# ---- block 1 ----
File: config.mk
export PLATFORM = sky130hd
export DESIGN_NAME = instruction_cache
export DESIGN_NICKNAME = d
export VERILOG_FILES = /design/src/rtl/instruction_cache.sv
export SDC_FILE = /design/constraint.sdc
export NUM_CORES = 1
export LEC_CHECK = 0
export CAP_MARGIN = 20
export CORE_ASPECT_RATIO = 1.2
export CORE_MARGIN = 8
export CORE_UTILIZATION = 35
export CTS_CLUSTER_DIAMETER = 80
export DETAILED_ROUTE_END_ITERATION = 7
export GPL_ROUTABILITY_DRIVEN = 0
export SLEW_MARGIN = 15
export SYNTH_ARGS = -nofsm -noshare
export SYNTH_HDL_FRONTEND = slang
export SYNTH_SLANG_ARGS = --single-unit
File: constraint.sdc
create_clock -name CLK -period 15.24 [get_ports CLK]
set_input_delay 3.048 -clock CLK [delete_from_list [all_inputs] [get_ports CLK]]
set_output_delay 3.048 -clock CLK [all_outputs]
set_load 0.1 [all_outputs]
File: src/rtl/instruction_cache.sv
// Direct-mapped read-only instruction cache: 8 lines of 16-byte blocks, 3-bit tag, 10-bit address space.
// Hits return the instruction combinationally; misses stall the CPU while a block is fetched.
module instruction_cache (
  input  logic         CLK,
  input  logic         RESET,
  input  logic [31:0]  PC,
  output logic [31:0]  INSTRUCTION,
  output logic         BUSYWAIT,
  output logic         MEM_READ,
  output logic [5:0]   MEM_ADDRESS,
  input  logic [127:0] MEM_READDATA,
  input  logic         MEM_BUSYWAIT
);

  typedef enum logic [1:0] {IDLE, FETCH, UPDATE} state_t;

  state_t state, next_state;

  logic [127:0] data_mem [8];
  logic [2:0]   tag_mem  [8];
  logic [7:0]   valid;
  logic [127:0] fill;
  logic         issued;

  logic [2:0] pc_tag;
  logic [2:0] pc_idx;
  logic [1:0] pc_word;
  logic       hit;
  logic       fetch_done;
  logic       unused_pc;

  assign pc_tag      = PC[9:7];
  assign pc_idx      = PC[6:4];
  assign pc_word     = PC[3:2];
  assign unused_pc   = ^{PC[31:10], PC[1:0]};
  assign hit         = valid[pc_idx] && (tag_mem[pc_idx] == pc_tag);
  assign INSTRUCTION = data_mem[pc_idx][pc_word*32 +: 32];
  assign MEM_ADDRESS = PC[9:4];

  // The first FETCH edge only marks the request as issued, so a stale low MEM_BUSYWAIT is never mistaken for data.
  assign fetch_done  = (state == FETCH) && issued && !MEM_BUSYWAIT;

  always_ff @(posedge CLK) begin
    if (RESET) begin
      state  <= IDLE;
      issued <= 1'b0;
      valid  <= '0;
    end else begin
      state  <= next_state;
      issued <= (state == FETCH) && !fetch_done;
      if (fetch_done)
        fill <= MEM_READDATA;
      if (state == UPDATE) begin
        data_mem[pc_idx] <= fill;
        tag_mem[pc_idx]  <= pc_tag;
        valid[pc_idx]    <= 1'b1;
      end
    end
  end

  always_comb begin
    next_state = state;
    BUSYWAIT   = 1'b0;
    MEM_READ   = 1'b0;
    case (state)
      IDLE: begin
        BUSYWAIT = !hit;
        if (!hit)
          next_state = FETCH;
      end
      FETCH: begin
        BUSYWAIT = 1'b1;
        MEM_READ = 1'b1;
        if (fetch_done)
          next_state = UPDATE;
      end
      UPDATE: begin
        BUSYWAIT   = 1'b1;
        next_state = IDLE;
      end
      default: next_state = IDLE;
    endcase
    // Reset silences the CPU stall and any memory request immediately.
    if (RESET) begin
      BUSYWAIT = 1'b0;
      MEM_READ = 1'b0;
    end
  end

endmodule

# ---- block 2 ----
`src/rtl/os_ctrl_pkg.sv`:
```
// os_ctrl_pkg: shared types and constants for the OS/PC controller slice.
package os_ctrl_pkg;
  typedef enum logic {USER = 1'b0, KERNEL = 1'b1} state_e;
  localparam int unsigned QUANTUM_DEFAULT = 10;
  localparam int unsigned PC_W = 32;
  localparam logic [PC_W-1:0] SO_ENTRY_ADDR = 32'd17;
endpackage

```
`src/rtl/quantum_counter_sat_counter.sv`:
```
// sat_counter: unsigned up-counter that clears on clr and sticks at MAX.
module sat_counter #(
  parameter int unsigned COUNT_W = 5,
  parameter int unsigned MAX = 10
) (
  input  logic               clk,
  input  logic               rst,
  input  logic               inc,
  input  logic               clr,
  output logic [COUNT_W-1:0] cnt
);
  localparam logic [COUNT_W-1:0] MAX_C = COUNT_W'(MAX);
  logic [COUNT_W-1:0] cnt_q, cnt_d;
  // Equality on MAX guarantees the downstream "== MAX" compare is observed.
  always_comb cnt_d = clr ? '0 : (inc && cnt_q != MAX_C) ? cnt_q + 1'b1 : cnt_q;
  always_ff @(posedge clk) cnt_q <= rst ? '0 : cnt_d;
  assign cnt = cnt_q;
endmodule

```
`src/rtl/quantum_counter.sv`:
```
// quantum_counter: counts user instructions per quantum, tracks USER/KERNEL, latches preempted PC.
// Optional QUANTUM_SWITCH_STATS_EN adds switch_count and a self-preemption assertion.
module quantum_counter
  import os_ctrl_pkg::*;
#(
  parameter int unsigned QUANTUM = QUANTUM_DEFAULT,
  parameter int unsigned COUNT_W = 5,
  parameter logic [PC_W-1:0] SO_ENTRY = SO_ENTRY_ADDR
) (
  input  logic               clock,
  input  logic               reset,
  input  logic               instr_valid,
  input  logic [PC_W-1:0]    pc_curr,
  input  logic               enable_so,
  input  logic               so_return,
  output logic [COUNT_W-1:0] pc_counter,
  output logic               kernel_mode,
  output logic [PC_W-1:0]    saved_pc,
  output logic               saved_valid,
  output logic [15:0]        switch_count
);
  if (QUANTUM >= (1 << COUNT_W)) $error("QUANTUM must fit in COUNT_W bits");
  if (SO_ENTRY == '0) $error("SO_ENTRY must differ from the saved_pc reset value");
  state_e state_q, state_d;
  logic [PC_W-1:0] saved_pc_q, saved_pc_d;
  logic saved_valid_q, saved_valid_d;
  logic preempt, resume, in_kernel;
  always_comb begin
    in_kernel = state_q == KERNEL;
    preempt = !in_kernel && enable_so;
    resume = in_kernel && so_return;
    state_d = preempt ? KERNEL : resume ? USER : state_q;
    saved_pc_d = preempt ? pc_curr : saved_pc_q;
    saved_valid_d = preempt ? 1'b1 : resume ? 1'b0 : saved_valid_q;
  end
  always_ff @(posedge clock) begin
    if (reset) begin
      state_q <= USER;
      saved_pc_q <= '0;
      saved_valid_q <= 1'b0;
    end else begin
      state_q <= state_d;
      saved_pc_q <= saved_pc_d;
      saved_valid_q <= saved_valid_d;
    end
  end
  // Kernel holds the count at zero; a preempting instruction is not counted.
  sat_counter #(.COUNT_W(COUNT_W), .MAX(QUANTUM)) u_cnt (
    .clk(clock),
    .rst(reset),
    .inc(!in_kernel && instr_valid && !enable_so),
    .clr(preempt || in_kernel),
    .cnt(pc_counter)
  );
  assign kernel_mode = state_q == KERNEL;
  assign saved_pc = saved_pc_q;
  assign saved_valid = saved_valid_q;
`ifdef QUANTUM_SWITCH_STATS_EN
  logic [15:0] switch_q, switch_d;
  always_comb switch_d = preempt ? switch_q + 16'd1 : switch_q;
  always_ff @(posedge clock) begin
    switch_q <= reset ? 16'd0 : switch_d;
    if (!reset && preempt) assert (pc_curr != SO_ENTRY) else $error("OS preempted itself at SO_ENTRY");
  end
  assign switch_count = switch_q;
`else
  assign switch_count = 16'd0;
`endif
endmodule

```
`config.mk`:
```
export PLATFORM = sky130hd
export DESIGN_NAME = quantum_counter
export DESIGN_NICKNAME = d
export VERILOG_FILES = /design/src/rtl/os_ctrl_pkg.sv /design/src/rtl/quantum_counter_sat_counter.sv /design/src/rtl/quantum_counter.sv
export SDC_FILE = /design/constraint.sdc
export NUM_CORES = 1
export LEC_CHECK = 0
export ABC_AREA = 1
export CAP_MARGIN = 10
export CORE_ASPECT_RATIO = 1.75
export CORE_MARGIN = 3
export CORE_UTILIZATION = 40
export CTS_CLUSTER_DIAMETER = 150
export DETAILED_ROUTE_END_ITERATION = 6
export GPL_ROUTABILITY_DRIVEN = 0
export GPL_TIMING_DRIVEN = 1
export PLACE_DENSITY = 0.83
export SYNTH_ARGS = -nofsm -noshare
export SYNTH_HDL_FRONTEND = slang
export SYNTH_HIERARCHICAL = 1
export SYNTH_SLANG_ARGS = --single-unit
```
`constraint.sdc`:
```
create_clock -name clock -period 1.6 [get_ports clock]
set_input_delay 0.16 -clock clock [delete_from_list [all_inputs] [get_ports clock]]
set_output_delay 0.16 -clock clock [all_outputs]
set_load 0.02 [all_outputs]
```
# ---- block 3 ----
<file path="config.mk">
export PLATFORM = sky130hd
export DESIGN_NAME = ssb_re_demapper
export DESIGN_NICKNAME = d
export VERILOG_FILES = /design/src/rtl/ssb_re_demapper.sv
export SDC_FILE = /design/constraint.sdc
export NUM_CORES = 1
export LEC_CHECK = 0
export CAP_MARGIN = 25
export CORE_MARGIN = 10
export CORE_UTILIZATION = 46
export DETAILED_ROUTE_END_ITERATION = 12
export PLACE_DENSITY = 0.8
export SETUP_SLACK_MARGIN = 0.02
export SYNTH_ARGS = -nofsm -noshare
export SYNTH_HDL_FRONTEND = slang
export SYNTH_SLANG_ARGS = --single-unit
</file>
<file path="constraint.sdc">
create_clock -name clk_i -period 3.6 [get_ports clk_i]
set_input_delay 0.54 -clock clk_i [delete_from_list [all_inputs] [get_ports clk_i]]
set_output_delay 0.54 -clock clk_i [all_outputs]
set_load 0.05 [all_outputs]
</file>
<file path="src/rtl/ssb_re_demapper.sv">
// rtl/ssb_re_demapper.sv - SSB resource-element demapper into PBCH data, PBCH DMRS and SSS streams
module ssb_re_demapper #(
    parameter int IN_DW     = 16,
    parameter int NID_WIDTH = 10
) (
    input  logic                 clk_i,
    input  logic                 reset_i,
    input  logic [NID_WIDTH-1:0] N_id_i,
    input  logic [IN_DW-1:0]     s_axis_in_tdata,
    input  logic                 s_axis_in_tlast,
    input  logic                 s_axis_in_tvalid,
    output logic [IN_DW-1:0]     m_axis_pbch_tdata,
    output logic                 m_axis_pbch_tlast,
    output logic                 m_axis_pbch_tvalid,
    output logic [IN_DW-1:0]     m_axis_dmrs_tdata,
    output logic                 m_axis_dmrs_tlast,
    output logic                 m_axis_dmrs_tvalid,
    output logic [IN_DW-1:0]     m_axis_sss_tdata,
    output logic                 m_axis_sss_tlast,
    output logic                 m_axis_sss_tvalid,
    output logic                 ssb_done_o,
    output logic                 err_o
);

    localparam logic [7:0] SC_LAST     = 8'd239;
    localparam logic [8:0] PBCH_LAST   = 9'd431;
    localparam logic [7:0] DMRS_LAST   = 8'd143;

    logic [7:0] sc_cnt;
    logic [1:0] sym_cnt;
    logic [1:0] v_reg;
    logic [8:0] pbch_cnt;
    logic [7:0] dmrs_cnt;

    logic [1:0] v_eff;
    logic       first_re;
    logic       at_last;
    logic       pbch_band;
    logic       sss_band;
    logic       sel_pbch;
    logic       sel_dmrs;
    logic       sel_sss;
    logic       tlast_err;
    logic       ssb_end;
    logic       nid_unused;

    // Only the DMRS offset bits of the cell ID matter here.
    assign nid_unused = ^N_id_i[NID_WIDTH-1:2];

    always_comb begin
        first_re  = (sym_cnt == 2'd0) && (sc_cnt == 8'd0);
        // The first RE of an SSB must already see the new offset, before v_reg has loaded.
        v_eff     = first_re ? N_id_i[1:0] : v_reg;
        at_last   = (sc_cnt == SC_LAST);
        pbch_band = (sym_cnt == 2'd1) || (sym_cnt == 2'd3) ||
                    ((sym_cnt == 2'd2) && ((sc_cnt <= 8'd47) || (sc_cnt >= 8'd192)));
        sss_band  = (sym_cnt == 2'd2) && (sc_cnt >= 8'd56) && (sc_cnt <= 8'd182);
        sel_dmrs  = s_axis_in_tvalid && pbch_band && (sc_cnt[1:0] == v_eff);
        sel_pbch  = s_axis_in_tvalid && pbch_band && (sc_cnt[1:0] != v_eff);
        sel_sss   = s_axis_in_tvalid && sss_band;
        tlast_err = s_axis_in_tvalid && (s_axis_in_tlast != at_last);
        ssb_end   = s_axis_in_tvalid && at_last && s_axis_in_tlast && (sym_cnt == 2'd3);
    end

    always_ff @(posedge clk_i or posedge reset_i) begin
        if (reset_i) begin
            sc_cnt             <= '0;
            sym_cnt            <= '0;
            v_reg              <= '0;
            pbch_cnt           <= '0;
            dmrs_cnt           <= '0;
            m_axis_pbch_tdata  <= '0;
            m_axis_pbch_tlast  <= 1'b0;
            m_axis_pbch_tvalid <= 1'b0;
            m_axis_dmrs_tdata  <= '0;
            m_axis_dmrs_tlast  <= 1'b0;
            m_axis_dmrs_tvalid <= 1'b0;
            m_axis_sss_tdata   <= '0;
            m_axis_sss_tlast   <= 1'b0;
            m_axis_sss_tvalid  <= 1'b0;
            ssb_done_o         <= 1'b0;
            err_o              <= 1'b0;
        end else begin
            m_axis_pbch_tvalid <= sel_pbch;
            m_axis_dmrs_tvalid <= sel_dmrs;
            m_axis_sss_tvalid  <= sel_sss;
            ssb_done_o         <= ssb_end;
            err_o              <= tlast_err;

            if (sel_pbch) begin
                m_axis_pbch_tdata <= s_axis_in_tdata;
                m_axis_pbch_tlast <= (pbch_cnt == PBCH_LAST);
            end
            if (sel_dmrs) begin
                m_axis_dmrs_tdata <= s_axis_in_tdata;
                m_axis_dmrs_tlast <= (dmrs_cnt == DMRS_LAST);
            end
            if (sel_sss) begin
                m_axis_sss_tdata <= s_axis_in_tdata;
                m_axis_sss_tlast <= (sc_cnt == 8'd182);
            end

            if (s_axis_in_tvalid) begin
                if (first_re) begin
                    v_reg <= N_id_i[1:0];
                end
                // A misaligned tlast restarts framing so the next RE is taken as sym 0, sc 0.
                if (tlast_err || ssb_end) begin
                    sc_cnt   <= '0;
                    sym_cnt  <= '0;
                    pbch_cnt <= '0;
                    dmrs_cnt <= '0;
                end else begin
                    if (at_last) begin
                        sc_cnt  <= '0;
                        sym_cnt <= sym_cnt + 2'd1;
                    end else begin
                        sc_cnt  <= sc_cnt + 8'd1;
                    end
                    if (sel_pbch) begin
                        pbch_cnt <= pbch_cnt + 9'd1;
                    end
                    if (sel_dmrs) begin
                        dmrs_cnt <= dmrs_cnt + 8'd1;
                    end
                end
            end
        end
    end

endmodule

</file>
# ---- block 4 ----
## src/rtl/iobus_btn_pkg.sv

```systemverilog
// Shared constants for the IOBUS button controller: button count,
// register offsets and the read-only ID word.
package iobus_btn_pkg;

    localparam int unsigned NUM_BTNS = 5;

    localparam logic [3:0] OFF_LEVEL  = 4'h0;
    localparam logic [3:0] OFF_EVENTS = 4'h4;
    localparam logic [3:0] OFF_IRQ_EN = 4'h8;
    localparam logic [3:0] OFF_ID     = 4'hC;

    localparam logic [31:0] ID_VALUE = 32'h0B7C_0001;

    // Word index within the window, i.e. io_addr[3:2].
    typedef enum logic [1:0] {
        REG_LEVEL  = OFF_LEVEL[3:2],
        REG_EVENTS = OFF_EVENTS[3:2],
        REG_IRQ_EN = OFF_IRQ_EN[3:2],
        REG_ID     = OFF_ID[3:2]
    } reg_word_e;

endpackage

```

## src/rtl/iobus_btn_ctrl_debounce.sv

```systemverilog
// One button: 2-flop synchronizer, stability counter, debounced level
// and a one-cycle pulse registered alongside each 0->1 level change.
module btn_debounce #(
    parameter int unsigned DB_CYCLES = 500000
) (
    input  logic clk,
    input  logic rst_n,
    input  logic btn,
    output logic stable,
    output logic rise
);

    localparam int unsigned CW = $clog2(DB_CYCLES);
    localparam logic [CW-1:0] CNT_MAX = CW'(DB_CYCLES - 1);

    logic          sync1;
    logic          sync2;
    logic [CW-1:0] cnt;

    always_ff @(posedge clk or negedge rst_n) begin
        if (!rst_n) begin
            sync1  <= 1'b0;
            sync2  <= 1'b0;
            stable <= 1'b0;
            rise   <= 1'b0;
            cnt    <= '0;
        end else begin
            sync1 <= btn;
            sync2 <= sync1;
            rise  <= 1'b0;
            // Any return to the stable value restarts the count, so short glitches never land.
            if (sync2 == stable) begin
                cnt <= '0;
            end else if (cnt == CNT_MAX) begin
                stable <= sync2;
                rise   <= sync2;
                cnt    <= '0;
            end else begin
                cnt <= cnt + 1'b1;
            end
        end
    end

endmodule

```

## src/rtl/iobus_btn_ctrl.sv

```systemverilog
// IOBUS-mapped button controller: debounced LEVEL, sticky press EVENTS,
// IRQ_EN mask and ID register in a 16-byte window, level interrupt out.
module iobus_btn_ctrl
    import iobus_btn_pkg::*;
#(
    parameter logic [31:0] BASE_ADDR = 32'h1100_0040,
    parameter int unsigned DB_CYCLES = 500000
) (
    input  logic                clk,
    input  logic                rst_n,
    input  logic [NUM_BTNS-1:0] btn_raw,
    input  logic [31:0]         io_addr,
    input  logic                io_rd,
    input  logic                io_wr,
    input  logic [31:0]         io_wdata,
    output logic [31:0]         io_rdata,
    output logic                io_sel,
    output logic                irq
);

    logic [NUM_BTNS-1:0] level;
    logic [NUM_BTNS-1:0] rise;
    logic [NUM_BTNS-1:0] events;
    logic [NUM_BTNS-1:0] irq_en;
    logic [NUM_BTNS-1:0] ev_clr;
    logic                aligned;
    logic                acc_ok;
    reg_word_e           word;

    logic [31:NUM_BTNS]  unused_wdata;
    assign unused_wdata = io_wdata[31:NUM_BTNS];

    for (genvar i = 0; i < NUM_BTNS; i++) begin : g_btn
        btn_debounce #(
            .DB_CYCLES(DB_CYCLES)
        ) u_db (
            .clk    (clk),
            .rst_n  (rst_n),
            .btn    (btn_raw[i]),
            .stable (level[i]),
            .rise   (rise[i])
        );
    end

    assign io_sel  = (io_addr[31:4] == BASE_ADDR[31:4]);
    assign aligned = (io_addr[1:0] == 2'b00);
    assign word    = reg_word_e'(io_addr[3:2]);
    assign acc_ok  = io_sel && aligned && !(io_rd && io_wr);

    always_comb begin
        ev_clr = '0;
        if (acc_ok && word == REG_EVENTS) begin
            if (io_rd) begin
                ev_clr = '1;
            end else if (io_wr) begin
                ev_clr = io_wdata[NUM_BTNS-1:0];
            end
        end
    end

    always_ff @(posedge clk or negedge rst_n) begin
        if (!rst_n) begin
            events <= '0;
            irq_en <= '0;
        end else begin
            // New press edges are OR-ed in after the clear, so they survive a coinciding read/W1C.
            events <= (events & ~ev_clr) | rise;
            if (acc_ok && io_wr && word == REG_IRQ_EN) begin
                irq_en <= io_wdata[NUM_BTNS-1:0];
            end
        end
    end

    always_comb begin
        io_rdata = '0;
        if (io_sel && aligned) begin
            unique case (word)
                REG_LEVEL:  io_rdata = 32'(level);
                REG_EVENTS: io_rdata = 32'(events);
                REG_IRQ_EN: io_rdata = 32'(irq_en);
                REG_ID:     io_rdata = ID_VALUE;
                default:    io_rdata = '0;
            endcase
        end
    end

    assign irq = |(events & irq_en);

endmodule
```

## config.mk

```make
export PLATFORM = sky130hd
export DESIGN_NAME = iobus_btn_ctrl
export DESIGN_NICKNAME = d
export VERILOG_FILES = /design/src/rtl/iobus_btn_pkg.sv /design/src/rtl/iobus_btn_ctrl_debounce.sv /design/src/rtl/iobus_btn_ctrl.sv
export SDC_FILE = /design/constraint.sdc
export NUM_CORES = 1
export LEC_CHECK = 0
export CAP_MARGIN = 0
export CELL_PAD_IN_SITES_DETAIL_PLACEMENT = 2
export CELL_PAD_IN_SITES_GLOBAL_PLACEMENT = 2
export CORE_MARGIN = 2
export CORE_UTILIZATION = 34
export CTS_CLUSTER_DIAMETER = 50
export CTS_CLUSTER_SIZE = 40
export DETAILED_ROUTE_END_ITERATION = 10
export GPL_ROUTABILITY_DRIVEN = 0
export HOLD_SLACK_MARGIN = 0.03
export PLACE_DENSITY_LB_ADDON = 0.1
export SLEW_MARGIN = 15
export SYNTH_ARGS = -nofsm -noshare
export SYNTH_HDL_FRONTEND = slang
export SYNTH_SLANG_ARGS = --single-unit
```

## constraint.sdc

```tcl
create_clock -name clk -period 3.55 [get_ports clk]
set_clock_uncertainty 0.05 [all_clocks]
set_input_delay 0.8875 -clock clk [delete_from_list [all_inputs] [get_ports clk]]
set_output_delay 0.8875 -clock clk [all_outputs]
set_load 0.01 [all_outputs]
```

Block 2, signal wires on met3:
Scale: 4 px per um.
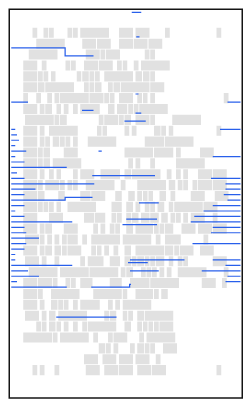
wire length on this layer = 411 um
main direction = horizontal
share of all routed wire = 9.1%
longest straight run = 20.5 um
nets with wire on the layer = 63
vias after detailed routing: 1843
DRT Wirelength: 4510 um

==> ds_physical_params.txt, block 2 <==
Summary of implementation characteristics

Parameter                              Value

Drt
  Routed wire per std cell .................. ~11 um
  Post-detailed-route DRC marker count .................. 0
  Total length of routed met2 wires .................. 2280 um

Critical path
  Crit path buf inv count .................. 1
  Worst-case register-to-register setup slack .................. approximately 0.28 ns
  Crit path depth .................. 1

Clocking
  Buffer count from post-CTS setup fixing .................. 0
  Clock transition at the registers of the reported paths .................. 0.07 ns
  Post_cts resized .................. 2
  Library cell used as clock root buffer .................. sky130_fd_sc_hd__clkbuf_8

Placement
  DP Cell Count .................. between 300 and 400
  Detailed-placement wirelength estimate .................. 3430 um

Floorplan
  Placeable core area .................. 4480 um2
  Y dimension of the die .................. 96.8 um

STA
  Post-route fraction of the period consumed by the critical path .................. 0.966
  Tightest hold margin .................. 0.482 ns
  Final setup margin .................. approximately 0.054 ns

Pwr
  Power density normalized to cell area .................. 865 nW/um2

Synthesis
  Flops after synth .................. 38

Global routing
  Met1 global-route usage .................. 0.189

Min path
  Min-delay worst type .................. reg2reg

Outcome
  Outcome .................. finished clean

Finish
  Non-clock inverters .................. 44
  Most frequent standard cell in the layout excluding fill and tap cells .................. sky130_fd_sc_hd__clkdlybuf4s50_1
block 2: cell families (layout without fill, tap and decap cells):
group | count (synthesis) | in the layout | share of synthesized area
other | 1 | 16 | 0.00199
flip-flops | 38 | 38 | 0.403
buffers and inverters | 75 | 135 | 0.213
AND-OR/OR-AND | 4 | 4 | 0.0106
adder cells (fa/ha/maj) | 2 | 2 | 0.0133
AND/OR/NAND/NOR | 160 | 160 | 0.358
block 2: power by group:
group,switching [uW],leakage (uW),internal [uW]
logic,313,0.000932,281
clock network,323,0.0000482,347
registers,38.9,0.000314,1020
Block 4, routed metal, one color a layer:
Scale: 3 px per um. Only two layers are drawn.
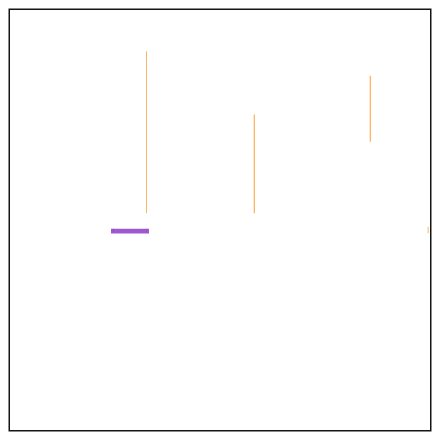
orange -> M4  # wire length 111 um
purple -> M5  # wire length 11.0 um
DRT Wirelength: 17100 um
All-Layer GR Usage: 0.183

==> ds_physical_params.txt, block 4 <==
Summary of implementation characteristics

Parameter                              Value

Outcome
  Outcome .................. finished with violations
  Violations in the final reports .................. DRC

Clocking
  Post_cts resized .................. 37
  Buffer count from post-CTS setup fixing .................. 3
  CTS H-Tree Depth .................. 4

Critical path
  Crit path cell chain .................. clkdlybuf4s50_1 -> nor4_2 -> nand4_1 -> buf_4 -> buf_4 -> nor2_1 -> dlygate4sd2_1
  Cell mode on critical path .................. sky130_fd_sc_hd__buf_4
  Cell family with most CP delay .................. buffers and inverters
  Worst-case register-to-register setup slack .................. 1.03 ns
  Crit path from .................. io_addr[5]
  Worst setup endpoint .................. io_sel
  Longest individual stage delay on the worst path .................. between 0.4 and 0.5 ns
  Worst EP arrival .................. 2.60 ns
  Crit path depth .................. 7

Global routing
  Number of antenna violations at the first check in global routing .................. 1
  Met1 global-route usage .................. 0.233
  Wire length of the first global-routing pass .................. 28800 um

Synthesis
  Yosys cell count .................. about 630
  Predominant post-synthesis flop cell .................. sky130_fd_sc_hd__dfrtp_1
  Adder-cell share of the synthesized area .................. 0.00994
  Cells after Synth .................. 629
  Unique cell types .................. 55

Flow run
  OpenROAD warnings .................. 55

Placement
  Worst setup slack before clock tree synthesis .................. -0.610 ns
  DP Cell Count .................. between 900 and 1000

Pwr
  Overall power .................. 3470 uW

STA
  Max Slew Vio Count .................. 0
  Worst slew margin relative to its limit .................. 0.467
  RSZ-0062 raised after global routing .................. true
  Tightest hold margin .................. 0.298 ns

Min path
  Worst Hold End .................. g_btn[3].u_db.sync2

Drt
  Post-detailed-route DRC marker count .................. 8
[block 4: power breakdown]
part	switching [uW]	internal, uW	leakage [uW]	total, uW
Combinational	101	77.4	0.00121	178
Sequential	20.1	1450	0.00171	1470
Clock	634	1190	0.000293	1830
[block 4: cell type report]
type | count | area [um2]
multi-input combinational | 466 | 2980
sequential | 125 | 3130
fill | 1897 | 10300
inverter | 15 | 56.3
tap | 229 | 287
clock buffer | 21 | 450
clock inverter | 11 | 166
timing repair buffer | 80 | 753
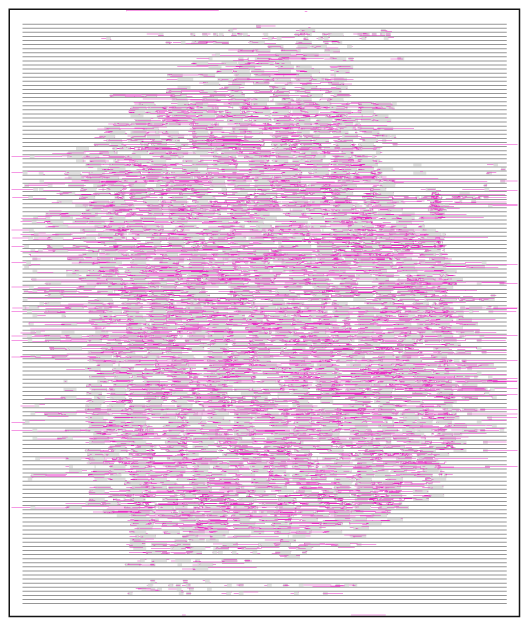
Block 1: signal wires on met1
Scale: 1.5 px per um. Supply wires on this layer in gray.
share of all routed wire = 39%
nets with wire on the layer = 2607
longest straight run = 100 um
main direction = horizontal
vias after detailed routing: 23733
met1 global-route usage: 0.216
DRT Wirelength: 121000 um

Block 1, the metal 4 layer:
Scale: 1 px per um. Supply wires on this layer in gray.
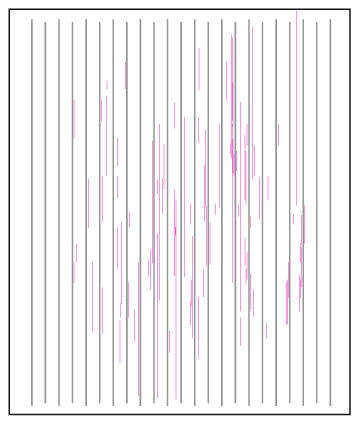
share of all routed wire = 3.7%
nets with wire on the layer = 44
longest straight run = 209 um

==> ds_physical_params.txt, block 1 <==
Summary of implementation characteristics

Parameter                              Value

Synthesis
  Yosys warning tally .................. 0
  XOR/XNOR share of the synthesized area .................. 0.000399
  Number of enable flip-flop cells .................. 1176
  Cells after Synth .................. 2405
  Post-synthesis async set-or-reset flop share .................. 0
  Netlist area before placement .................. 43900 um2
  Average instance area after synthesis .................. 18.2 um2
  Adder-cell share of the synthesized area .................. 0.00143

Critical path
  Critical Path RT .................. approximately 12 ns
  Maximum fanout along the worst path .................. approximately 61
  Longest individual stage delay on the worst path .................. 1.29 ns
  Worst setup endpoint .................. INSTRUCTION[1]

Finish
  Final layout net count .................. 2769
  Total area of sequential cells .................. around 36000 um2
  End-of-flow core utilization .................. 0.412
  Tally of non-filler cells in the final layout .................. 4352
  Non-clock inverters .................. 7

Outcome
  Outcome .................. finished clean

Clocking
  Clock transition at the registers of the reported paths .................. 0.06 ns
  Sink Count .................. 1187

STA
  Tightest hold margin .................. 0.452 ns

Drt
  Vias per inst .................. 5.45
  DR pass1 iterations .................. 5
  Routed wire per std cell .................. 27.8 um

Global routing
  All-Layer GR Usage .................. 0.170

Pwr
  Part of the total power dissipated in the clock network .................. 0.405
  Power density normalized to cell area .................. 135 nW/um2
## block 1: worst max-delay path: cells and delay by family
kind / cells / cell delay [ns]
AOI/OAI and AO/OA: 4 / 1.12
buffers and inverters: 4 / 2.97
and+or+nand+nor: 1 / 0.80
## block 1: power groups by stage
| stage | Clock (uW) | Combinational, uW | Sequential, uW |
|---|---|---|---|
| final | 2810 | 489 | 3640 |
| after global routing | 2980 | 515 | 3650 |
| after CTS | 2860 | 494 | 3640 |
| after detailed placement | 0 | 492 | 3710 |
| after global placement | 0 | 488 | 3710 |
| after floorplan | 0 | 291 | 3710 |
Block 3, where the registers sit:
Scale: 4 px per um. Other sequential cells in the stronger gray, the rest of the logic in the fainter gray.
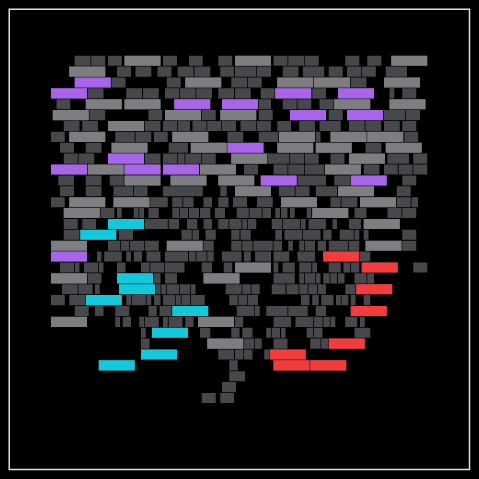
cyan -> `pbch_cnt`  # sequential cells 9
red -> `sc_cnt`  # sequential cells 8
purple -> `m_axis_pbch_tdata`  # sequential cells 16
total area of sequential cells: 2130 um2
proportion of cell area occupied by registers: 0.412
sequential logic power: 1270 uW

==> ds_physical_params.txt, block 3 <==
Summary of implementation characteristics

Parameter                              Value

Finish
  Synthesis-to-finish area growth .................. 25.2%
  Final layout net count .................. 449
  Tally of non-filler cells in the final layout .................. ~520
  Filler Cell Count .................. 697
  Most frequent standard cell in the layout excluding fill and tap cells .................. sky130_fd_sc_hd__dfrtp_1
  End-of-flow core utilization .................. 0.592
  Layout clock buffer count .................. 10
  Multi-input gate share of the layout cell area .................. 0.357
  Largest cell class .................. flip-flops and latches

STA
  Tightest hold margin .................. 0.511 ns
  Number of failing setup endpoints in the final timing report .................. 0
  Hold Vio Cnt, Final .................. 0
  Time the worst path needs with I/O delays and setup .................. 3.06 ns
  Summed negative setup slack over all endpoints .................. 0 ns
  Max Fclk .................. 0.327 GHz
  Final setup margin .................. roughly 0.54 ns

Min path
  Number of cells on the worst hold path .................. 1

Synthesis
  Yosys cell count .................. 335
  Chip area from the yosys synthesis statistics .................. between 4000 and 5000 um2
  Yosys warning tally .................. 0
  Top-count cell post-synth .................. sky130_fd_sc_hd__dfrtp_1
  Netlist area before placement .................. 4120 um2
  Flops after synth .................. 85
  Average instance area after synthesis .................. 12.3 um2

Critical path
  CP max-delay cell .................. sky130_fd_sc_hd__or2_1
  Longest individual stage delay on the worst path .................. 0.61 ns
  Critical register-to-register path endpoint .................. m_axis_pbch_tlast
  Launch instance of the worst register-to-register path .................. sc_cnt[1]
  Worst setup endpoint .................. m_axis_pbch_tlast
  Crit path from .................. sc_cnt[1]

Floorplan
  Placeable core area .................. roughly 8700 um2
  Tapcell count .................. approximately 110

Drt
  DR pass1 iterations .................. 4
  Post-detailed-route DRC marker count .................. 0

Placement
  DP Cell Count .................. roughly 510

Outcome
  Outcome .................. finished clean

Pwr
  Overall power .................. 3410 uW
  Leading power group .................. combinational cells
  Total leakage power .................. 0.00232 uW

Global routing
  Total overflow reported by the global router .................. 0

Clocking
  Clock transition at the registers of the reported paths .................. ~0.090 ns
  Library cell used as clock root buffer .................. sky130_fd_sc_hd__clkbuf_8
## block 3: kinds of logic after synthesis
group                    share of synthesized area
AND/OR/NAND/NOR                              0.140
flip-flops                                   0.516
multiplexers                                 0.181
AND-OR/OR-AND                               0.0992
buffers and inverters                       0.0373
adder cells (fa/ha/maj)                     0.0243
XOR/XNOR                                   0.00212
## block 3: layer usage
metal,GRT usage,vias to the layer above,wire length (um)
met1,0.166,1438,3640
met3,0.0440,7,531
met2,0.228,59,4580
met5,0,-,0
met4,0.0359,0,108
li1,-,1379,-

# ---- block 5 ----
[src/rtl/writeback_buffer.sv]
// -----------------------------------------------------------------------------
// writeback_buffer
//
// Small FIFO that sits between a result producer and the register file write
// port. Results are queued oldest-first and written whenever the write port is
// free (hold low). Writes to register 0 are accepted but dropped, because that
// register is hard-wired to zero. An optional forwarding lookup reports the
// youngest pending value for a queried register.
//
// Parameters
//   DEPTH   number of buffered writes (power of two, >= 2)
//   DATA_W  result data width
//
// Ports
//   clk            single clock, rising edge
//   rst            synchronous active-high reset
//   inValid        producer offers a result
//   inAddress      destination register of the offered result
//   inData         offered result value
//   inReady        buffer can accept this cycle (depends on occupancy only)
//   hold           register file write port busy; nothing drains this cycle
//   writeAddress   head entry address (0 when empty)
//   writeData      head entry data (0 when empty)
//   writeEnable    head entry is written and popped at the next rising edge
//   lookupAddress  forwarding query register
//   lookupHit      a pending write to lookupAddress exists
//   lookupData     data of the youngest pending write to lookupAddress
//   count          number of pending entries
//
// Handshake: a result transfers at a rising edge where inValid && inReady.
// The producer must keep inValid/inAddress/inData stable until that edge.
// inReady never depends on inValid or on a same-cycle drain.
//
// Build option
//   WB_FORWARD_EN  defined: forwarding compare logic is built.
//                  undefined: lookupHit/lookupData are tied to 0.
// -----------------------------------------------------------------------------
module writeback_buffer #(
    parameter int DEPTH  = 4,
    parameter int DATA_W = 32
) (
    input  logic                         clk,
    input  logic                         rst,
    input  logic                         inValid,
    input  logic [4:0]                   inAddress,
    input  logic [DATA_W-1:0]            inData,
    output logic                         inReady,
    input  logic                         hold,
    output logic [4:0]                   writeAddress,
    output logic [DATA_W-1:0]            writeData,
    output logic                         writeEnable,
    input  logic [4:0]                   lookupAddress,
    output logic                         lookupHit,
    output logic [DATA_W-1:0]            lookupData,
    output logic [$clog2(DEPTH):0]       count
);

    localparam int PTR_W = $clog2(DEPTH);
    localparam int CNT_W = PTR_W + 1;
    localparam logic [CNT_W-1:0] FULL_COUNT = CNT_W'(DEPTH);

    logic [4:0]        mem_addr [DEPTH];
    logic [DATA_W-1:0] mem_data [DEPTH];
    logic [PTR_W-1:0]  head;
    logic [PTR_W-1:0]  tail;
    logic [CNT_W-1:0]  occupancy;

    logic accept;
    logic push;
    logic pop;
    logic head_valid;

    assign count   = occupancy;
    assign inReady = (occupancy != FULL_COUNT);
    assign accept  = inValid && inReady && !rst;
    // Register 0 writes are consumed here and never enqueued.
    assign push    = accept && (inAddress != 5'd0);

    // Entries are discarded by the reset edge, so the write port is kept
    // quiet while rst is high to avoid committing entries being dropped.
    assign head_valid   = (occupancy != '0) && !rst;
    assign writeEnable  = head_valid && !hold;
    assign pop          = writeEnable;
    assign writeAddress = head_valid ? mem_addr[head] : 5'd0;
    assign writeData    = head_valid ? mem_data[head] : '0;

    always_ff @(posedge clk) begin
        if (rst) begin
            head      <= '0;
            tail      <= '0;
            occupancy <= '0;
            for (int i = 0; i < DEPTH; i++) begin
                mem_addr[i] <= 5'd0;
                mem_data[i] <= '0;
            end
        end else begin
            if (push) begin
                mem_addr[tail] <= inAddress;
                mem_data[tail] <= inData;
                tail           <= tail + PTR_W'(1);
            end
            if (pop) begin
                head <= head + PTR_W'(1);
            end
            case ({push, pop})
                2'b10:   occupancy <= occupancy + CNT_W'(1);
                2'b01:   occupancy <= occupancy - CNT_W'(1);
                default: occupancy <= occupancy;
            endcase
        end
    end

`ifdef WB_FORWARD_EN
    logic              fwd_hit;
    logic [DATA_W-1:0] fwd_data;
    logic [PTR_W-1:0]  idx;

    // Walk from oldest to youngest so the last match seen is the youngest.
    always_comb begin
        fwd_hit  = 1'b0;
        fwd_data = '0;
        idx      = '0;
        for (int i = 0; i < DEPTH; i++) begin
            idx = head + PTR_W'(i);
            if ((CNT_W'(i) < occupancy) && (mem_addr[idx] == lookupAddress)) begin
                fwd_hit  = 1'b1;
                fwd_data = mem_data[idx];
            end
        end
        if ((lookupAddress == 5'd0) || rst) begin
            fwd_hit  = 1'b0;
            fwd_data = '0;
        end
    end

    assign lookupHit  = fwd_hit;
    assign lookupData = fwd_data;
`else
    logic unused_lookup;
    assign unused_lookup = ^lookupAddress;
    assign lookupHit     = 1'b0;
    assign lookupData    = '0;
`endif

endmodule
[config.mk]
export PLATFORM = sky130hd
export DESIGN_NAME = writeback_buffer
export DESIGN_NICKNAME = d
export VERILOG_FILES = /design/src/rtl/writeback_buffer.sv
export SDC_FILE = /design/constraint.sdc
export NUM_CORES = 1
export LEC_CHECK = 0
export ABC_AREA = 1
export CORE_ASPECT_RATIO = 1.5
export CORE_MARGIN = 5
export CORE_UTILIZATION = 40
export CTS_CLUSTER_DIAMETER = 200
export DETAILED_ROUTE_END_ITERATION = 12
export PLACE_DENSITY = 0.75
export SYNTH_ARGS = -nofsm -noshare
export SYNTH_HDL_FRONTEND = slang
export SYNTH_SLANG_ARGS = --single-unit
[constraint.sdc]
create_clock -name clk -period 6.8 [get_ports clk]
set_clock_uncertainty 0.2 [all_clocks]
set_input_delay 1.02 -clock clk [delete_from_list [all_inputs] [get_ports clk]]
set_output_delay 1.02 -clock clk [all_outputs]
set_load 0.005 [all_outputs]
# ---- block 6 ----
<file path="src/rtl/byte_accumulator_pkg.sv">
// Shared types and widths for the byte accumulator slice.
package byte_accumulator_pkg;

    typedef enum logic {
        ACCUM = 1'b0,
        HOLD  = 1'b1
    } state_e;

    localparam int unsigned BYTE_W = 8;
    localparam int unsigned SUM_W  = 16;
    localparam int unsigned CNT_W  = 4;

endpackage

</file>
<file path="src/rtl/byte_accumulator_fulladder8.sv">
// 8-bit ripple full adder with carry in/out; chained to build the 16-bit sum.
module fulladder8
    import byte_accumulator_pkg::*;
(
    input  logic [BYTE_W-1:0] a_i,
    input  logic [BYTE_W-1:0] b_i,
    input  logic              c_i,
    output logic [BYTE_W-1:0] s_o,
    output logic              c_o
);

    assign {c_o, s_o} = {1'b0, a_i} + {1'b0, b_i} + {{BYTE_W{1'b0}}, c_i};

endmodule

</file>
<file path="src/rtl/byte_accumulator.sv">
// Sums N_SAMPLES unsigned bytes per frame and holds the result until consumed.
// Define BYTE_ACCUMULATOR_SAT_EN to clamp the sum at 16'hFFFF instead of wrapping.
module byte_accumulator
    import byte_accumulator_pkg::*;
#(
    parameter int unsigned N_SAMPLES = 4
)
(
    input  logic              clk,
    input  logic              rst_n,
    input  logic              clr,
    input  logic              in_valid,
    input  logic [BYTE_W-1:0] in_data,
    output logic              in_ready,
    output logic              out_valid,
    output logic [SUM_W-1:0]  out_sum,
    output logic              out_ovf,
    input  logic              out_ready
);

    localparam logic [CNT_W-1:0] LAST_CNT = CNT_W'(N_SAMPLES - 1);

    state_e            state_q, state_d;
    logic [SUM_W-1:0]  acc_q, acc_d;
    logic [CNT_W-1:0]  cnt_q, cnt_d;
    logic              ovf_q, ovf_d;

    logic [BYTE_W-1:0] sum_lo, sum_hi;
    logic              carry_lo, carry_hi;
    logic [SUM_W-1:0]  acc_next;
    logic              accept;

    fulladder8 u_add_lo (
        .a_i (acc_q[BYTE_W-1:0]),
        .b_i (in_data),
        .c_i (1'b0),
        .s_o (sum_lo),
        .c_o (carry_lo)
    );

    fulladder8 u_add_hi (
        .a_i (acc_q[SUM_W-1:BYTE_W]),
        .b_i ({BYTE_W{1'b0}}),
        .c_i (carry_lo),
        .s_o (sum_hi),
        .c_o (carry_hi)
    );

`ifdef BYTE_ACCUMULATOR_SAT_EN
    // Once saturated, stay pinned at full scale for the rest of the frame.
    assign acc_next = (carry_hi || ovf_q) ? '1 : {sum_hi, sum_lo};
`else
    assign acc_next = {sum_hi, sum_lo};
`endif

    // Ready depends only on state and reset, never on in_valid.
    assign in_ready  = rst_n && (state_q == ACCUM);
    assign accept    = in_valid && in_ready && !clr;
    assign out_valid = (state_q == HOLD);
    assign out_sum   = acc_q;
    assign out_ovf   = ovf_q;

    always_comb begin
        state_d = state_q;
        acc_d   = acc_q;
        cnt_d   = cnt_q;
        ovf_d   = ovf_q;
        if (clr) begin
            state_d = ACCUM;
            acc_d   = '0;
            cnt_d   = '0;
            ovf_d   = 1'b0;
        end else begin
            case (state_q)
                ACCUM: begin
                    if (accept) begin
                        acc_d = acc_next;
                        ovf_d = ovf_q | carry_hi;
                        if (cnt_q == LAST_CNT) begin
                            cnt_d   = '0;
                            state_d = HOLD;
                        end else begin
                            cnt_d = cnt_q + CNT_W'(1);
                        end
                    end
                end
                HOLD: begin
                    if (out_ready) begin
                        state_d = ACCUM;
                        acc_d   = '0;
                        ovf_d   = 1'b0;
                    end
                end
                default: state_d = ACCUM;
            endcase
        end
    end

    always_ff @(posedge clk) begin
        if (!rst_n) begin
            state_q <= ACCUM;
            acc_q   <= '0;
            cnt_q   <= '0;
            ovf_q   <= 1'b0;
        end else begin
            state_q <= state_d;
            acc_q   <= acc_d;
            cnt_q   <= cnt_d;
            ovf_q   <= ovf_d;
        end
    end

endmodule

</file>
<file path="config.mk">
export PLATFORM = sky130hd
export DESIGN_NAME = byte_accumulator
export DESIGN_NICKNAME = d
export VERILOG_FILES = /design/src/rtl/byte_accumulator_pkg.sv /design/src/rtl/byte_accumulator_fulladder8.sv /design/src/rtl/byte_accumulator.sv
export SDC_FILE = /design/constraint.sdc
export NUM_CORES = 1
export LEC_CHECK = 0
export CORE_ASPECT_RATIO = 0.75
export CORE_MARGIN = 3
export CORE_UTILIZATION = 45
export DETAILED_ROUTE_END_ITERATION = 16
export PLACE_DENSITY = 0.85
export SKIP_LAST_GASP = 1
export SYNTH_ARGS = -nofsm -noshare
export SYNTH_HDL_FRONTEND = slang
export SYNTH_HIERARCHICAL = 1
export SYNTH_SLANG_ARGS = --single-unit
</file>
<file path="constraint.sdc">
create_clock -name clk -period 4 [get_ports clk]
set_input_delay 1 -clock clk [delete_from_list [all_inputs] [get_ports clk]]
set_output_delay 1 -clock clk [all_outputs]
set_load 0.1 [all_outputs]
</file>
# ---- block 7 ----
[src/rtl/cache_arbiter.sv]
// Round-robin arbiter sharing one physical-memory port between I-cache and D-cache.
// One grant per transaction; address/data latched at grant, response routed back to the winner.
module cache_arbiter #(
  parameter int addr_width = 16,
  parameter int line_width = 128
) (
  input  logic                  clk,
  input  logic                  reset,

  input  logic                  i_read,
  input  logic [addr_width-1:0] i_address,
  output logic [line_width-1:0] i_rdata,
  output logic                  i_resp,

  input  logic                  d_read,
  input  logic                  d_write,
  input  logic [addr_width-1:0] d_address,
  input  logic [line_width-1:0] d_wdata,
  output logic [line_width-1:0] d_rdata,
  output logic                  d_resp,

  output logic                  pmem_read,
  output logic                  pmem_write,
  output logic [addr_width-1:0] pmem_address,
  output logic [line_width-1:0] pmem_wdata,
  input  logic [line_width-1:0] pmem_rdata,
  input  logic                  pmem_resp
);

  typedef enum logic [1:0] {
    IDLE,
    SERVE_I,
    SERVE_D
  } state_t;

  typedef enum logic {
    GRANT_I,
    GRANT_D
  } grant_t;

  state_t                  state;
  state_t                  state_n;
  grant_t                  last_grant;
  grant_t                  last_grant_n;
  logic [addr_width-1:0]   addr_q;
  logic [addr_width-1:0]   addr_n;
  logic [line_width-1:0]   wdata_q;
  logic [line_width-1:0]   wdata_n;
  logic                    write_q;
  logic                    write_n;

  logic i_req;
  logic d_req;
  logic take_i;
  logic take_d;
  logic serving;

  assign i_req = i_read;
  assign d_req = d_read | d_write;

  // On contention the side that did not win last time gets the port.
  assign take_d = d_req && (!i_req || (last_grant == GRANT_I));
  assign take_i = i_req && !take_d;

  always_comb begin
    state_n      = state;
    last_grant_n = last_grant;
    addr_n       = addr_q;
    wdata_n      = wdata_q;
    write_n      = write_q;
    i_resp       = 1'b0;
    d_resp       = 1'b0;
    unique case (state)
      IDLE: begin
        if (take_d) begin
          state_n      = SERVE_D;
          last_grant_n = GRANT_D;
          addr_n       = d_address;
          wdata_n      = d_wdata;
          write_n      = d_write;
        end else if (take_i) begin
          state_n      = SERVE_I;
          last_grant_n = GRANT_I;
          addr_n       = i_address;
          write_n      = 1'b0;
        end
      end
      SERVE_I: begin
        if (pmem_resp) begin
          i_resp  = 1'b1;
          state_n = IDLE;
        end
      end
      SERVE_D: begin
        if (pmem_resp) begin
          d_resp  = 1'b1;
          state_n = IDLE;
        end
      end
      default: state_n = IDLE;
    endcase
  end

  always_ff @(posedge clk or posedge reset) begin
    if (reset) begin
      state      <= IDLE;
      last_grant <= GRANT_I;
      addr_q     <= '0;
      wdata_q    <= '0;
      write_q    <= 1'b0;
    end else begin
      state      <= state_n;
      last_grant <= last_grant_n;
      addr_q     <= addr_n;
      wdata_q    <= wdata_n;
      write_q    <= write_n;
    end
  end

  assign serving      = (state != IDLE);
  assign pmem_read    = serving & ~write_q;
  assign pmem_write   = serving & write_q;
  assign pmem_address = addr_q;
  assign pmem_wdata   = wdata_q;

  assign i_rdata = pmem_rdata;
  assign d_rdata = pmem_rdata;

endmodule

[config.mk]
export PLATFORM = sky130hd
export DESIGN_NAME = cache_arbiter
export DESIGN_NICKNAME = d
export VERILOG_FILES = /design/src/rtl/cache_arbiter.sv
export SDC_FILE = /design/constraint.sdc
export NUM_CORES = 1
export LEC_CHECK = 0
export ABC_CLOCK_PERIOD_IN_PS = 6060
export CORE_AREA = 2 2 268 270
export DETAILED_ROUTE_END_ITERATION = 6
export DIE_AREA = 0 0 270 272
export MAX_ROUTING_LAYER = met4
export PLACE_DENSITY = 0.4
export SYNTH_ARGS = -nofsm -noshare
export SYNTH_HDL_FRONTEND = slang
export SYNTH_SLANG_ARGS = --single-unit
export TNS_END_PERCENT = 100
[constraint.sdc]
create_clock -name clk -period 6.06 [get_ports clk]
set_input_delay 1.212 -clock clk [delete_from_list [all_inputs] [get_ports clk]]
set_output_delay 1.212 -clock clk [all_outputs]
set_load 0.05 [all_outputs]
Block 6, routed metal, one color a layer:
Scale: 6 px per um. Only two layers are drawn.
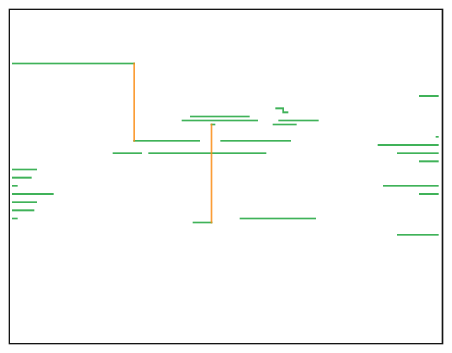
orange -> M4  # wire length 29.2 um
green -> M3  # wire length 181 um
All-Layer GR Usage: 0.186
vias after detailed routing: 1390
Routed wire per std cell: 14.9 um
DRT Wirelength: 3640 um

Block 6, signal wires on met1:
Scale: 8 px per um. Supply wires on this layer in gray.
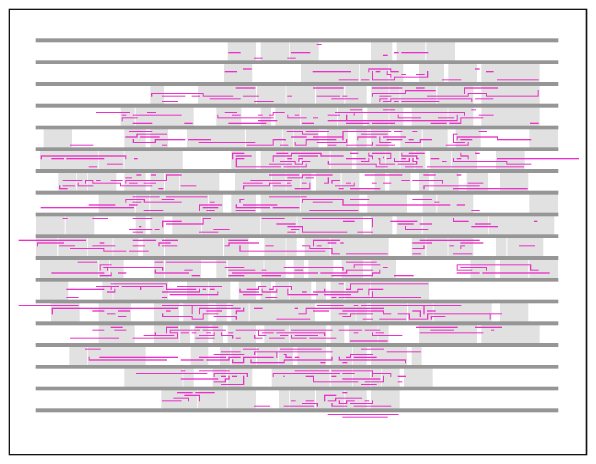
wire length on this layer = 1500 um
share of all routed wire = 41%
met1 global-route usage: 0.201

==> ds_physical_params.txt, block 6 <==
Summary of implementation characteristics

Parameter                              Value

Critical path
  Maximum fanout along the worst path .................. 2
  Critical register-to-register path endpoint .................. out_sum[14]
  Launch instance of the worst register-to-register path .................. out_sum[0]
  Worst reg2reg path depth .................. 14
  Worst EP arrival .................. 3.83 ns

Synthesis
  Predominant post-synthesis flop cell .................. sky130_fd_sc_hd__dfxtp_1
  Top-count cell post-synth .................. sky130_fd_sc_hd__dfxtp_1
  Number of enable flip-flop cells .................. 0
  Post-synthesis mux area share .................. 0.0204
  Cell type with the largest total area after synthesis .................. sky130_fd_sc_hd__dfxtp_1
  Yosys cell count .................. roughly 150
  Area share of the largest cell type after synthesis .................. 0.300
  Adder-cell share of the synthesized area .................. 0.182

Finish
  Synthesis-to-finish area growth .................. 36.5%
  Final layout net count .................. 241
  Filler Cell Count .................. roughly 220

Placement
  Number of input and output port buffers inserted .................. 31

Pwr
  Total leakage power .................. about 0.00088 uW

Min path
  Worst Hold End .................. cnt_q[2]
  Min-delay worst type .................. reg2reg

Drt
  Vias per inst .................. about 5.7
  Tally of nets with antenna violations remaining after routing .................. 0
  Highest routing layer actually used .................. met4

STA
  Post-route fraction of the period consumed by the critical path .................. 0.919
  Tightest hold margin .................. 0.510 ns
  RSZ-0062 raised after global routing .................. false

Clocking
  Number of clock buffers inserted by TritonCTS .................. 3
  Clock transition at the registers of the reported paths .................. roughly 0.080 ns

Flow run
  OpenROAD warnings .................. 26

Outcome
  Outcome .................. finished clean

Global routing
  Wire length of the first global-routing pass .................. 6110 um
  Vias in the first global route .................. 1434

Floorplan
  Die Size .................. 3990 um2
block 6: flip-flops by register name, summed over array words and instances (netlist names):
register   count
out_sum       16
cnt_q          4
out_ovf        1
out_valid      1
block 6: where the power goes:
group / switching [uW] / internal [uW]
clock: 70.9 / 67.2
sequential: 9.29 / 228
combinational: 138 / 85.9
block 6: final cells by class:
type / count / area [um2] / area share
clock buffers: 3 / 41.3 / 0.0206
inverters: 7 / 26.3 / 0.0131
multi-input cells: 130 / 1030 / 0.516
flip-flops and latches: 22 / 440 / 0.220
well taps: 38 / 47.5 / 0.0237
repair buffers: 45 / 415 / 0.207
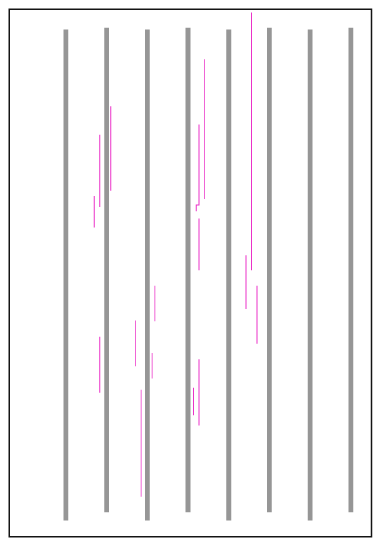
Block 5: the metal 4 layer
Scale: 3 px per um. Supply wires on this layer in gray.
wire length on this layer = 396 um
main direction = vertical
share of all routed wire = 2.3%
vias after detailed routing: 5239
DRT Wirelength: 17100 um

Block 5, routed metal, one color a layer:
Scale: 3 px per um. Only two layers are drawn.
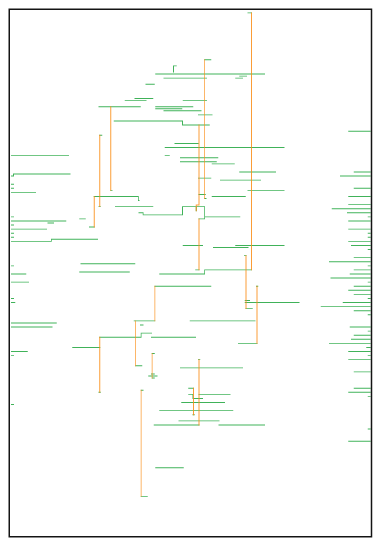
green -> M3  # wire length 1170 um
orange -> M4  # wire length 396 um
Routed wire per std cell: 16.5 um
All-Layer GR Usage: 0.163

==> ds_physical_params.txt, block 5 <==
Summary of implementation characteristics

Parameter                              Value

Min path
  Min-delay worst type .................. reg2reg

Critical path
  Crit path from .................. rst

Synthesis
  Top area cells in the synthesized netlist .................. sky130_fd_sc_hd__edfxtp_1, sky130_fd_sc_hd__nor2_1, sky130_fd_sc_hd__o21ai_0, sky130_fd_sc_hd__buf_4, sky130_fd_sc_hd__a21oi_1
  Top-count cell post-synth .................. sky130_fd_sc_hd__nor2_1
  Unique cell types .................. 28
  Chip area from the yosys synthesis statistics .................. 7290 um2
  AND-OR/OR-AND share of the synthesized area .................. 0.0866
  Sequential cell area fraction in the yosys report .................. 0.634
  Netlist area before placement .................. ~7300 um2

Finish
  Final design area excluding fillers .................. 8670 um2
  Antenna Diode Count .................. 0
  Most frequent standard cell in the layout excluding fill and tap cells .................. sky130_fd_sc_hd__nor2_1

Floorplan
  Y dimension of the die .................. 175 um

Placement
  Last weighted congestion value of the routability-driven placer .................. 0.751

Clocking
  CTS tree .................. yes
  CTS H-Tree Depth .................. 4
  Number of clock buffers inserted by TritonCTS .................. 17
  Hold-fix buffers, CTS .................. 0

Outcome
  Outcome .................. finished clean

STA
  Worst slew margin relative to its limit .................. 0.271
  Hold Vio Cnt, Final .................. 0
  Final setup margin .................. 1.91 ns
[block 5: flip-flops by register name, indices dropped and copies added, names as in the netlist, named ones only]
register,flops
mem_addr,20
mem_data,128
head,2
count,3
tail,2
[block 5: routing by layer]
metal | global-route usage | wire length [um] | vias up
met5 | 0 | 0 | -
met4 | 0.0718 | 396 | 0
met3 | 0.0348 | 1170 | 35
met2 | 0.287 | 8930 | 212
met1 | 0.191 | 6640 | 2488
li1 | - | - | 2504
[block 5: power breakdown]
group,switching (uW),internal (uW)
clock network,410,479
logic,171,100
registers,17.0,1120
total,598,1700
Block 7, signal wires on met1:
Scale: 2 px per um. Supply wires on this layer in gray.
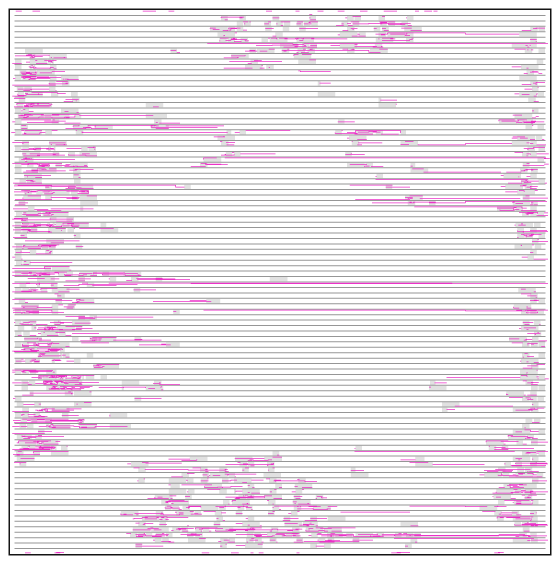
share of all routed wire = 35%
wire length on this layer = 8740 um
longest straight run = 179 um
vias after detailed routing: 4496
met1 global-route usage: 0.0632
DRT Wirelength: 24600 um

==> ds_physical_params.txt, block 7 <==
Summary of implementation characteristics

Parameter                              Value

Global routing
  Fraction of met3 tracks used by global routing .................. 0.0479
  Number of antenna violations at the first check in global routing .................. 9

Drt
  Length of routed met3 wiring .................. around 3000 um
  DR pass1 iterations .................. 4
  Total length of routed met2 wires .................. 11300 um
  Initial DRC count .................. ~71

Floorplan
  Placeable core area .................. 70800 um2

Synthesis
  Yosys cell count .................. 621
  Yosys warning tally .................. 0
  Predominant post-synthesis flop cell .................. sky130_fd_sc_hd__dfrtp_1
  Net count entering floorplan .................. 918

Critical path
  Crit path buf inv count .................. 2
  Crit path from .................. pmem_resp
  Cell family with most CP delay .................. buffers and inverters
  Worst reg2reg path depth .................. 5
  Worst setup endpoint .................. d_resp

Placement
  Number of input and output port buffers inserted .................. between 300 and 400
  DP Cell Count .................. 1615

STA
  RSZ-0062 raised after global routing .................. false
  Maximum clock skew at final layout .................. 0.00916 ns

Finish
  Final layout net count .................. 981
  End-of-flow core utilization .................. 0.150
  Non-clock inverters .................. 3
  Total area of sequential cells .................. 3700 um2
  Combined area of the multi-input logic cells .................. 1920 um2
  NonClk Buf Share .................. 0.301

Flow run
  Number of maximum-capacitance violations .................. 0

Outcome
  Outcome .................. finished clean

Clocking
  CTS H-Tree Depth .................. 4
  Number of clock buffers inserted by TritonCTS .................. 17
  Library cell used as clock root buffer .................. sky130_fd_sc_hd__clkbuf_16

Min path
  Hold path startpoint .................. pmem_wdata[20]
==> block 7: state kept, by name, summed over array words and instances (netlist names) <==
register      cells
pmem_wdata      128
write_q           1
state             2
last_grant        1
pmem_address     16
==> block 7: cell families after synthesis <==
| group | share of synthesized area |
|---|---|
| DFF | 0.480 |
| muxes | 0.209 |
| adders and majority gates | 0.00487 |
| and+or+nand+nor | 0.0148 |
| buffers and inverters | 0.273 |
| AOI/OAI and AO/OA | 0.0188 |
==> block 7: where the power goes <==
group | switching (uW) | internal, uW
clock network | 482 | 629
registers | 271 | 1500
logic | 2570 | 1520
total | 3330 | 3650

==> layout pictures side by side <==
Where the registers sit.
Plate I
Scale: 1.5 px per um. Other sequential cells in the stronger gray, the rest of the logic in the fainter gray.
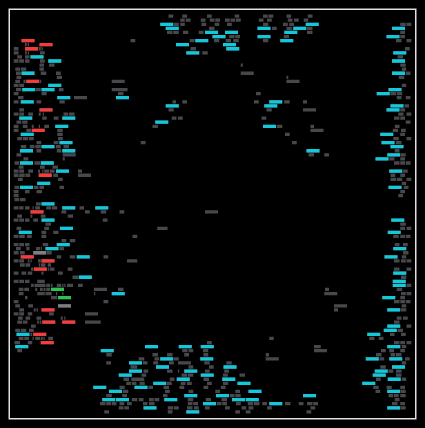
Plate II
Scale: 6 px per um. Other sequential cells in the stronger gray, the rest of the logic in the fainter gray.
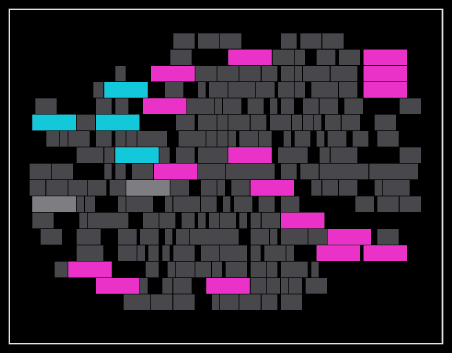
Plate III
Scale: 3 px per um. Other sequential cells in the stronger gray, the rest of the logic in the fainter gray.
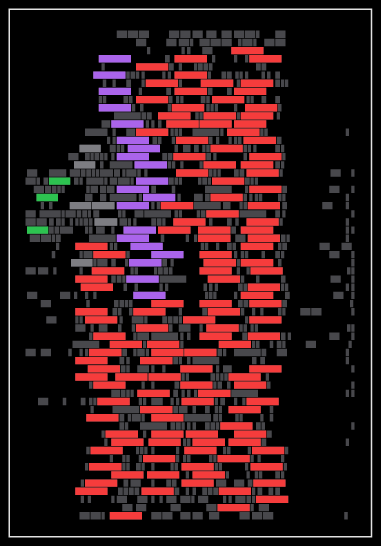
For block 7, see Plate I.
For block 6, see Plate II.
For block 5, see Plate III.
Of these, most cells: Plate I


# ---- block 8 ----
Block 8, routed metal, one color a layer:
Scale: 3 px per um. Only two layers are drawn.
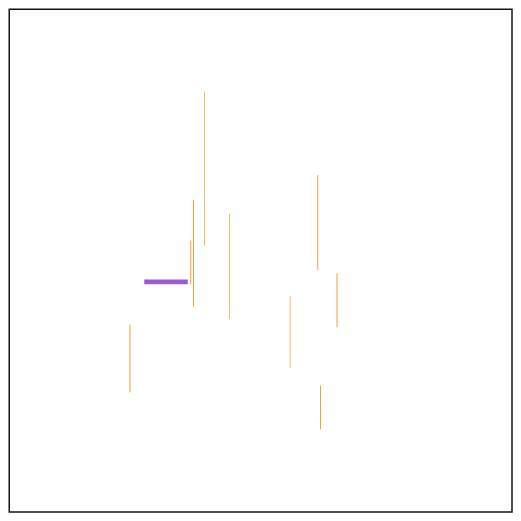

File: src/rtl/regfile_pkg.sv
// Shared definitions for the scoreboarded register file.
package regfile_pkg;

  localparam int unsigned DEF_WIDTH = 16;
  localparam int unsigned DEF_NREGS = 8;

  // Select width for a register count; callers keep NREGS a power of two >= 2.
  function automatic int unsigned calc_aw(input int unsigned nregs);
    return $clog2(nregs);
  endfunction

  // Cause of a sticky protocol error, highest priority first.
  typedef enum logic [1:0] {
    ErrNone,
    ErrXz,
    ErrDoubleRsv,
    ErrUnrsvWb
  } err_cause_e;

endpackage

File: src/rtl/regfile_sb_if.sv
// Decode-stage bus of the register file: two read ports, writeback and reserve.
interface regfile_sb_if
  import regfile_pkg::*;
#(
  parameter int unsigned WIDTH = DEF_WIDTH,
  parameter int unsigned NREGS = DEF_NREGS
);
  localparam int unsigned AW = calc_aw(NREGS);

  logic [AW-1:0]    read1RegSel;
  logic [AW-1:0]    read2RegSel;
  logic [WIDTH-1:0] read1Data;
  logic [WIDTH-1:0] read2Data;
  logic             read1Busy;
  logic             read2Busy;
  logic [AW-1:0]    writeRegSel;
  logic [WIDTH-1:0] writeData;
  logic             writeEn;
  logic [AW-1:0]    rsvRegSel;
  logic             rsvEn;
  logic             err;

  modport master (
    output read1RegSel, read2RegSel, writeRegSel, writeData, writeEn, rsvRegSel, rsvEn,
    input  read1Data, read2Data, read1Busy, read2Busy, err
  );

  modport slave (
    input  read1RegSel, read2RegSel, writeRegSel, writeData, writeEn, rsvRegSel, rsvEn,
    output read1Data, read2Data, read1Busy, read2Busy, err
  );
endinterface

File: src/rtl/rf_entry.sv
// One register: data flop with write enable plus its pending (scoreboard) bit.
module rf_entry #(
  parameter int unsigned WIDTH = 16
) (
  input  logic             clk,
  input  logic             rst,
  input  logic             we_i,
  input  logic [WIDTH-1:0] wdata_i,
  input  logic             rsv_i,
  output logic [WIDTH-1:0] data_o,
  output logic             pend_o
);
  logic [WIDTH-1:0] data_q;
  logic             pend_q;

  // Data capture on write; a same-cycle reservation wins over the retire.
  always_ff @(posedge clk or posedge rst) begin
    if (rst) begin
      data_q <= '0;
      pend_q <= 1'b0;
    end else begin
      if (we_i) begin
        data_q <= wdata_i;
      end
      if (rsv_i) begin
        pend_q <= 1'b1;
      end else if (we_i) begin
        pend_q <= 1'b0;
      end
    end
  end

  assign data_o = data_q;
  assign pend_o = pend_q;
endmodule

File: src/rtl/regfile_sb.sv
// Register file with write-to-read bypass, per-register pending bits and sticky error.
module regfile_sb
  import regfile_pkg::*;
#(
  parameter int unsigned WIDTH  = DEF_WIDTH,
  parameter int unsigned NREGS  = DEF_NREGS,
  parameter int unsigned BYPASS = 1
) (
  input logic         clk,
  input logic         rst,
  regfile_sb_if.slave bus
);
  localparam int unsigned AW = calc_aw(NREGS);

  logic [WIDTH-1:0] regs [NREGS];
  logic [NREGS-1:0] pend;
  logic [NREGS-1:0] we_dec;
  logic [NREGS-1:0] rsv_dec;
  logic             fwd1;
  logic             fwd2;
  logic             xz;
  logic             err_q;
  logic             err_d;
  err_cause_e       cause;

  // One-hot decode of the write and reserve selects.
  always_comb begin
    we_dec  = '0;
    rsv_dec = '0;
    if (bus.writeEn) we_dec[bus.writeRegSel] = 1'b1;
    if (bus.rsvEn)   rsv_dec[bus.rsvRegSel]  = 1'b1;
  end

  for (genvar i = 0; i < NREGS; i++) begin : g_entry
    rf_entry #(
      .WIDTH (WIDTH)
    ) u_entry (
      .clk     (clk),
      .rst     (rst),
      .we_i    (we_dec[i]),
      .wdata_i (bus.writeData),
      .rsv_i   (rsv_dec[i]),
      .data_o  (regs[i]),
      .pend_o  (pend[i])
    );
  end

  // Read muxes; a matching write in flight forwards its data and hides the retiring pend bit.
  always_comb begin
    fwd1 = (BYPASS != 0) && bus.writeEn && (bus.writeRegSel == bus.read1RegSel);
    fwd2 = (BYPASS != 0) && bus.writeEn && (bus.writeRegSel == bus.read2RegSel);
    bus.read1Data = fwd1 ? bus.writeData : regs[bus.read1RegSel];
    bus.read2Data = fwd2 ? bus.writeData : regs[bus.read2RegSel];
    bus.read1Busy = pend[bus.read1RegSel] & ~fwd1;
    bus.read2Busy = pend[bus.read2RegSel] & ~fwd2;
  end

  // X/Z on any control or select is only observable in four-state simulation.
`ifndef SYNTHESIS
  always_comb begin
    xz = !rst && $isunknown({bus.writeEn, bus.rsvEn, bus.writeRegSel, bus.rsvRegSel,
                             bus.read1RegSel, bus.read2RegSel});
  end
`else
  assign xz = 1'b0;
`endif

  // Classify this cycle's protocol violation, if any.
  always_comb begin
    cause = ErrNone;
    if (xz) begin
      cause = ErrXz;
    end else if (bus.rsvEn && pend[bus.rsvRegSel] &&
                 !(bus.writeEn && (bus.writeRegSel == bus.rsvRegSel))) begin
      cause = ErrDoubleRsv;
    end else if (bus.writeEn && !pend[bus.writeRegSel]) begin
      cause = ErrUnrsvWb;
    end
    err_d = err_q | (cause != ErrNone);
  end

  // Sticky error flag; only reset clears it.
  always_ff @(posedge clk or posedge rst) begin
    if (rst) err_q <= 1'b0;
    else     err_q <= err_d;
  end

  assign bus.err = err_q;
endmodule

File: src/flat_wrapper.sv
// flat-port wrapper written by rule: the top's interface ports become plain ports
module regfile_sb_flat import regfile_pkg::*;
#(
  parameter int unsigned WIDTH  = DEF_WIDTH,
  parameter int unsigned NREGS  = DEF_NREGS,
  parameter int unsigned BYPASS = 1
)
  (clk, rst, bus_read1RegSel, bus_read2RegSel, bus_writeRegSel, bus_writeData, bus_writeEn, bus_rsvRegSel, bus_rsvEn, bus_read1Data, bus_read2Data, bus_read1Busy, bus_read2Busy, bus_err);
  regfile_sb_if #(.WIDTH(WIDTH), .NREGS(NREGS)) bus_i ();
  input logic clk;
  input logic rst;
  input wire logic [$bits(bus_i.read1RegSel)-1:0] bus_read1RegSel;
  input wire logic [$bits(bus_i.read2RegSel)-1:0] bus_read2RegSel;
  input wire logic [$bits(bus_i.writeRegSel)-1:0] bus_writeRegSel;
  input wire logic [$bits(bus_i.writeData)-1:0] bus_writeData;
  input wire logic [$bits(bus_i.writeEn)-1:0] bus_writeEn;
  input wire logic [$bits(bus_i.rsvRegSel)-1:0] bus_rsvRegSel;
  input wire logic [$bits(bus_i.rsvEn)-1:0] bus_rsvEn;
  output wire logic [$bits(bus_i.read1Data)-1:0] bus_read1Data;
  output wire logic [$bits(bus_i.read2Data)-1:0] bus_read2Data;
  output wire logic [$bits(bus_i.read1Busy)-1:0] bus_read1Busy;
  output wire logic [$bits(bus_i.read2Busy)-1:0] bus_read2Busy;
  output wire logic [$bits(bus_i.err)-1:0] bus_err;
  assign bus_i.read1RegSel = bus_read1RegSel;
  assign bus_i.read2RegSel = bus_read2RegSel;
  assign bus_i.writeRegSel = bus_writeRegSel;
  assign bus_i.writeData = bus_writeData;
  assign bus_i.writeEn = bus_writeEn;
  assign bus_i.rsvRegSel = bus_rsvRegSel;
  assign bus_i.rsvEn = bus_rsvEn;
  assign bus_read1Data = bus_i.read1Data;
  assign bus_read2Data = bus_i.read2Data;
  assign bus_read1Busy = bus_i.read1Busy;
  assign bus_read2Busy = bus_i.read2Busy;
  assign bus_err = bus_i.err;
  regfile_sb #(.WIDTH(WIDTH), .NREGS(NREGS), .BYPASS(BYPASS)) u_core (.clk(clk), .rst(rst), .bus(bus_i));
endmodule
File: config.mk
export PLATFORM = sky130hd
export DESIGN_NAME = regfile_sb_flat
export DESIGN_NICKNAME = d
export VERILOG_FILES = /design/src/rtl/regfile_pkg.sv /design/src/rtl/regfile_sb_if.sv /design/src/rtl/rf_entry.sv /design/src/rtl/regfile_sb.sv /design/src/flat_wrapper.sv
export SDC_FILE = /design/constraint.sdc
export NUM_CORES = 1
export LEC_CHECK = 0
export CAP_MARGIN = 20
export CORE_MARGIN = 2
export CORE_UTILIZATION = 30
export CTS_CLUSTER_DIAMETER = 200
export DETAILED_ROUTE_END_ITERATION = 16
export HOLD_SLACK_MARGIN = 0.08
export PLACE_DENSITY = 0.52
export SETUP_SLACK_MARGIN = 0.02
export SLEW_MARGIN = 20
export SYNTH_ARGS = -nofsm -noshare
export SYNTH_HDL_FRONTEND = slang
export SYNTH_SLANG_ARGS = --single-unit
File: constraint.sdc
create_clock -name clk -period 13.3 [get_ports clk]
set_input_delay 3.325 -clock clk [delete_from_list [all_inputs] [get_ports clk]]
set_output_delay 3.325 -clock clk [all_outputs]
set_load 0.05 [all_outputs]
# ---- block 9 ----
`config.mk`:
```
export PLATFORM = sky130hd
export DESIGN_NAME = fetch_queue
export DESIGN_NICKNAME = d
export VERILOG_FILES = /design/src/rtl/fetch_queue.sv
export SDC_FILE = /design/constraint.sdc
export NUM_CORES = 1
export LEC_CHECK = 0
export CORE_MARGIN = 8
export CORE_UTILIZATION = 55
export CTS_CLUSTER_DIAMETER = 80
export DETAILED_ROUTE_END_ITERATION = 6
export HOLD_SLACK_MARGIN = 0.02
export PLACE_DENSITY = 0.8
export SLEW_MARGIN = 40
export SYNTH_ARGS = -nofsm -noshare
export SYNTH_HDL_FRONTEND = slang
export SYNTH_SLANG_ARGS = --single-unit
```
`constraint.sdc`:
```
create_clock -name clk -period 15.5 [get_ports clk]
set_input_delay 3.1 -clock clk [delete_from_list [all_inputs] [get_ports clk]]
set_output_delay 3.1 -clock clk [all_outputs]
set_load 0.03 [all_outputs]
```
`src/rtl/fetch_queue.sv`:
```
// Instruction fetch queue: circular buffer of {insn, pc} entries between fetch and decode.
// Registered-only ready/valid (no pass-through); flush drops every entry at the next edge.
module fetch_queue #(
    parameter int          DEPTH    = 4,
    parameter logic [31:0] NOP_INSN = 32'h00000013
) (
    input  logic                       clk,
    input  logic                       rst_n,
    input  logic                       in_valid,
    output logic                       in_ready,
    input  logic [31:0]                in_insn,
    input  logic [31:0]                in_pc,
    output logic                       out_valid,
    input  logic                       out_ready,
    output logic [31:0]                out_insn,
    output logic [31:0]                out_pc,
    input  logic                       flush,
    output logic [$clog2(DEPTH):0]     count
);

    localparam int PTR_W = $clog2(DEPTH);
    localparam int CNT_W = PTR_W + 1;

    logic [31:0]      insn_mem [DEPTH];
    logic [31:0]      pc_mem   [DEPTH];

    logic [PTR_W-1:0] head_q, head_d;
    logic [PTR_W-1:0] tail_q, tail_d;
    logic [CNT_W-1:0] count_q, count_d;

    logic push;
    logic pop;

    // Handshakes are driven purely from occupancy, never from the opposite side.
    always_comb begin
        in_ready  = (count_q != CNT_W'(DEPTH));
        out_valid = (count_q != '0);
        push      = in_valid & in_ready;
        pop       = out_valid & out_ready;
    end

    always_comb begin
        out_insn = NOP_INSN;
        out_pc   = '0;
        if (out_valid) begin
            out_insn = insn_mem[head_q];
            out_pc   = pc_mem[head_q];
        end
    end

    // Pointers wrap for free because DEPTH is a power of two.
    always_comb begin
        head_d  = head_q;
        tail_d  = tail_q;
        count_d = count_q;
        if (flush) begin
            head_d  = '0;
            tail_d  = '0;
            count_d = '0;
        end else begin
            if (pop) begin
                head_d = head_q + PTR_W'(1);
            end
            if (push) begin
                tail_d = tail_q + PTR_W'(1);
            end
            count_d = count_q + CNT_W'(push) - CNT_W'(pop);
        end
    end

    always_ff @(posedge clk or negedge rst_n) begin
        if (!rst_n) begin
            head_q  <= '0;
            tail_q  <= '0;
            count_q <= '0;
        end else begin
            head_q  <= head_d;
            tail_q  <= tail_d;
            count_q <= count_d;
        end
    end

    // Storage is not reset; only pointers and occupancy define what is valid.
    always_ff @(posedge clk) begin
        if (push && !flush) begin
            insn_mem[tail_q] <= in_insn;
            pc_mem[tail_q]   <= in_pc;
        end
    end

    assign count = count_q;

endmodule

```
# ---- block 10 ----
<file path="src/rtl/regfile_pkg.sv">
// Shared constants and writeback-source encoding for the regfile writeback arbiter.
package regfile_pkg;
  localparam int ADDR_W = 5;
  localparam int DATA_W = 32;
  localparam int NREGS  = 32;

  typedef enum logic {
    SRC_ALU = 1'b0,
    SRC_MEM = 1'b1
  } wb_src_e;
endpackage

</file>
<file path="src/rtl/rr_arb2.sv">
// Two-way round-robin arbiter; bit 0 is ALU, bit 1 is MEM.
import regfile_pkg::*;

module rr_arb2 (
  input  logic       clk,
  input  logic       rst_n,
  input  logic [1:0] valid,
  input  logic       xfer,
  output logic [1:0] grant,
  output wb_src_e    last_grant
);

  always_comb begin
    grant = 2'b00;
    unique case (1'b1)
      valid[0] && (!valid[1] || last_grant == SRC_MEM): grant = 2'b01;
      valid[1] && (!valid[0] || last_grant == SRC_ALU): grant = 2'b10;
      default: grant = 2'b00;
    endcase
  end

  // Reset to MEM so the ALU wins the first tie.
  always_ff @(posedge clk or negedge rst_n) begin
    if (!rst_n) begin
      last_grant <= SRC_MEM;
    end else if (xfer) begin
      last_grant <= grant[0] ? SRC_ALU : SRC_MEM;
    end
  end

endmodule

</file>
<file path="src/rtl/regfile_wb_arbiter.sv">
// Shares the register-file write port between ALU and MEM writeback, with a pending scoreboard.
// Optional write-to-read bypass is enabled by defining REGFILE_WB_BYPASS_EN.
import regfile_pkg::*;

module regfile_wb_arbiter #(
  parameter int ADDR_W = regfile_pkg::ADDR_W,
  parameter int DATA_W = regfile_pkg::DATA_W,
  parameter int NREGS  = regfile_pkg::NREGS
) (
  input  logic              clk,
  input  logic              rst_n,
  input  logic              alu_valid,
  output logic              alu_ready,
  input  logic [ADDR_W-1:0] alu_reg,
  input  logic [DATA_W-1:0] alu_data,
  input  logic              mem_valid,
  output logic              mem_ready,
  input  logic [ADDR_W-1:0] mem_reg,
  input  logic [DATA_W-1:0] mem_data,
  input  logic              issue_valid,
  input  logic [ADDR_W-1:0] issue_reg,
  input  logic [ADDR_W-1:0] rd_reg1,
  input  logic [ADDR_W-1:0] rd_reg2,
  output logic              rd_busy1,
  output logic              rd_busy2,
  output logic              byp_hit1,
  output logic              byp_hit2,
  output logic [DATA_W-1:0] byp_data1,
  output logic [DATA_W-1:0] byp_data2,
  output logic              rf_we,
  output logic [ADDR_W-1:0] rf_waddr,
  output logic [DATA_W-1:0] rf_wdata
);

  logic [1:0]       grant;
  wb_src_e          last_grant;
  logic             alu_xfer;
  logic             mem_xfer;
  logic [NREGS-1:0] pending;

  // Ready is suppressed while reset is held so nothing is accepted.
  assign alu_ready = rst_n && grant[0];
  assign mem_ready = rst_n && grant[1];
  assign alu_xfer  = alu_valid && alu_ready;
  assign mem_xfer  = mem_valid && mem_ready;

  rr_arb2 u_arb (
    .clk        (clk),
    .rst_n      (rst_n),
    .valid      ({mem_valid, alu_valid}),
    .xfer       (alu_xfer || mem_xfer),
    .grant      (grant),
    .last_grant (last_grant)
  );

  always_ff @(posedge clk or negedge rst_n) begin
    if (!rst_n) begin
      rf_we    <= 1'b0;
      rf_waddr <= '0;
      rf_wdata <= '0;
    end else if (alu_xfer) begin
      rf_we    <= (alu_reg != '0);
      rf_waddr <= alu_reg;
      rf_wdata <= alu_data;
    end else if (mem_xfer) begin
      rf_we    <= (mem_reg != '0);
      rf_waddr <= mem_reg;
      rf_wdata <= mem_data;
    end else begin
      rf_we    <= 1'b0;
    end
  end

  // Set beats clear when an issue and a retiring write hit the same register.
  always_ff @(posedge clk or negedge rst_n) begin
    if (!rst_n) begin
      pending <= '0;
    end else begin
      pending[0] <= 1'b0;
      for (int i = 1; i < NREGS; i++) begin
        pending[i] <= (issue_valid && issue_reg == ADDR_W'(i)) ||
                      (pending[i] && !(rf_we && rf_waddr == ADDR_W'(i)));
      end
    end
  end

`ifdef REGFILE_WB_BYPASS_EN
  assign byp_hit1  = rf_we && rf_waddr == rd_reg1 && rd_reg1 != '0;
  assign byp_hit2  = rf_we && rf_waddr == rd_reg2 && rd_reg2 != '0;
  assign byp_data1 = rf_wdata;
  assign byp_data2 = rf_wdata;
`else
  assign byp_hit1  = 1'b0;
  assign byp_hit2  = 1'b0;
  assign byp_data1 = '0;
  assign byp_data2 = '0;
`endif

  assign rd_busy1 = (rd_reg1 != '0) && pending[rd_reg1] && !byp_hit1;
  assign rd_busy2 = (rd_reg2 != '0) && pending[rd_reg2] && !byp_hit2;

endmodule

</file>
<file path="config.mk">
export PLATFORM = sky130hd
export DESIGN_NAME = regfile_wb_arbiter
export DESIGN_NICKNAME = d
export VERILOG_FILES = /design/src/rtl/regfile_pkg.sv /design/src/rtl/rr_arb2.sv /design/src/rtl/regfile_wb_arbiter.sv
export SDC_FILE = /design/constraint.sdc
export NUM_CORES = 1
export LEC_CHECK = 0
export ABC_AREA = 1
export CORE_MARGIN = 2
export CORE_UTILIZATION = 38
export DETAILED_ROUTE_END_ITERATION = 8
export MAX_ROUTING_LAYER = met4
export PLACE_DENSITY = 0.77
export SLEW_MARGIN = 40
export SYNTH_ARGS = -nofsm -noshare
export SYNTH_HDL_FRONTEND = slang
export SYNTH_SLANG_ARGS = --single-unit
</file>
<file path="constraint.sdc">
create_clock -name clk -period 1.27 [get_ports clk]
set_input_delay 0.127 -clock clk [delete_from_list [all_inputs] [get_ports clk]]
set_output_delay 0.127 -clock clk [all_outputs]
set_load 0.03 [all_outputs]
</file>
# ---- block 11 ----
`src/rtl/rot_share_pkg.sv`:
```
// Shared types and helpers for the rotator-sharing controller: direction encoding,
// right-to-left amount folding and the round-robin pick.
package rot_share_pkg;

  localparam int unsigned MAX_REQ = 16;

  typedef enum logic {
    DIR_LEFT  = 1'b0,
    DIR_RIGHT = 1'b1
  } dir_e;

  // A right rotate by k equals a left rotate by (2**n - k) mod 2**n.
  function automatic int unsigned eff_amt(input int unsigned amt, input dir_e dir,
                                          input int unsigned n);
    int unsigned w;
    w = 32'd1 << n;
    if (dir == DIR_RIGHT) begin
      return (w - (amt % w)) % w;
    end else begin
      return amt % w;
    end
  endfunction

  // First valid index found scanning upward from ptr, wrapping at nreq.
  function automatic logic [3:0] rr_pick(input logic [15:0] valid, input logic [3:0] ptr,
                                         input int unsigned nreq);
    logic [3:0]  pick;
    logic        found;
    int unsigned idx;
    pick  = 4'd0;
    found = 1'b0;
    for (int unsigned k = 0; k < MAX_REQ; k++) begin
      idx = (32'(ptr) + k) % nreq;
      if (!found && (k < nreq) && valid[idx[3:0]]) begin
        pick  = idx[3:0];
        found = 1'b1;
      end
    end
    return pick;
  endfunction

endpackage

```
`src/rtl/rot_share_ctrl_if.sv`:
```
// Requester-side and result-side handshake bundle of rot_share_ctrl.
interface rot_share_ctrl_if #(
  parameter int N    = 3,
  parameter int NREQ = 4
);
  localparam int W  = 2 ** N;
  localparam int IW = (NREQ > 1) ? $clog2(NREQ) : 1;

  logic [NREQ-1:0]   req_valid;
  logic [NREQ-1:0]   req_ready;
  logic [NREQ*W-1:0] req_data;
  logic [NREQ*N-1:0] req_amt;
  logic [NREQ-1:0]   req_dir;
  logic              out_valid;
  logic              out_ready;
  logic [W-1:0]      out_data;
  logic [IW-1:0]     out_id;
  logic [1:0]        inflight;

  modport master (
    output req_valid, req_data, req_amt, req_dir, out_ready,
    input  req_ready, out_valid, out_data, out_id, inflight
  );

  modport slave (
    input  req_valid, req_data, req_amt, req_dir, out_ready,
    output req_ready, out_valid, out_data, out_id, inflight
  );

endinterface

```
`src/rtl/rot_share_ctrl_chk.sv`:
```
// Protocol properties of the result port and the grant vector.
module rot_share_ctrl_chk #(
  parameter int NREQ = 4,
  parameter int W    = 8,
  parameter int IW   = 2
) (
  input logic            clk,
  input logic            reset,
  input logic [NREQ-1:0] req_ready,
  input logic            out_valid,
  input logic            out_ready,
  input logic [W-1:0]    out_data,
  input logic [IW-1:0]   out_id
);

  a_ready_onehot0: assert property (@(posedge clk) disable iff (reset)
    $onehot0(req_ready));

  a_out_hold: assert property (@(posedge clk) disable iff (reset)
    (out_valid && !out_ready) |=> (out_valid && $stable(out_data) && $stable(out_id)));

endmodule

```
`src/rtl/rot_share_ctrl_shifter.sv`:
```
// Shared combinational left rotator on 2**N-bit words; out bit (j+k) mod W takes in bit j.
module param_left_shifter #(
  parameter int N = 3
) (
  input  logic [2**N-1:0] data_in,
  input  logic [N-1:0]    amt,
  output logic [2**N-1:0] data_out
);
  localparam int W = 2 ** N;

  logic [W-1:0] stage_s;

  // Log-depth barrel: stage s rotates left by 2**s when amt[s] is set.
  always_comb begin
    stage_s = data_in;
    for (int s = 0; s < N; s++) begin
      if (amt[s]) begin
        stage_s = (stage_s << (2 ** s)) | (stage_s >> (W - (2 ** s)));
      end else begin
        stage_s = stage_s;
      end
    end
    data_out = stage_s;
  end

endmodule

```
`src/rtl/rot_share_ctrl.sv`:
```
// Round-robin arbiter and two-stage pipeline (issue register A, output register B)
// sharing one left rotator among NREQ requesters; right rotates are folded before issue.
module rot_share_ctrl
  import rot_share_pkg::*;
#(
  parameter int N    = 3,
  parameter int NREQ = 4
) (
  input logic             clk,
  input logic             reset,
  rot_share_ctrl_if.slave bus
);
  localparam int W  = 2 ** N;
  localparam int IW = (NREQ > 1) ? $clog2(NREQ) : 1;

  logic          a_valid_r;
  logic [W-1:0]  a_data_r;
  logic [N-1:0]  a_amt_r;
  logic [IW-1:0] a_id_r;
  logic          out_valid_r;
  logic [W-1:0]  out_data_r;
  logic [IW-1:0] out_id_r;
  logic [IW-1:0] ptr_r;
  logic [1:0]    inflight_r;

  logic            any_valid_s;
  logic            b_load_s;
  logic            a_load_s;
  logic            xfer_s;
  logic            a_valid_nxt_s;
  logic            out_valid_nxt_s;
  logic [3:0]      pick_s;
  logic [IW-1:0]   g_s;
  logic [IW-1:0]   ptr_nxt_s;
  logic [NREQ-1:0] ready_s;
  logic [W-1:0]    sel_data_s;
  logic [N-1:0]    sel_amt_s;
  logic            sel_dir_s;
  logic [31:0]     eff_full_s;
  logic [N-1:0]    eff_s;
  logic [W-1:0]    rot_s;

  // Grant selection and pipeline advance decisions.
  always_comb begin
    b_load_s    = a_valid_r && (!out_valid_r || bus.out_ready);
    a_load_s    = !a_valid_r || b_load_s;
    any_valid_s = |bus.req_valid;
    pick_s      = rr_pick(16'(bus.req_valid), 4'(ptr_r), NREQ);
    g_s         = pick_s[IW-1:0];
    xfer_s      = any_valid_s && a_load_s && !reset;
    ready_s     = '0;
    if (xfer_s) begin
      ready_s[g_s] = 1'b1;
    end else begin
      ready_s = '0;
    end
    if (32'(g_s) == NREQ - 1) begin
      ptr_nxt_s = '0;
    end else begin
      ptr_nxt_s = g_s + IW'(1);
    end
    a_valid_nxt_s   = a_load_s ? xfer_s : a_valid_r;
    out_valid_nxt_s = b_load_s ? 1'b1 : (out_valid_r && !bus.out_ready);
  end

  // Payload of the granted requester, with the direction folded into a left amount.
  always_comb begin
    sel_data_s = bus.req_data[32'(g_s) * W +: W];
    sel_amt_s  = bus.req_amt[32'(g_s) * N +: N];
    sel_dir_s  = bus.req_dir[g_s];
    eff_full_s = eff_amt(32'(sel_amt_s), dir_e'(sel_dir_s), N);
    eff_s      = eff_full_s[N-1:0];
  end

  param_left_shifter #(.N(N)) u_rot (
    .data_in  (a_data_r),
    .amt      (a_amt_r),
    .data_out (rot_s)
  );

  // Stage A: issue register, refilled whenever it is empty or moving into B.
  always_ff @(posedge clk or posedge reset) begin
    if (reset) begin
      a_valid_r <= 1'b0;
      a_data_r  <= '0;
      a_amt_r   <= '0;
      a_id_r    <= '0;
    end else if (a_load_s) begin
      a_valid_r <= xfer_s;
      if (xfer_s) begin
        a_data_r <= sel_data_s;
        a_amt_r  <= eff_s;
        a_id_r   <= g_s;
      end
    end
  end

  // Stage B: output register; holds its contents while the consumer stalls.
  always_ff @(posedge clk or posedge reset) begin
    if (reset) begin
      out_valid_r <= 1'b0;
      out_data_r  <= '0;
      out_id_r    <= '0;
    end else if (b_load_s) begin
      out_valid_r <= 1'b1;
      out_data_r  <= rot_s;
      out_id_r    <= a_id_r;
    end else if (bus.out_ready) begin
      out_valid_r <= 1'b0;
    end
  end

  // Round-robin pointer and occupancy count.
  always_ff @(posedge clk or posedge reset) begin
    if (reset) begin
      ptr_r      <= '0;
      inflight_r <= 2'd0;
    end else begin
      if (xfer_s) begin
        ptr_r <= ptr_nxt_s;
      end
      inflight_r <= {1'b0, a_valid_nxt_s} + {1'b0, out_valid_nxt_s};
    end
  end

  assign bus.req_ready = ready_s;
  assign bus.out_valid = out_valid_r;
  assign bus.out_data  = out_data_r;
  assign bus.out_id    = out_id_r;
  assign bus.inflight  = inflight_r;

  rot_share_ctrl_chk #(.NREQ(NREQ), .W(W), .IW(IW)) u_chk (
    .clk       (clk),
    .reset     (reset),
    .req_ready (ready_s),
    .out_valid (out_valid_r),
    .out_ready (bus.out_ready),
    .out_data  (out_data_r),
    .out_id    (out_id_r)
  );

endmodule

```
`src/flat_wrapper.sv`:
```
// flat-port wrapper written by rule: the top's interface ports become plain ports
module rot_share_ctrl_flat import rot_share_pkg::*;
#(
  parameter int N    = 3,
  parameter int NREQ = 4
)
  (clk, reset, bus_req_valid, bus_req_data, bus_req_amt, bus_req_dir, bus_out_ready, bus_req_ready, bus_out_valid, bus_out_data, bus_out_id, bus_inflight);
  rot_share_ctrl_if #(.N(N), .NREQ(NREQ)) bus_i ();
  input logic clk;
  input logic reset;
  input wire logic [$bits(bus_i.req_valid)-1:0] bus_req_valid;
  input wire logic [$bits(bus_i.req_data)-1:0] bus_req_data;
  input wire logic [$bits(bus_i.req_amt)-1:0] bus_req_amt;
  input wire logic [$bits(bus_i.req_dir)-1:0] bus_req_dir;
  input wire logic [$bits(bus_i.out_ready)-1:0] bus_out_ready;
  output wire logic [$bits(bus_i.req_ready)-1:0] bus_req_ready;
  output wire logic [$bits(bus_i.out_valid)-1:0] bus_out_valid;
  output wire logic [$bits(bus_i.out_data)-1:0] bus_out_data;
  output wire logic [$bits(bus_i.out_id)-1:0] bus_out_id;
  output wire logic [$bits(bus_i.inflight)-1:0] bus_inflight;
  assign bus_i.req_valid = bus_req_valid;
  assign bus_i.req_data = bus_req_data;
  assign bus_i.req_amt = bus_req_amt;
  assign bus_i.req_dir = bus_req_dir;
  assign bus_i.out_ready = bus_out_ready;
  assign bus_req_ready = bus_i.req_ready;
  assign bus_out_valid = bus_i.out_valid;
  assign bus_out_data = bus_i.out_data;
  assign bus_out_id = bus_i.out_id;
  assign bus_inflight = bus_i.inflight;
  rot_share_ctrl #(.N(N), .NREQ(NREQ)) u_core (.clk(clk), .reset(reset), .bus(bus_i));
endmodule
```
`config.mk`:
```
export PLATFORM = sky130hd
export DESIGN_NAME = rot_share_ctrl_flat
export DESIGN_NICKNAME = d
export VERILOG_FILES = /design/src/rtl/rot_share_pkg.sv /design/src/rtl/rot_share_ctrl_if.sv /design/src/rtl/rot_share_ctrl_chk.sv /design/src/rtl/rot_share_ctrl_shifter.sv /design/src/rtl/rot_share_ctrl.sv /design/src/flat_wrapper.sv
export SDC_FILE = /design/constraint.sdc
export NUM_CORES = 1
export LEC_CHECK = 0
export CORE_MARGIN = 1.5
export CORE_UTILIZATION = 48
export CTS_CLUSTER_DIAMETER = 50
export DETAILED_ROUTE_END_ITERATION = 10
export HOLD_SLACK_MARGIN = 0.12
export PLACE_DENSITY_LB_ADDON = 0.1
export SETUP_SLACK_MARGIN = 0.1
export SLEW_MARGIN = 10
export SYNTH_ARGS = -nofsm -noshare
export SYNTH_HDL_FRONTEND = slang
export SYNTH_SLANG_ARGS = --single-unit
export TNS_END_PERCENT = 100
```
`constraint.sdc`:
```
create_clock -name clk -period 3.5 [get_ports clk]
set_input_delay 0.7 -clock clk [delete_from_list [all_inputs] [get_ports clk]]
set_output_delay 0.7 -clock clk [all_outputs]
set_load 0.05 [all_outputs]
```
Block 9, where the registers sit:
Scale: 3 px per um. Other sequential cells in the stronger gray, the rest of the logic in the fainter gray.
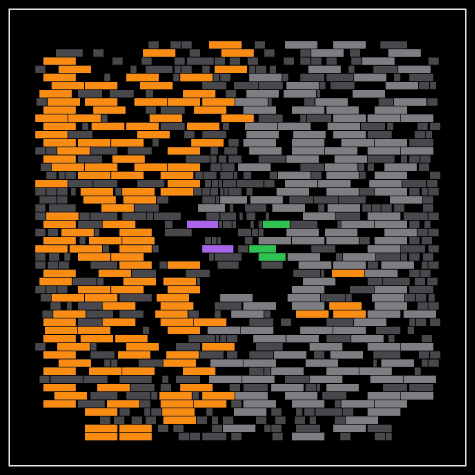
purple -> `head_q`  # sequential cells 2
orange -> `insn_mem`  # sequential cells 128
green -> `count`  # sequential cells 3
end-of-flow core utilization: 0.708
proportion of cell area occupied by registers: 0.617
total area of sequential cells: 7870 um2

Block 9, signal wires on met1:
Scale: 4 px per um. Supply wires on this layer in gray.
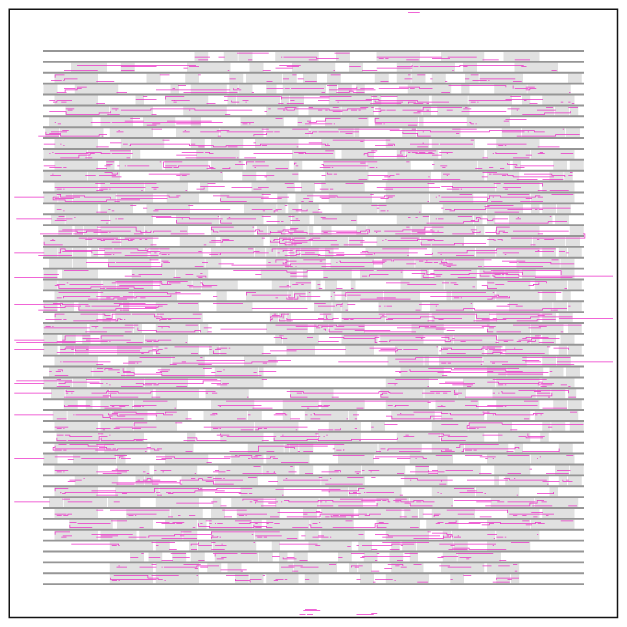
share of all routed wire = 39%
nets with wire on the layer = 617
wire length on this layer = 7590 um
met1 global-route usage: 0.215
vias after detailed routing: 4884

==> ds_physical_params.txt, block 9 <==
Summary of implementation characteristics

Parameter                              Value

Pwr
  Leading power group .................. registers
  Largest vdd supply drop .................. 0.000124 V
  Reported clock group power .................. 669 uW
  Switching component of the power .................. 692 uW
  Total leakage power .................. about 0.0041 uW
  Power density normalized to cell area .................. around 180 nW/um2

Synthesis
  Cell type with the largest total area after synthesis .................. sky130_fd_sc_hd__edfxtp_1
  Cells after Synth .................. around 450
  Top area cells in the synthesized netlist .................. sky130_fd_sc_hd__edfxtp_1, sky130_fd_sc_hd__mux4_2, sky130_fd_sc_hd__and2_1, sky130_fd_sc_hd__dfrtp_1, sky130_fd_sc_hd__ha_1
  Post-synthesis mux area share .................. 0.145
  Net count entering floorplan .................. 528
  Most used standard cells in the synthesized netlist .................. sky130_fd_sc_hd__edfxtp_1, sky130_fd_sc_hd__mux4_2, sky130_fd_sc_hd__and2_1
  XOR/XNOR share of the synthesized area .................. 0.00173
  Simple-gate share of the synthesized area .................. 0.0510

Outcome
  Outcome .................. finished clean

Floorplan
  Y dimension of the die .................. around 150 um
  Die X .................. roughly 150 um
  FP Util .................. 0.562
  Tapcell count .................. around 230

STA
  Post-route fraction of the period consumed by the critical path .................. 0.410
  Max Slew Vio Count .................. 0
  Max Fclk .................. 0.158 GHz
  Summed negative setup slack over all endpoints .................. 0 ns
  Final setup margin .................. 9.15 ns

Finish
  Tally of non-filler cells in the final layout .................. between 800 and 900
  Non-clock inverters .................. 7
  Multi-input gate share of the layout cell area .................. 0.167
  Final layout net count .................. 686
  NonClk Buf Share .................. 0.117
  Filler Cell Count .................. 1121

Clocking
  CTS H-Tree Depth .................. 1
  Library cell used as clock root buffer .................. sky130_fd_sc_hd__clkbuf_16

Critical path
  Worst setup endpoint .................. out_pc[12]
  Cell family with most CP delay .................. buffers and inverters
  Crit path buf inv count .................. 2
  Longest individual stage delay on the worst path .................. 0.76 ns

Drt
  DR pass1 iterations .................. 4

Min path
  Number of cells on the worst hold path .................. 2

Global routing
  Wire length of the first global-routing pass .................. just over 30000 um

Placement
  Detailed-placement wirelength estimate .................. 11900 um
-- block 9: metal layers --
metal	GRT usage	share of wire	vias up
li1	-	-	2145
met1	0.215	0.39	2544
met2	0.309	0.52	167
met3	0.0404	0.072	28
met4	0.0436	0.016	0
met5	0	0	-
-- block 9: state kept, by name, indices dropped and copies added, names as in the netlist --
| name | cells |
|---|---|
| insn_mem | 128 |
| tail_q | 2 |
| pc_mem | 128 |
| count | 3 |
| head_q | 2 |
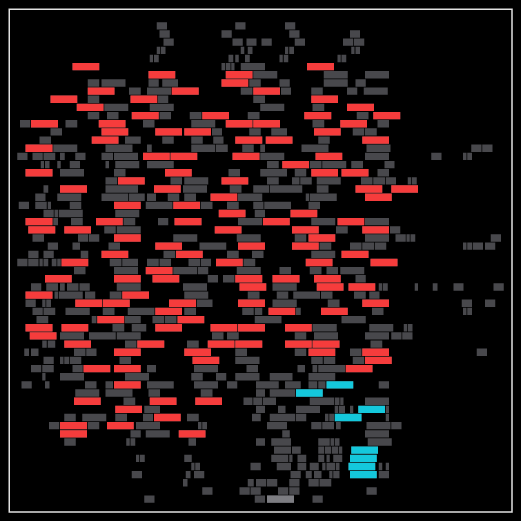
Block 8: where the registers sit
Scale: 3 px per um. Other sequential cells in the stronger gray, the rest of the logic in the fainter gray.
red -> `u_core.g_entry.u_entry.data_o`  # sequential cells 128
cyan -> `u_core.g_entry.u_entry.pend_o`  # sequential cells 8
sequential logic power: 575 uW
total area of sequential cells: 3430 um2
end-of-flow core utilization: 0.358
proportion of cell area occupied by registers: 0.367

## Picture notes: 'routed metal, one color a layer' of block 8
purple -> M5  # wire length 12.9 um
orange -> M4  # wire length 245 um
DRT Wirelength: 20700 um
Routed wire per std cell: 22.1 um
All-Layer GR Usage: 0.154
vias after detailed routing: 4865

==> ds_physical_params.txt, block 8 <==
Summary of implementation characteristics

Parameter                              Value

Outcome
  Outcome .................. finished clean

Drt
  DR pass1 iterations .................. 4
  Total length of routed met2 wires .................. 10600 um
  Post-detailed-route DRC marker count .................. 0
  WL met1 .................. 8960 um

STA
  Worst slew margin relative to its limit .................. 0.319
  Tightest hold margin .................. 0.517 ns
  Time the worst path needs with I/O delays and setup .................. 9.83 ns
  Hold Vio Cnt, Final .................. 0
  Maximum clock skew at final layout .................. 0.00666 ns

Floorplan
  IO Count .................. approximately 67
  Y dimension of the die .................. 167 um
  Die Size .................. 27900 um2
  Placeable core area .................. 26100 um2
  Placement Rows .................. roughly 59
  Tapcell count .................. ~340

Finish
  Most frequent standard cell in the layout excluding fill and tap cells .................. sky130_fd_sc_hd__dfrtp_1
  Synthesis-to-finish area growth .................. 16.9%
  Filler Cell Count .................. 2468
  Final layout net count .................. 619
  Combined area of the multi-input logic cells .................. 4150 um2
  Final design area excluding fillers .................. around 9300 um2

Synthesis
  Most used standard cells in the synthesized netlist .................. sky130_fd_sc_hd__dfrtp_1, sky130_fd_sc_hd__mux2_2, sky130_fd_sc_hd__mux4_2
  Sequential cell area fraction in the yosys report .................. 0.429
  Chip area from the yosys synthesis statistics .................. approximately 8000 um2
  Flops after synth .................. 137
  Number of enable flip-flop cells .................. 0
  Post-synthesis async set-or-reset flop share .................. 1.00

Clocking
  CTS H-Tree Depth .................. 4
  Post_cts resized .................. 0
  Library cell used as clock root buffer .................. sky130_fd_sc_hd__clkbuf_16
  CTS tree .................. yes
  Latest clock arrival within the worst-skew pair .................. 0.42 ns

Critical path
  Cell family with most CP delay .................. buffers and inverters
  Critical register-to-register path endpoint .................. u_core.bus.err
  CP startpoint kind .................. input pin
  Critical Path RT .................. 9.97 ns
  Worst EP arrival .................. 6.51 ns
  Endpoint kind of the worst setup timing path .................. output port
  Worst reg2reg path depth .................. 4

Placement
  Last weighted congestion value of the routability-driven placer .................. slightly below 0.8
  Worst setup slack before clock tree synthesis .................. 3.44 ns
  Instance area at placement .................. 8750 um2

Global routing
  Wire length of the first global-routing pass .................. 32700 um
  Total overflow reported by the global router .................. 0
  Number of antenna violations at the first check in global routing .................. 1
  Pin count of the biggest net entering global routing .................. between 80 and 90
  Vias in the first global route .................. 5328

Pwr
  Total leakage power .................. 0.00379 uW
  Share of power burned in combinational logic .................. 0.319
  Combinational power .................. 484 uW

Min path
  Min-delay worst type .................. reg2reg
  Worst Hold End .................. u_core.bus.err
[block 8: metal layers]
metal | GRT usage | vias up
met5 | 0 | -
met2 | 0.263 | 87
met1 | 0.199 | 2599
li1 | - | 2154
met4 | 0.0424 | 2
met3 | 0.0338 | 23
[block 8: cells by family (layout without fill, tap and decap cells)]
family,after synthesis,after routing,share of synthesized area
compound gates,45,45,0.0312
xor+xnor,9,9,0.00988
buf+inv,64,117,0.0520
flops,137,137,0.429
mux,237,237,0.432
simple gates,55,55,0.0458
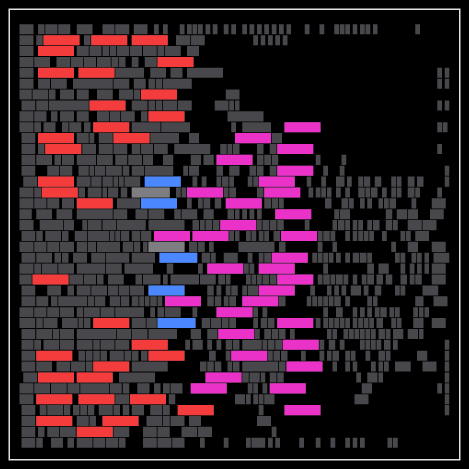
Block 10: where the registers sit
Scale: 4 px per um. Other sequential cells in the stronger gray, the rest of the logic in the fainter gray.
magenta -> `pending`  # sequential cells 31
blue -> `rf_waddr`  # sequential cells 5
red -> `rf_wdata`  # sequential cells 32, where a column on the left
proportion of cell area occupied by registers: 0.250
total area of sequential cells: 1760 um2
sequential logic power: 3380 uW
end-of-flow core utilization: 0.614

==> ds_physical_params.txt, block 10 <==
Summary of implementation characteristics

Parameter                              Value

Drt
  Routed wire per std cell .................. between 15 and 20 um
  Total length of routed met2 wires .................. 8260 um
  DRT Wirelength .................. 16400 um
  Tally of nets with antenna violations remaining after routing .................. 0
  WL met1 .................. around 6100 um
  Length of routed met3 wiring .................. 1550 um

Critical path
  Crit path depth .................. 11
  Worst EP arrival .................. 1.46 ns
  CP max-delay cell .................. sky130_fd_sc_hd__clkdlybuf4s50_1
  Worst setup path category .................. in2out

STA
  Post-route fraction of the period consumed by the critical path .................. 1.25
  Max Slew Vio Count .................. 0
  Time the worst path needs with I/O delays and setup .................. roughly 1.6 ns
  Final setup margin .................. -0.312 ns
  Number of failing setup endpoints in the final timing report .................. between 40 and 50

Clocking
  CTS tree .................. yes
  Sink Count .................. 70
  Library cell used as clock root buffer .................. sky130_fd_sc_hd__clkbuf_16
  Clock transition at the registers of the reported paths .................. 0.05 ns
  Buffer count from post-CTS setup fixing .................. 12

Floorplan
  Die Size .................. approximately 13000 um2

Synthesis
  AND-OR/OR-AND share of the synthesized area .................. 0.165
  Number of enable flip-flop cells .................. 0
  Sequential cell area fraction in the yosys report .................. 0.394
  Cells after Synth .................. 639
  Flops after synth .................. 70

Pwr
  Share of power burned in combinational logic .................. 0.392
  Internal cell power .................. 5730 uW
  Leading power group .................. combinational cells

Global routing
  Pin count of the biggest net entering global routing .................. between 50 and 60
  All-Layer GR Usage .................. 0.254
  Number of antenna violations at the first check in global routing .................. 0
  Highest-utilization routing layer at the global route stage .................. met2

Finish
  Filler Cell Count .................. 956
  Most frequent standard cell in the layout excluding fill and tap cells .................. sky130_fd_sc_hd__nand2_1
  Antenna Diode Count .................. 0

Placement
  Instance area at placement .................. 5960 um2

Outcome
  Violations in the final reports .................. setup timing
  Outcome .................. finished with violations
block 10: final cells by class:
cell class | instances | area [um2] | share of cell area
multi-input cells | 480 | 2560 | 0.365
repair buffers | 192 | 1990 | 0.284
flip-flops and latches | 70 | 1760 | 0.250
clock buffers | 14 | 264 | 0.0377
inverters | 59 | 241 | 0.0345
well taps | 143 | 179 | 0.0255
repair inverters | 2 | 15.0 | 0.00214
clock inverters | 1 | 5.00 | 0.000714
block 10: registers in the layout, summed over array words and instances, names as in the netlist:
register	flops
rf_we	1
pending	31
rf_waddr	5
rf_wdata	32
u_arb.last_grant	1
Block 11, signal wires on met3:
Scale: 6 px per um.
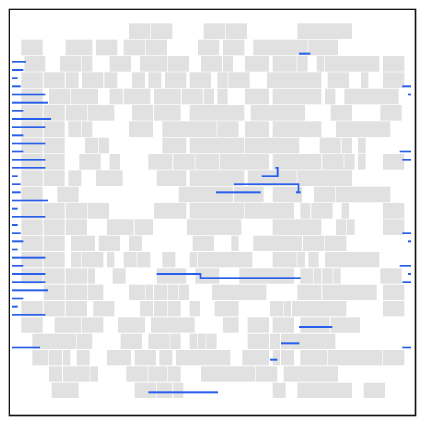
share of all routed wire = 4.4%
main direction = horizontal
fraction of met3 tracks used by global routing: 0.0467
vias after detailed routing: 1581
DRT Wirelength: 4140 um

Block 11, signal wires on met1:
Scale: 8 px per um. Supply wires on this layer in gray.
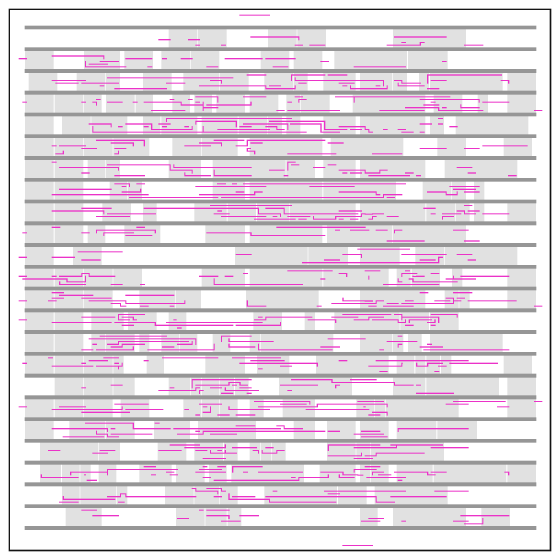
share of all routed wire = 44%
nets with wire on the layer = 257
main direction = horizontal
wire length on this layer = 1830 um
longest straight run = 26.7 um
met1 global-route usage: 0.252

==> ds_physical_params.txt, block 11 <==
Summary of implementation characteristics

Parameter                              Value

Outcome
  Outcome .................. finished clean

Clocking
  Sink Count .................. 29
  Clock transition at the registers of the reported paths .................. about 0.06 ns
  CTS H-Tree Depth .................. 2

Pwr
  Reported clock group power .................. 302 uW
  Share of power burned in combinational logic .................. 0.570

Finish
  Combined area of the multi-input logic cells .................. around 1200 um2
  Non-clock inverters .................. 5
  Dominant logic cell types in the final layout .................. sky130_fd_sc_hd__clkdlybuf4s50_1, sky130_fd_sc_hd__dfrtp_1, sky130_fd_sc_hd__mux2i_1
  Antenna Diode Count .................. 0
  Clock tree cell share of total cell area .................. 0.0359
  Layout cell share with drive strength beyond 1 .................. 0.198

Critical path
  Critical Path RT .................. 2.80 ns
  Critical register-to-register path endpoint .................. u_core.a_amt_r[2]

STA
  Hold Vio Cnt, Final .................. 0
  Maximum clock skew at final layout .................. 0.00505 ns
  Worst slew margin relative to its limit .................. 0.302

Placement
  Last weighted congestion value of the routability-driven placer .................. 0.771

Drt
  Tally of nets with antenna violations remaining after routing .................. 0

Floorplan
  Placement Rows .................. 23
  IO Count .................. 72

Min path
  Number of cells on the worst hold path .................. 2

Synthesis
  Yosys cell count .................. 178
## block 11: per-layer routing
metal,routed length [um],up-vias
met5,0,-
li1,-,782
met4,78,0
met3,182,6
met1,1830,736
met2,2050,57
## block 11: critical path, cell delays in order
cell and delay [ns]:
sky130_fd_sc_hd__clkdlybuf4s50_1 0.45, sky130_fd_sc_hd__nor2b_1 0.15, sky130_fd_sc_hd__nor3_1 0.18, sky130_fd_sc_hd__o22a_1 0.32, sky130_fd_sc_hd__inv_1 0.17, sky130_fd_sc_hd__ha_1 0.23, sky130_fd_sc_hd__and2_1 0.13, sky130_fd_sc_hd__buf_4 0.18


==> notes/layouts.md <==
Pictures saved along the way, in no particular order.

Where the registers sit.
panel A
Scale: 6 px per um. Other sequential cells in the stronger gray, the rest of the logic in the fainter gray.
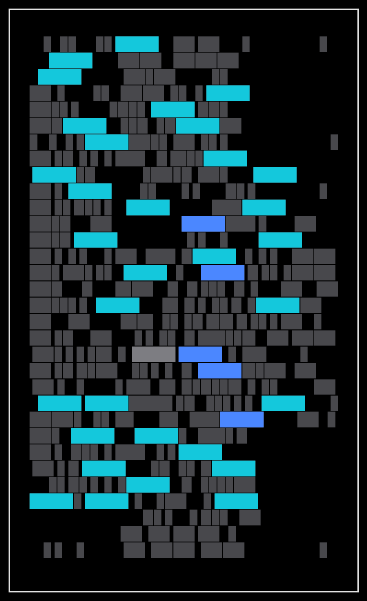
panel B
Scale: 3 px per um. Other sequential cells in the stronger gray, the rest of the logic in the fainter gray.
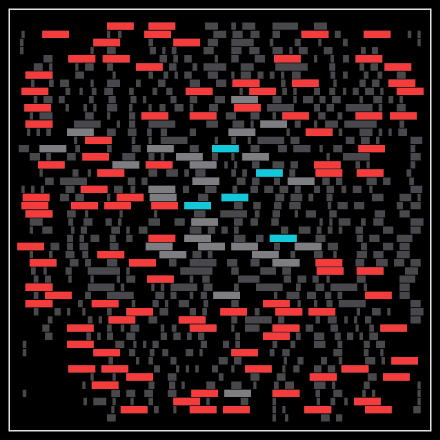
panel C
Scale: 8 px per um. Other sequential cells in the stronger gray, the rest of the logic in the fainter gray.
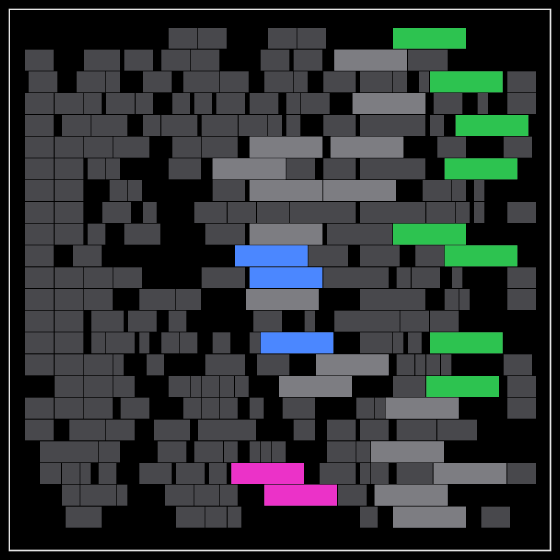
panel D
Scale: 1 px per um. Other sequential cells in the stronger gray, the rest of the logic in the fainter gray.
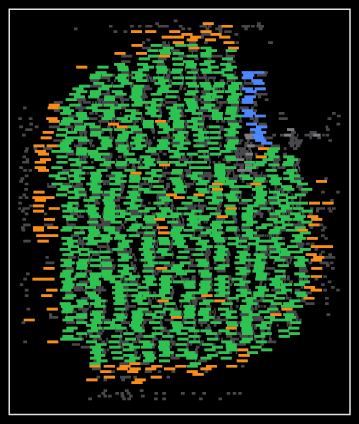
panel C: block 11
panel B: block 4
panel A: block 2
panel D: block 1
Of these, most sequential cells: panel D
Of these, fewest sequential cells: panel C

Key to panel C:
green -> `u_core.bus.out_data`  # sequential cells 8
magenta -> `u_core.ptr_r`  # sequential cells 2
blue -> `u_core.a_amt_r`  # sequential cells 3


==> notes/layouts.md <==
Pictures saved along the way, in no particular order.

Routed metal, one color a layer.
image #1
Scale: 8 px per um. Only two layers are drawn.
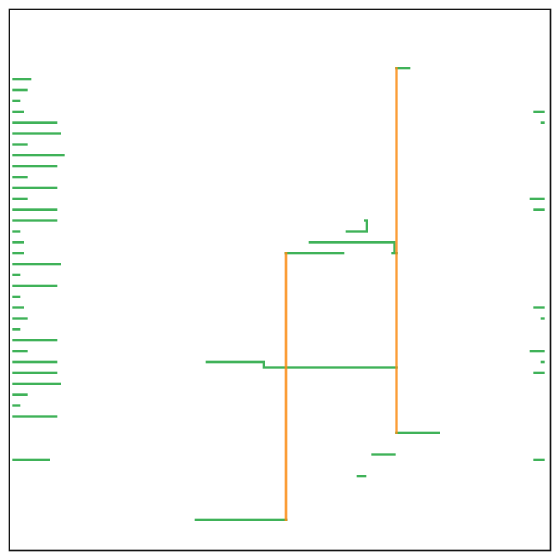
image #2
Scale: 1.5 px per um. Only two layers are drawn.
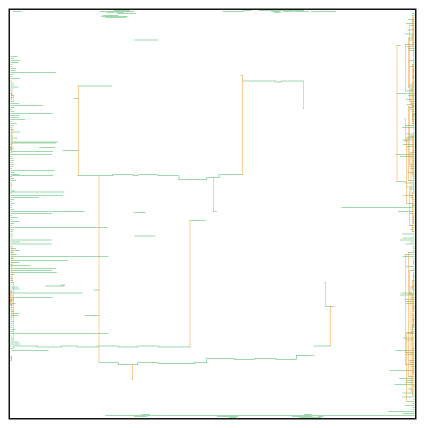
image #3
Scale: 6 px per um. Only two layers are drawn.
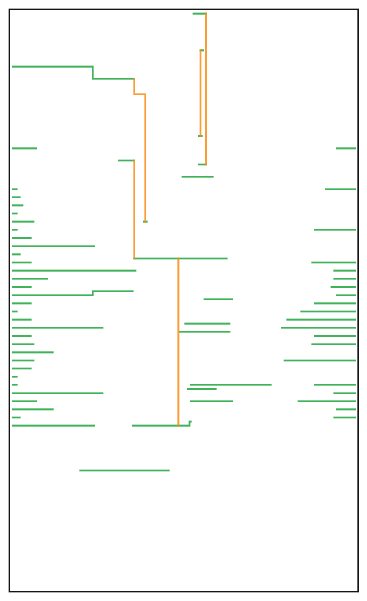
image #4
Scale: 1 px per um. Only two layers are drawn.
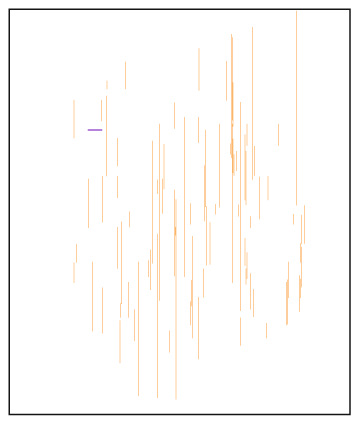
image #5
Scale: 4 px per um. Only two layers are drawn.
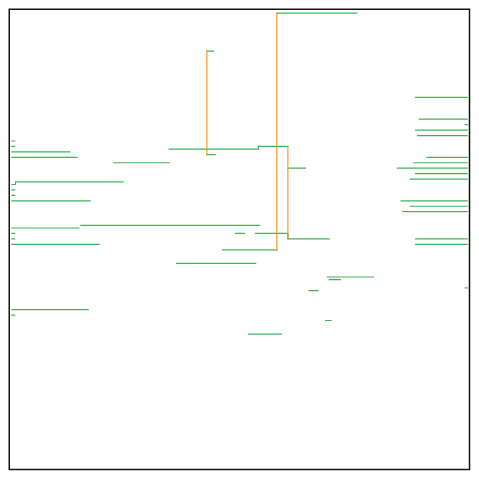
image #6
Scale: 3 px per um. Only two layers are drawn.
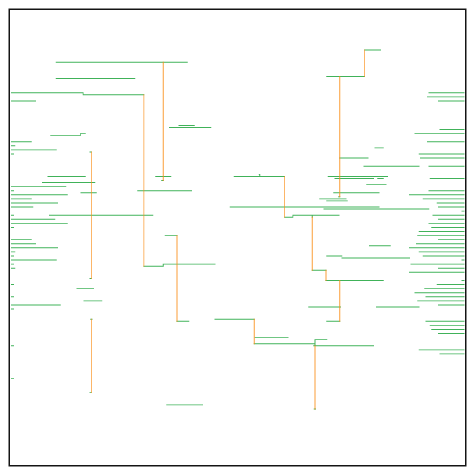
image #6 -> block 9
image #4 -> block 1
image #2 -> block 7
image #1 -> block 11
image #3 -> block 2
image #5 -> block 3
- largest die: image #4
- smallest die: image #1

Key to image #4:
orange -> M4  # wire length 4510 um
purple -> M5  # wire length 12.9 um

Power is estimated from default activity; no workload was simulated.
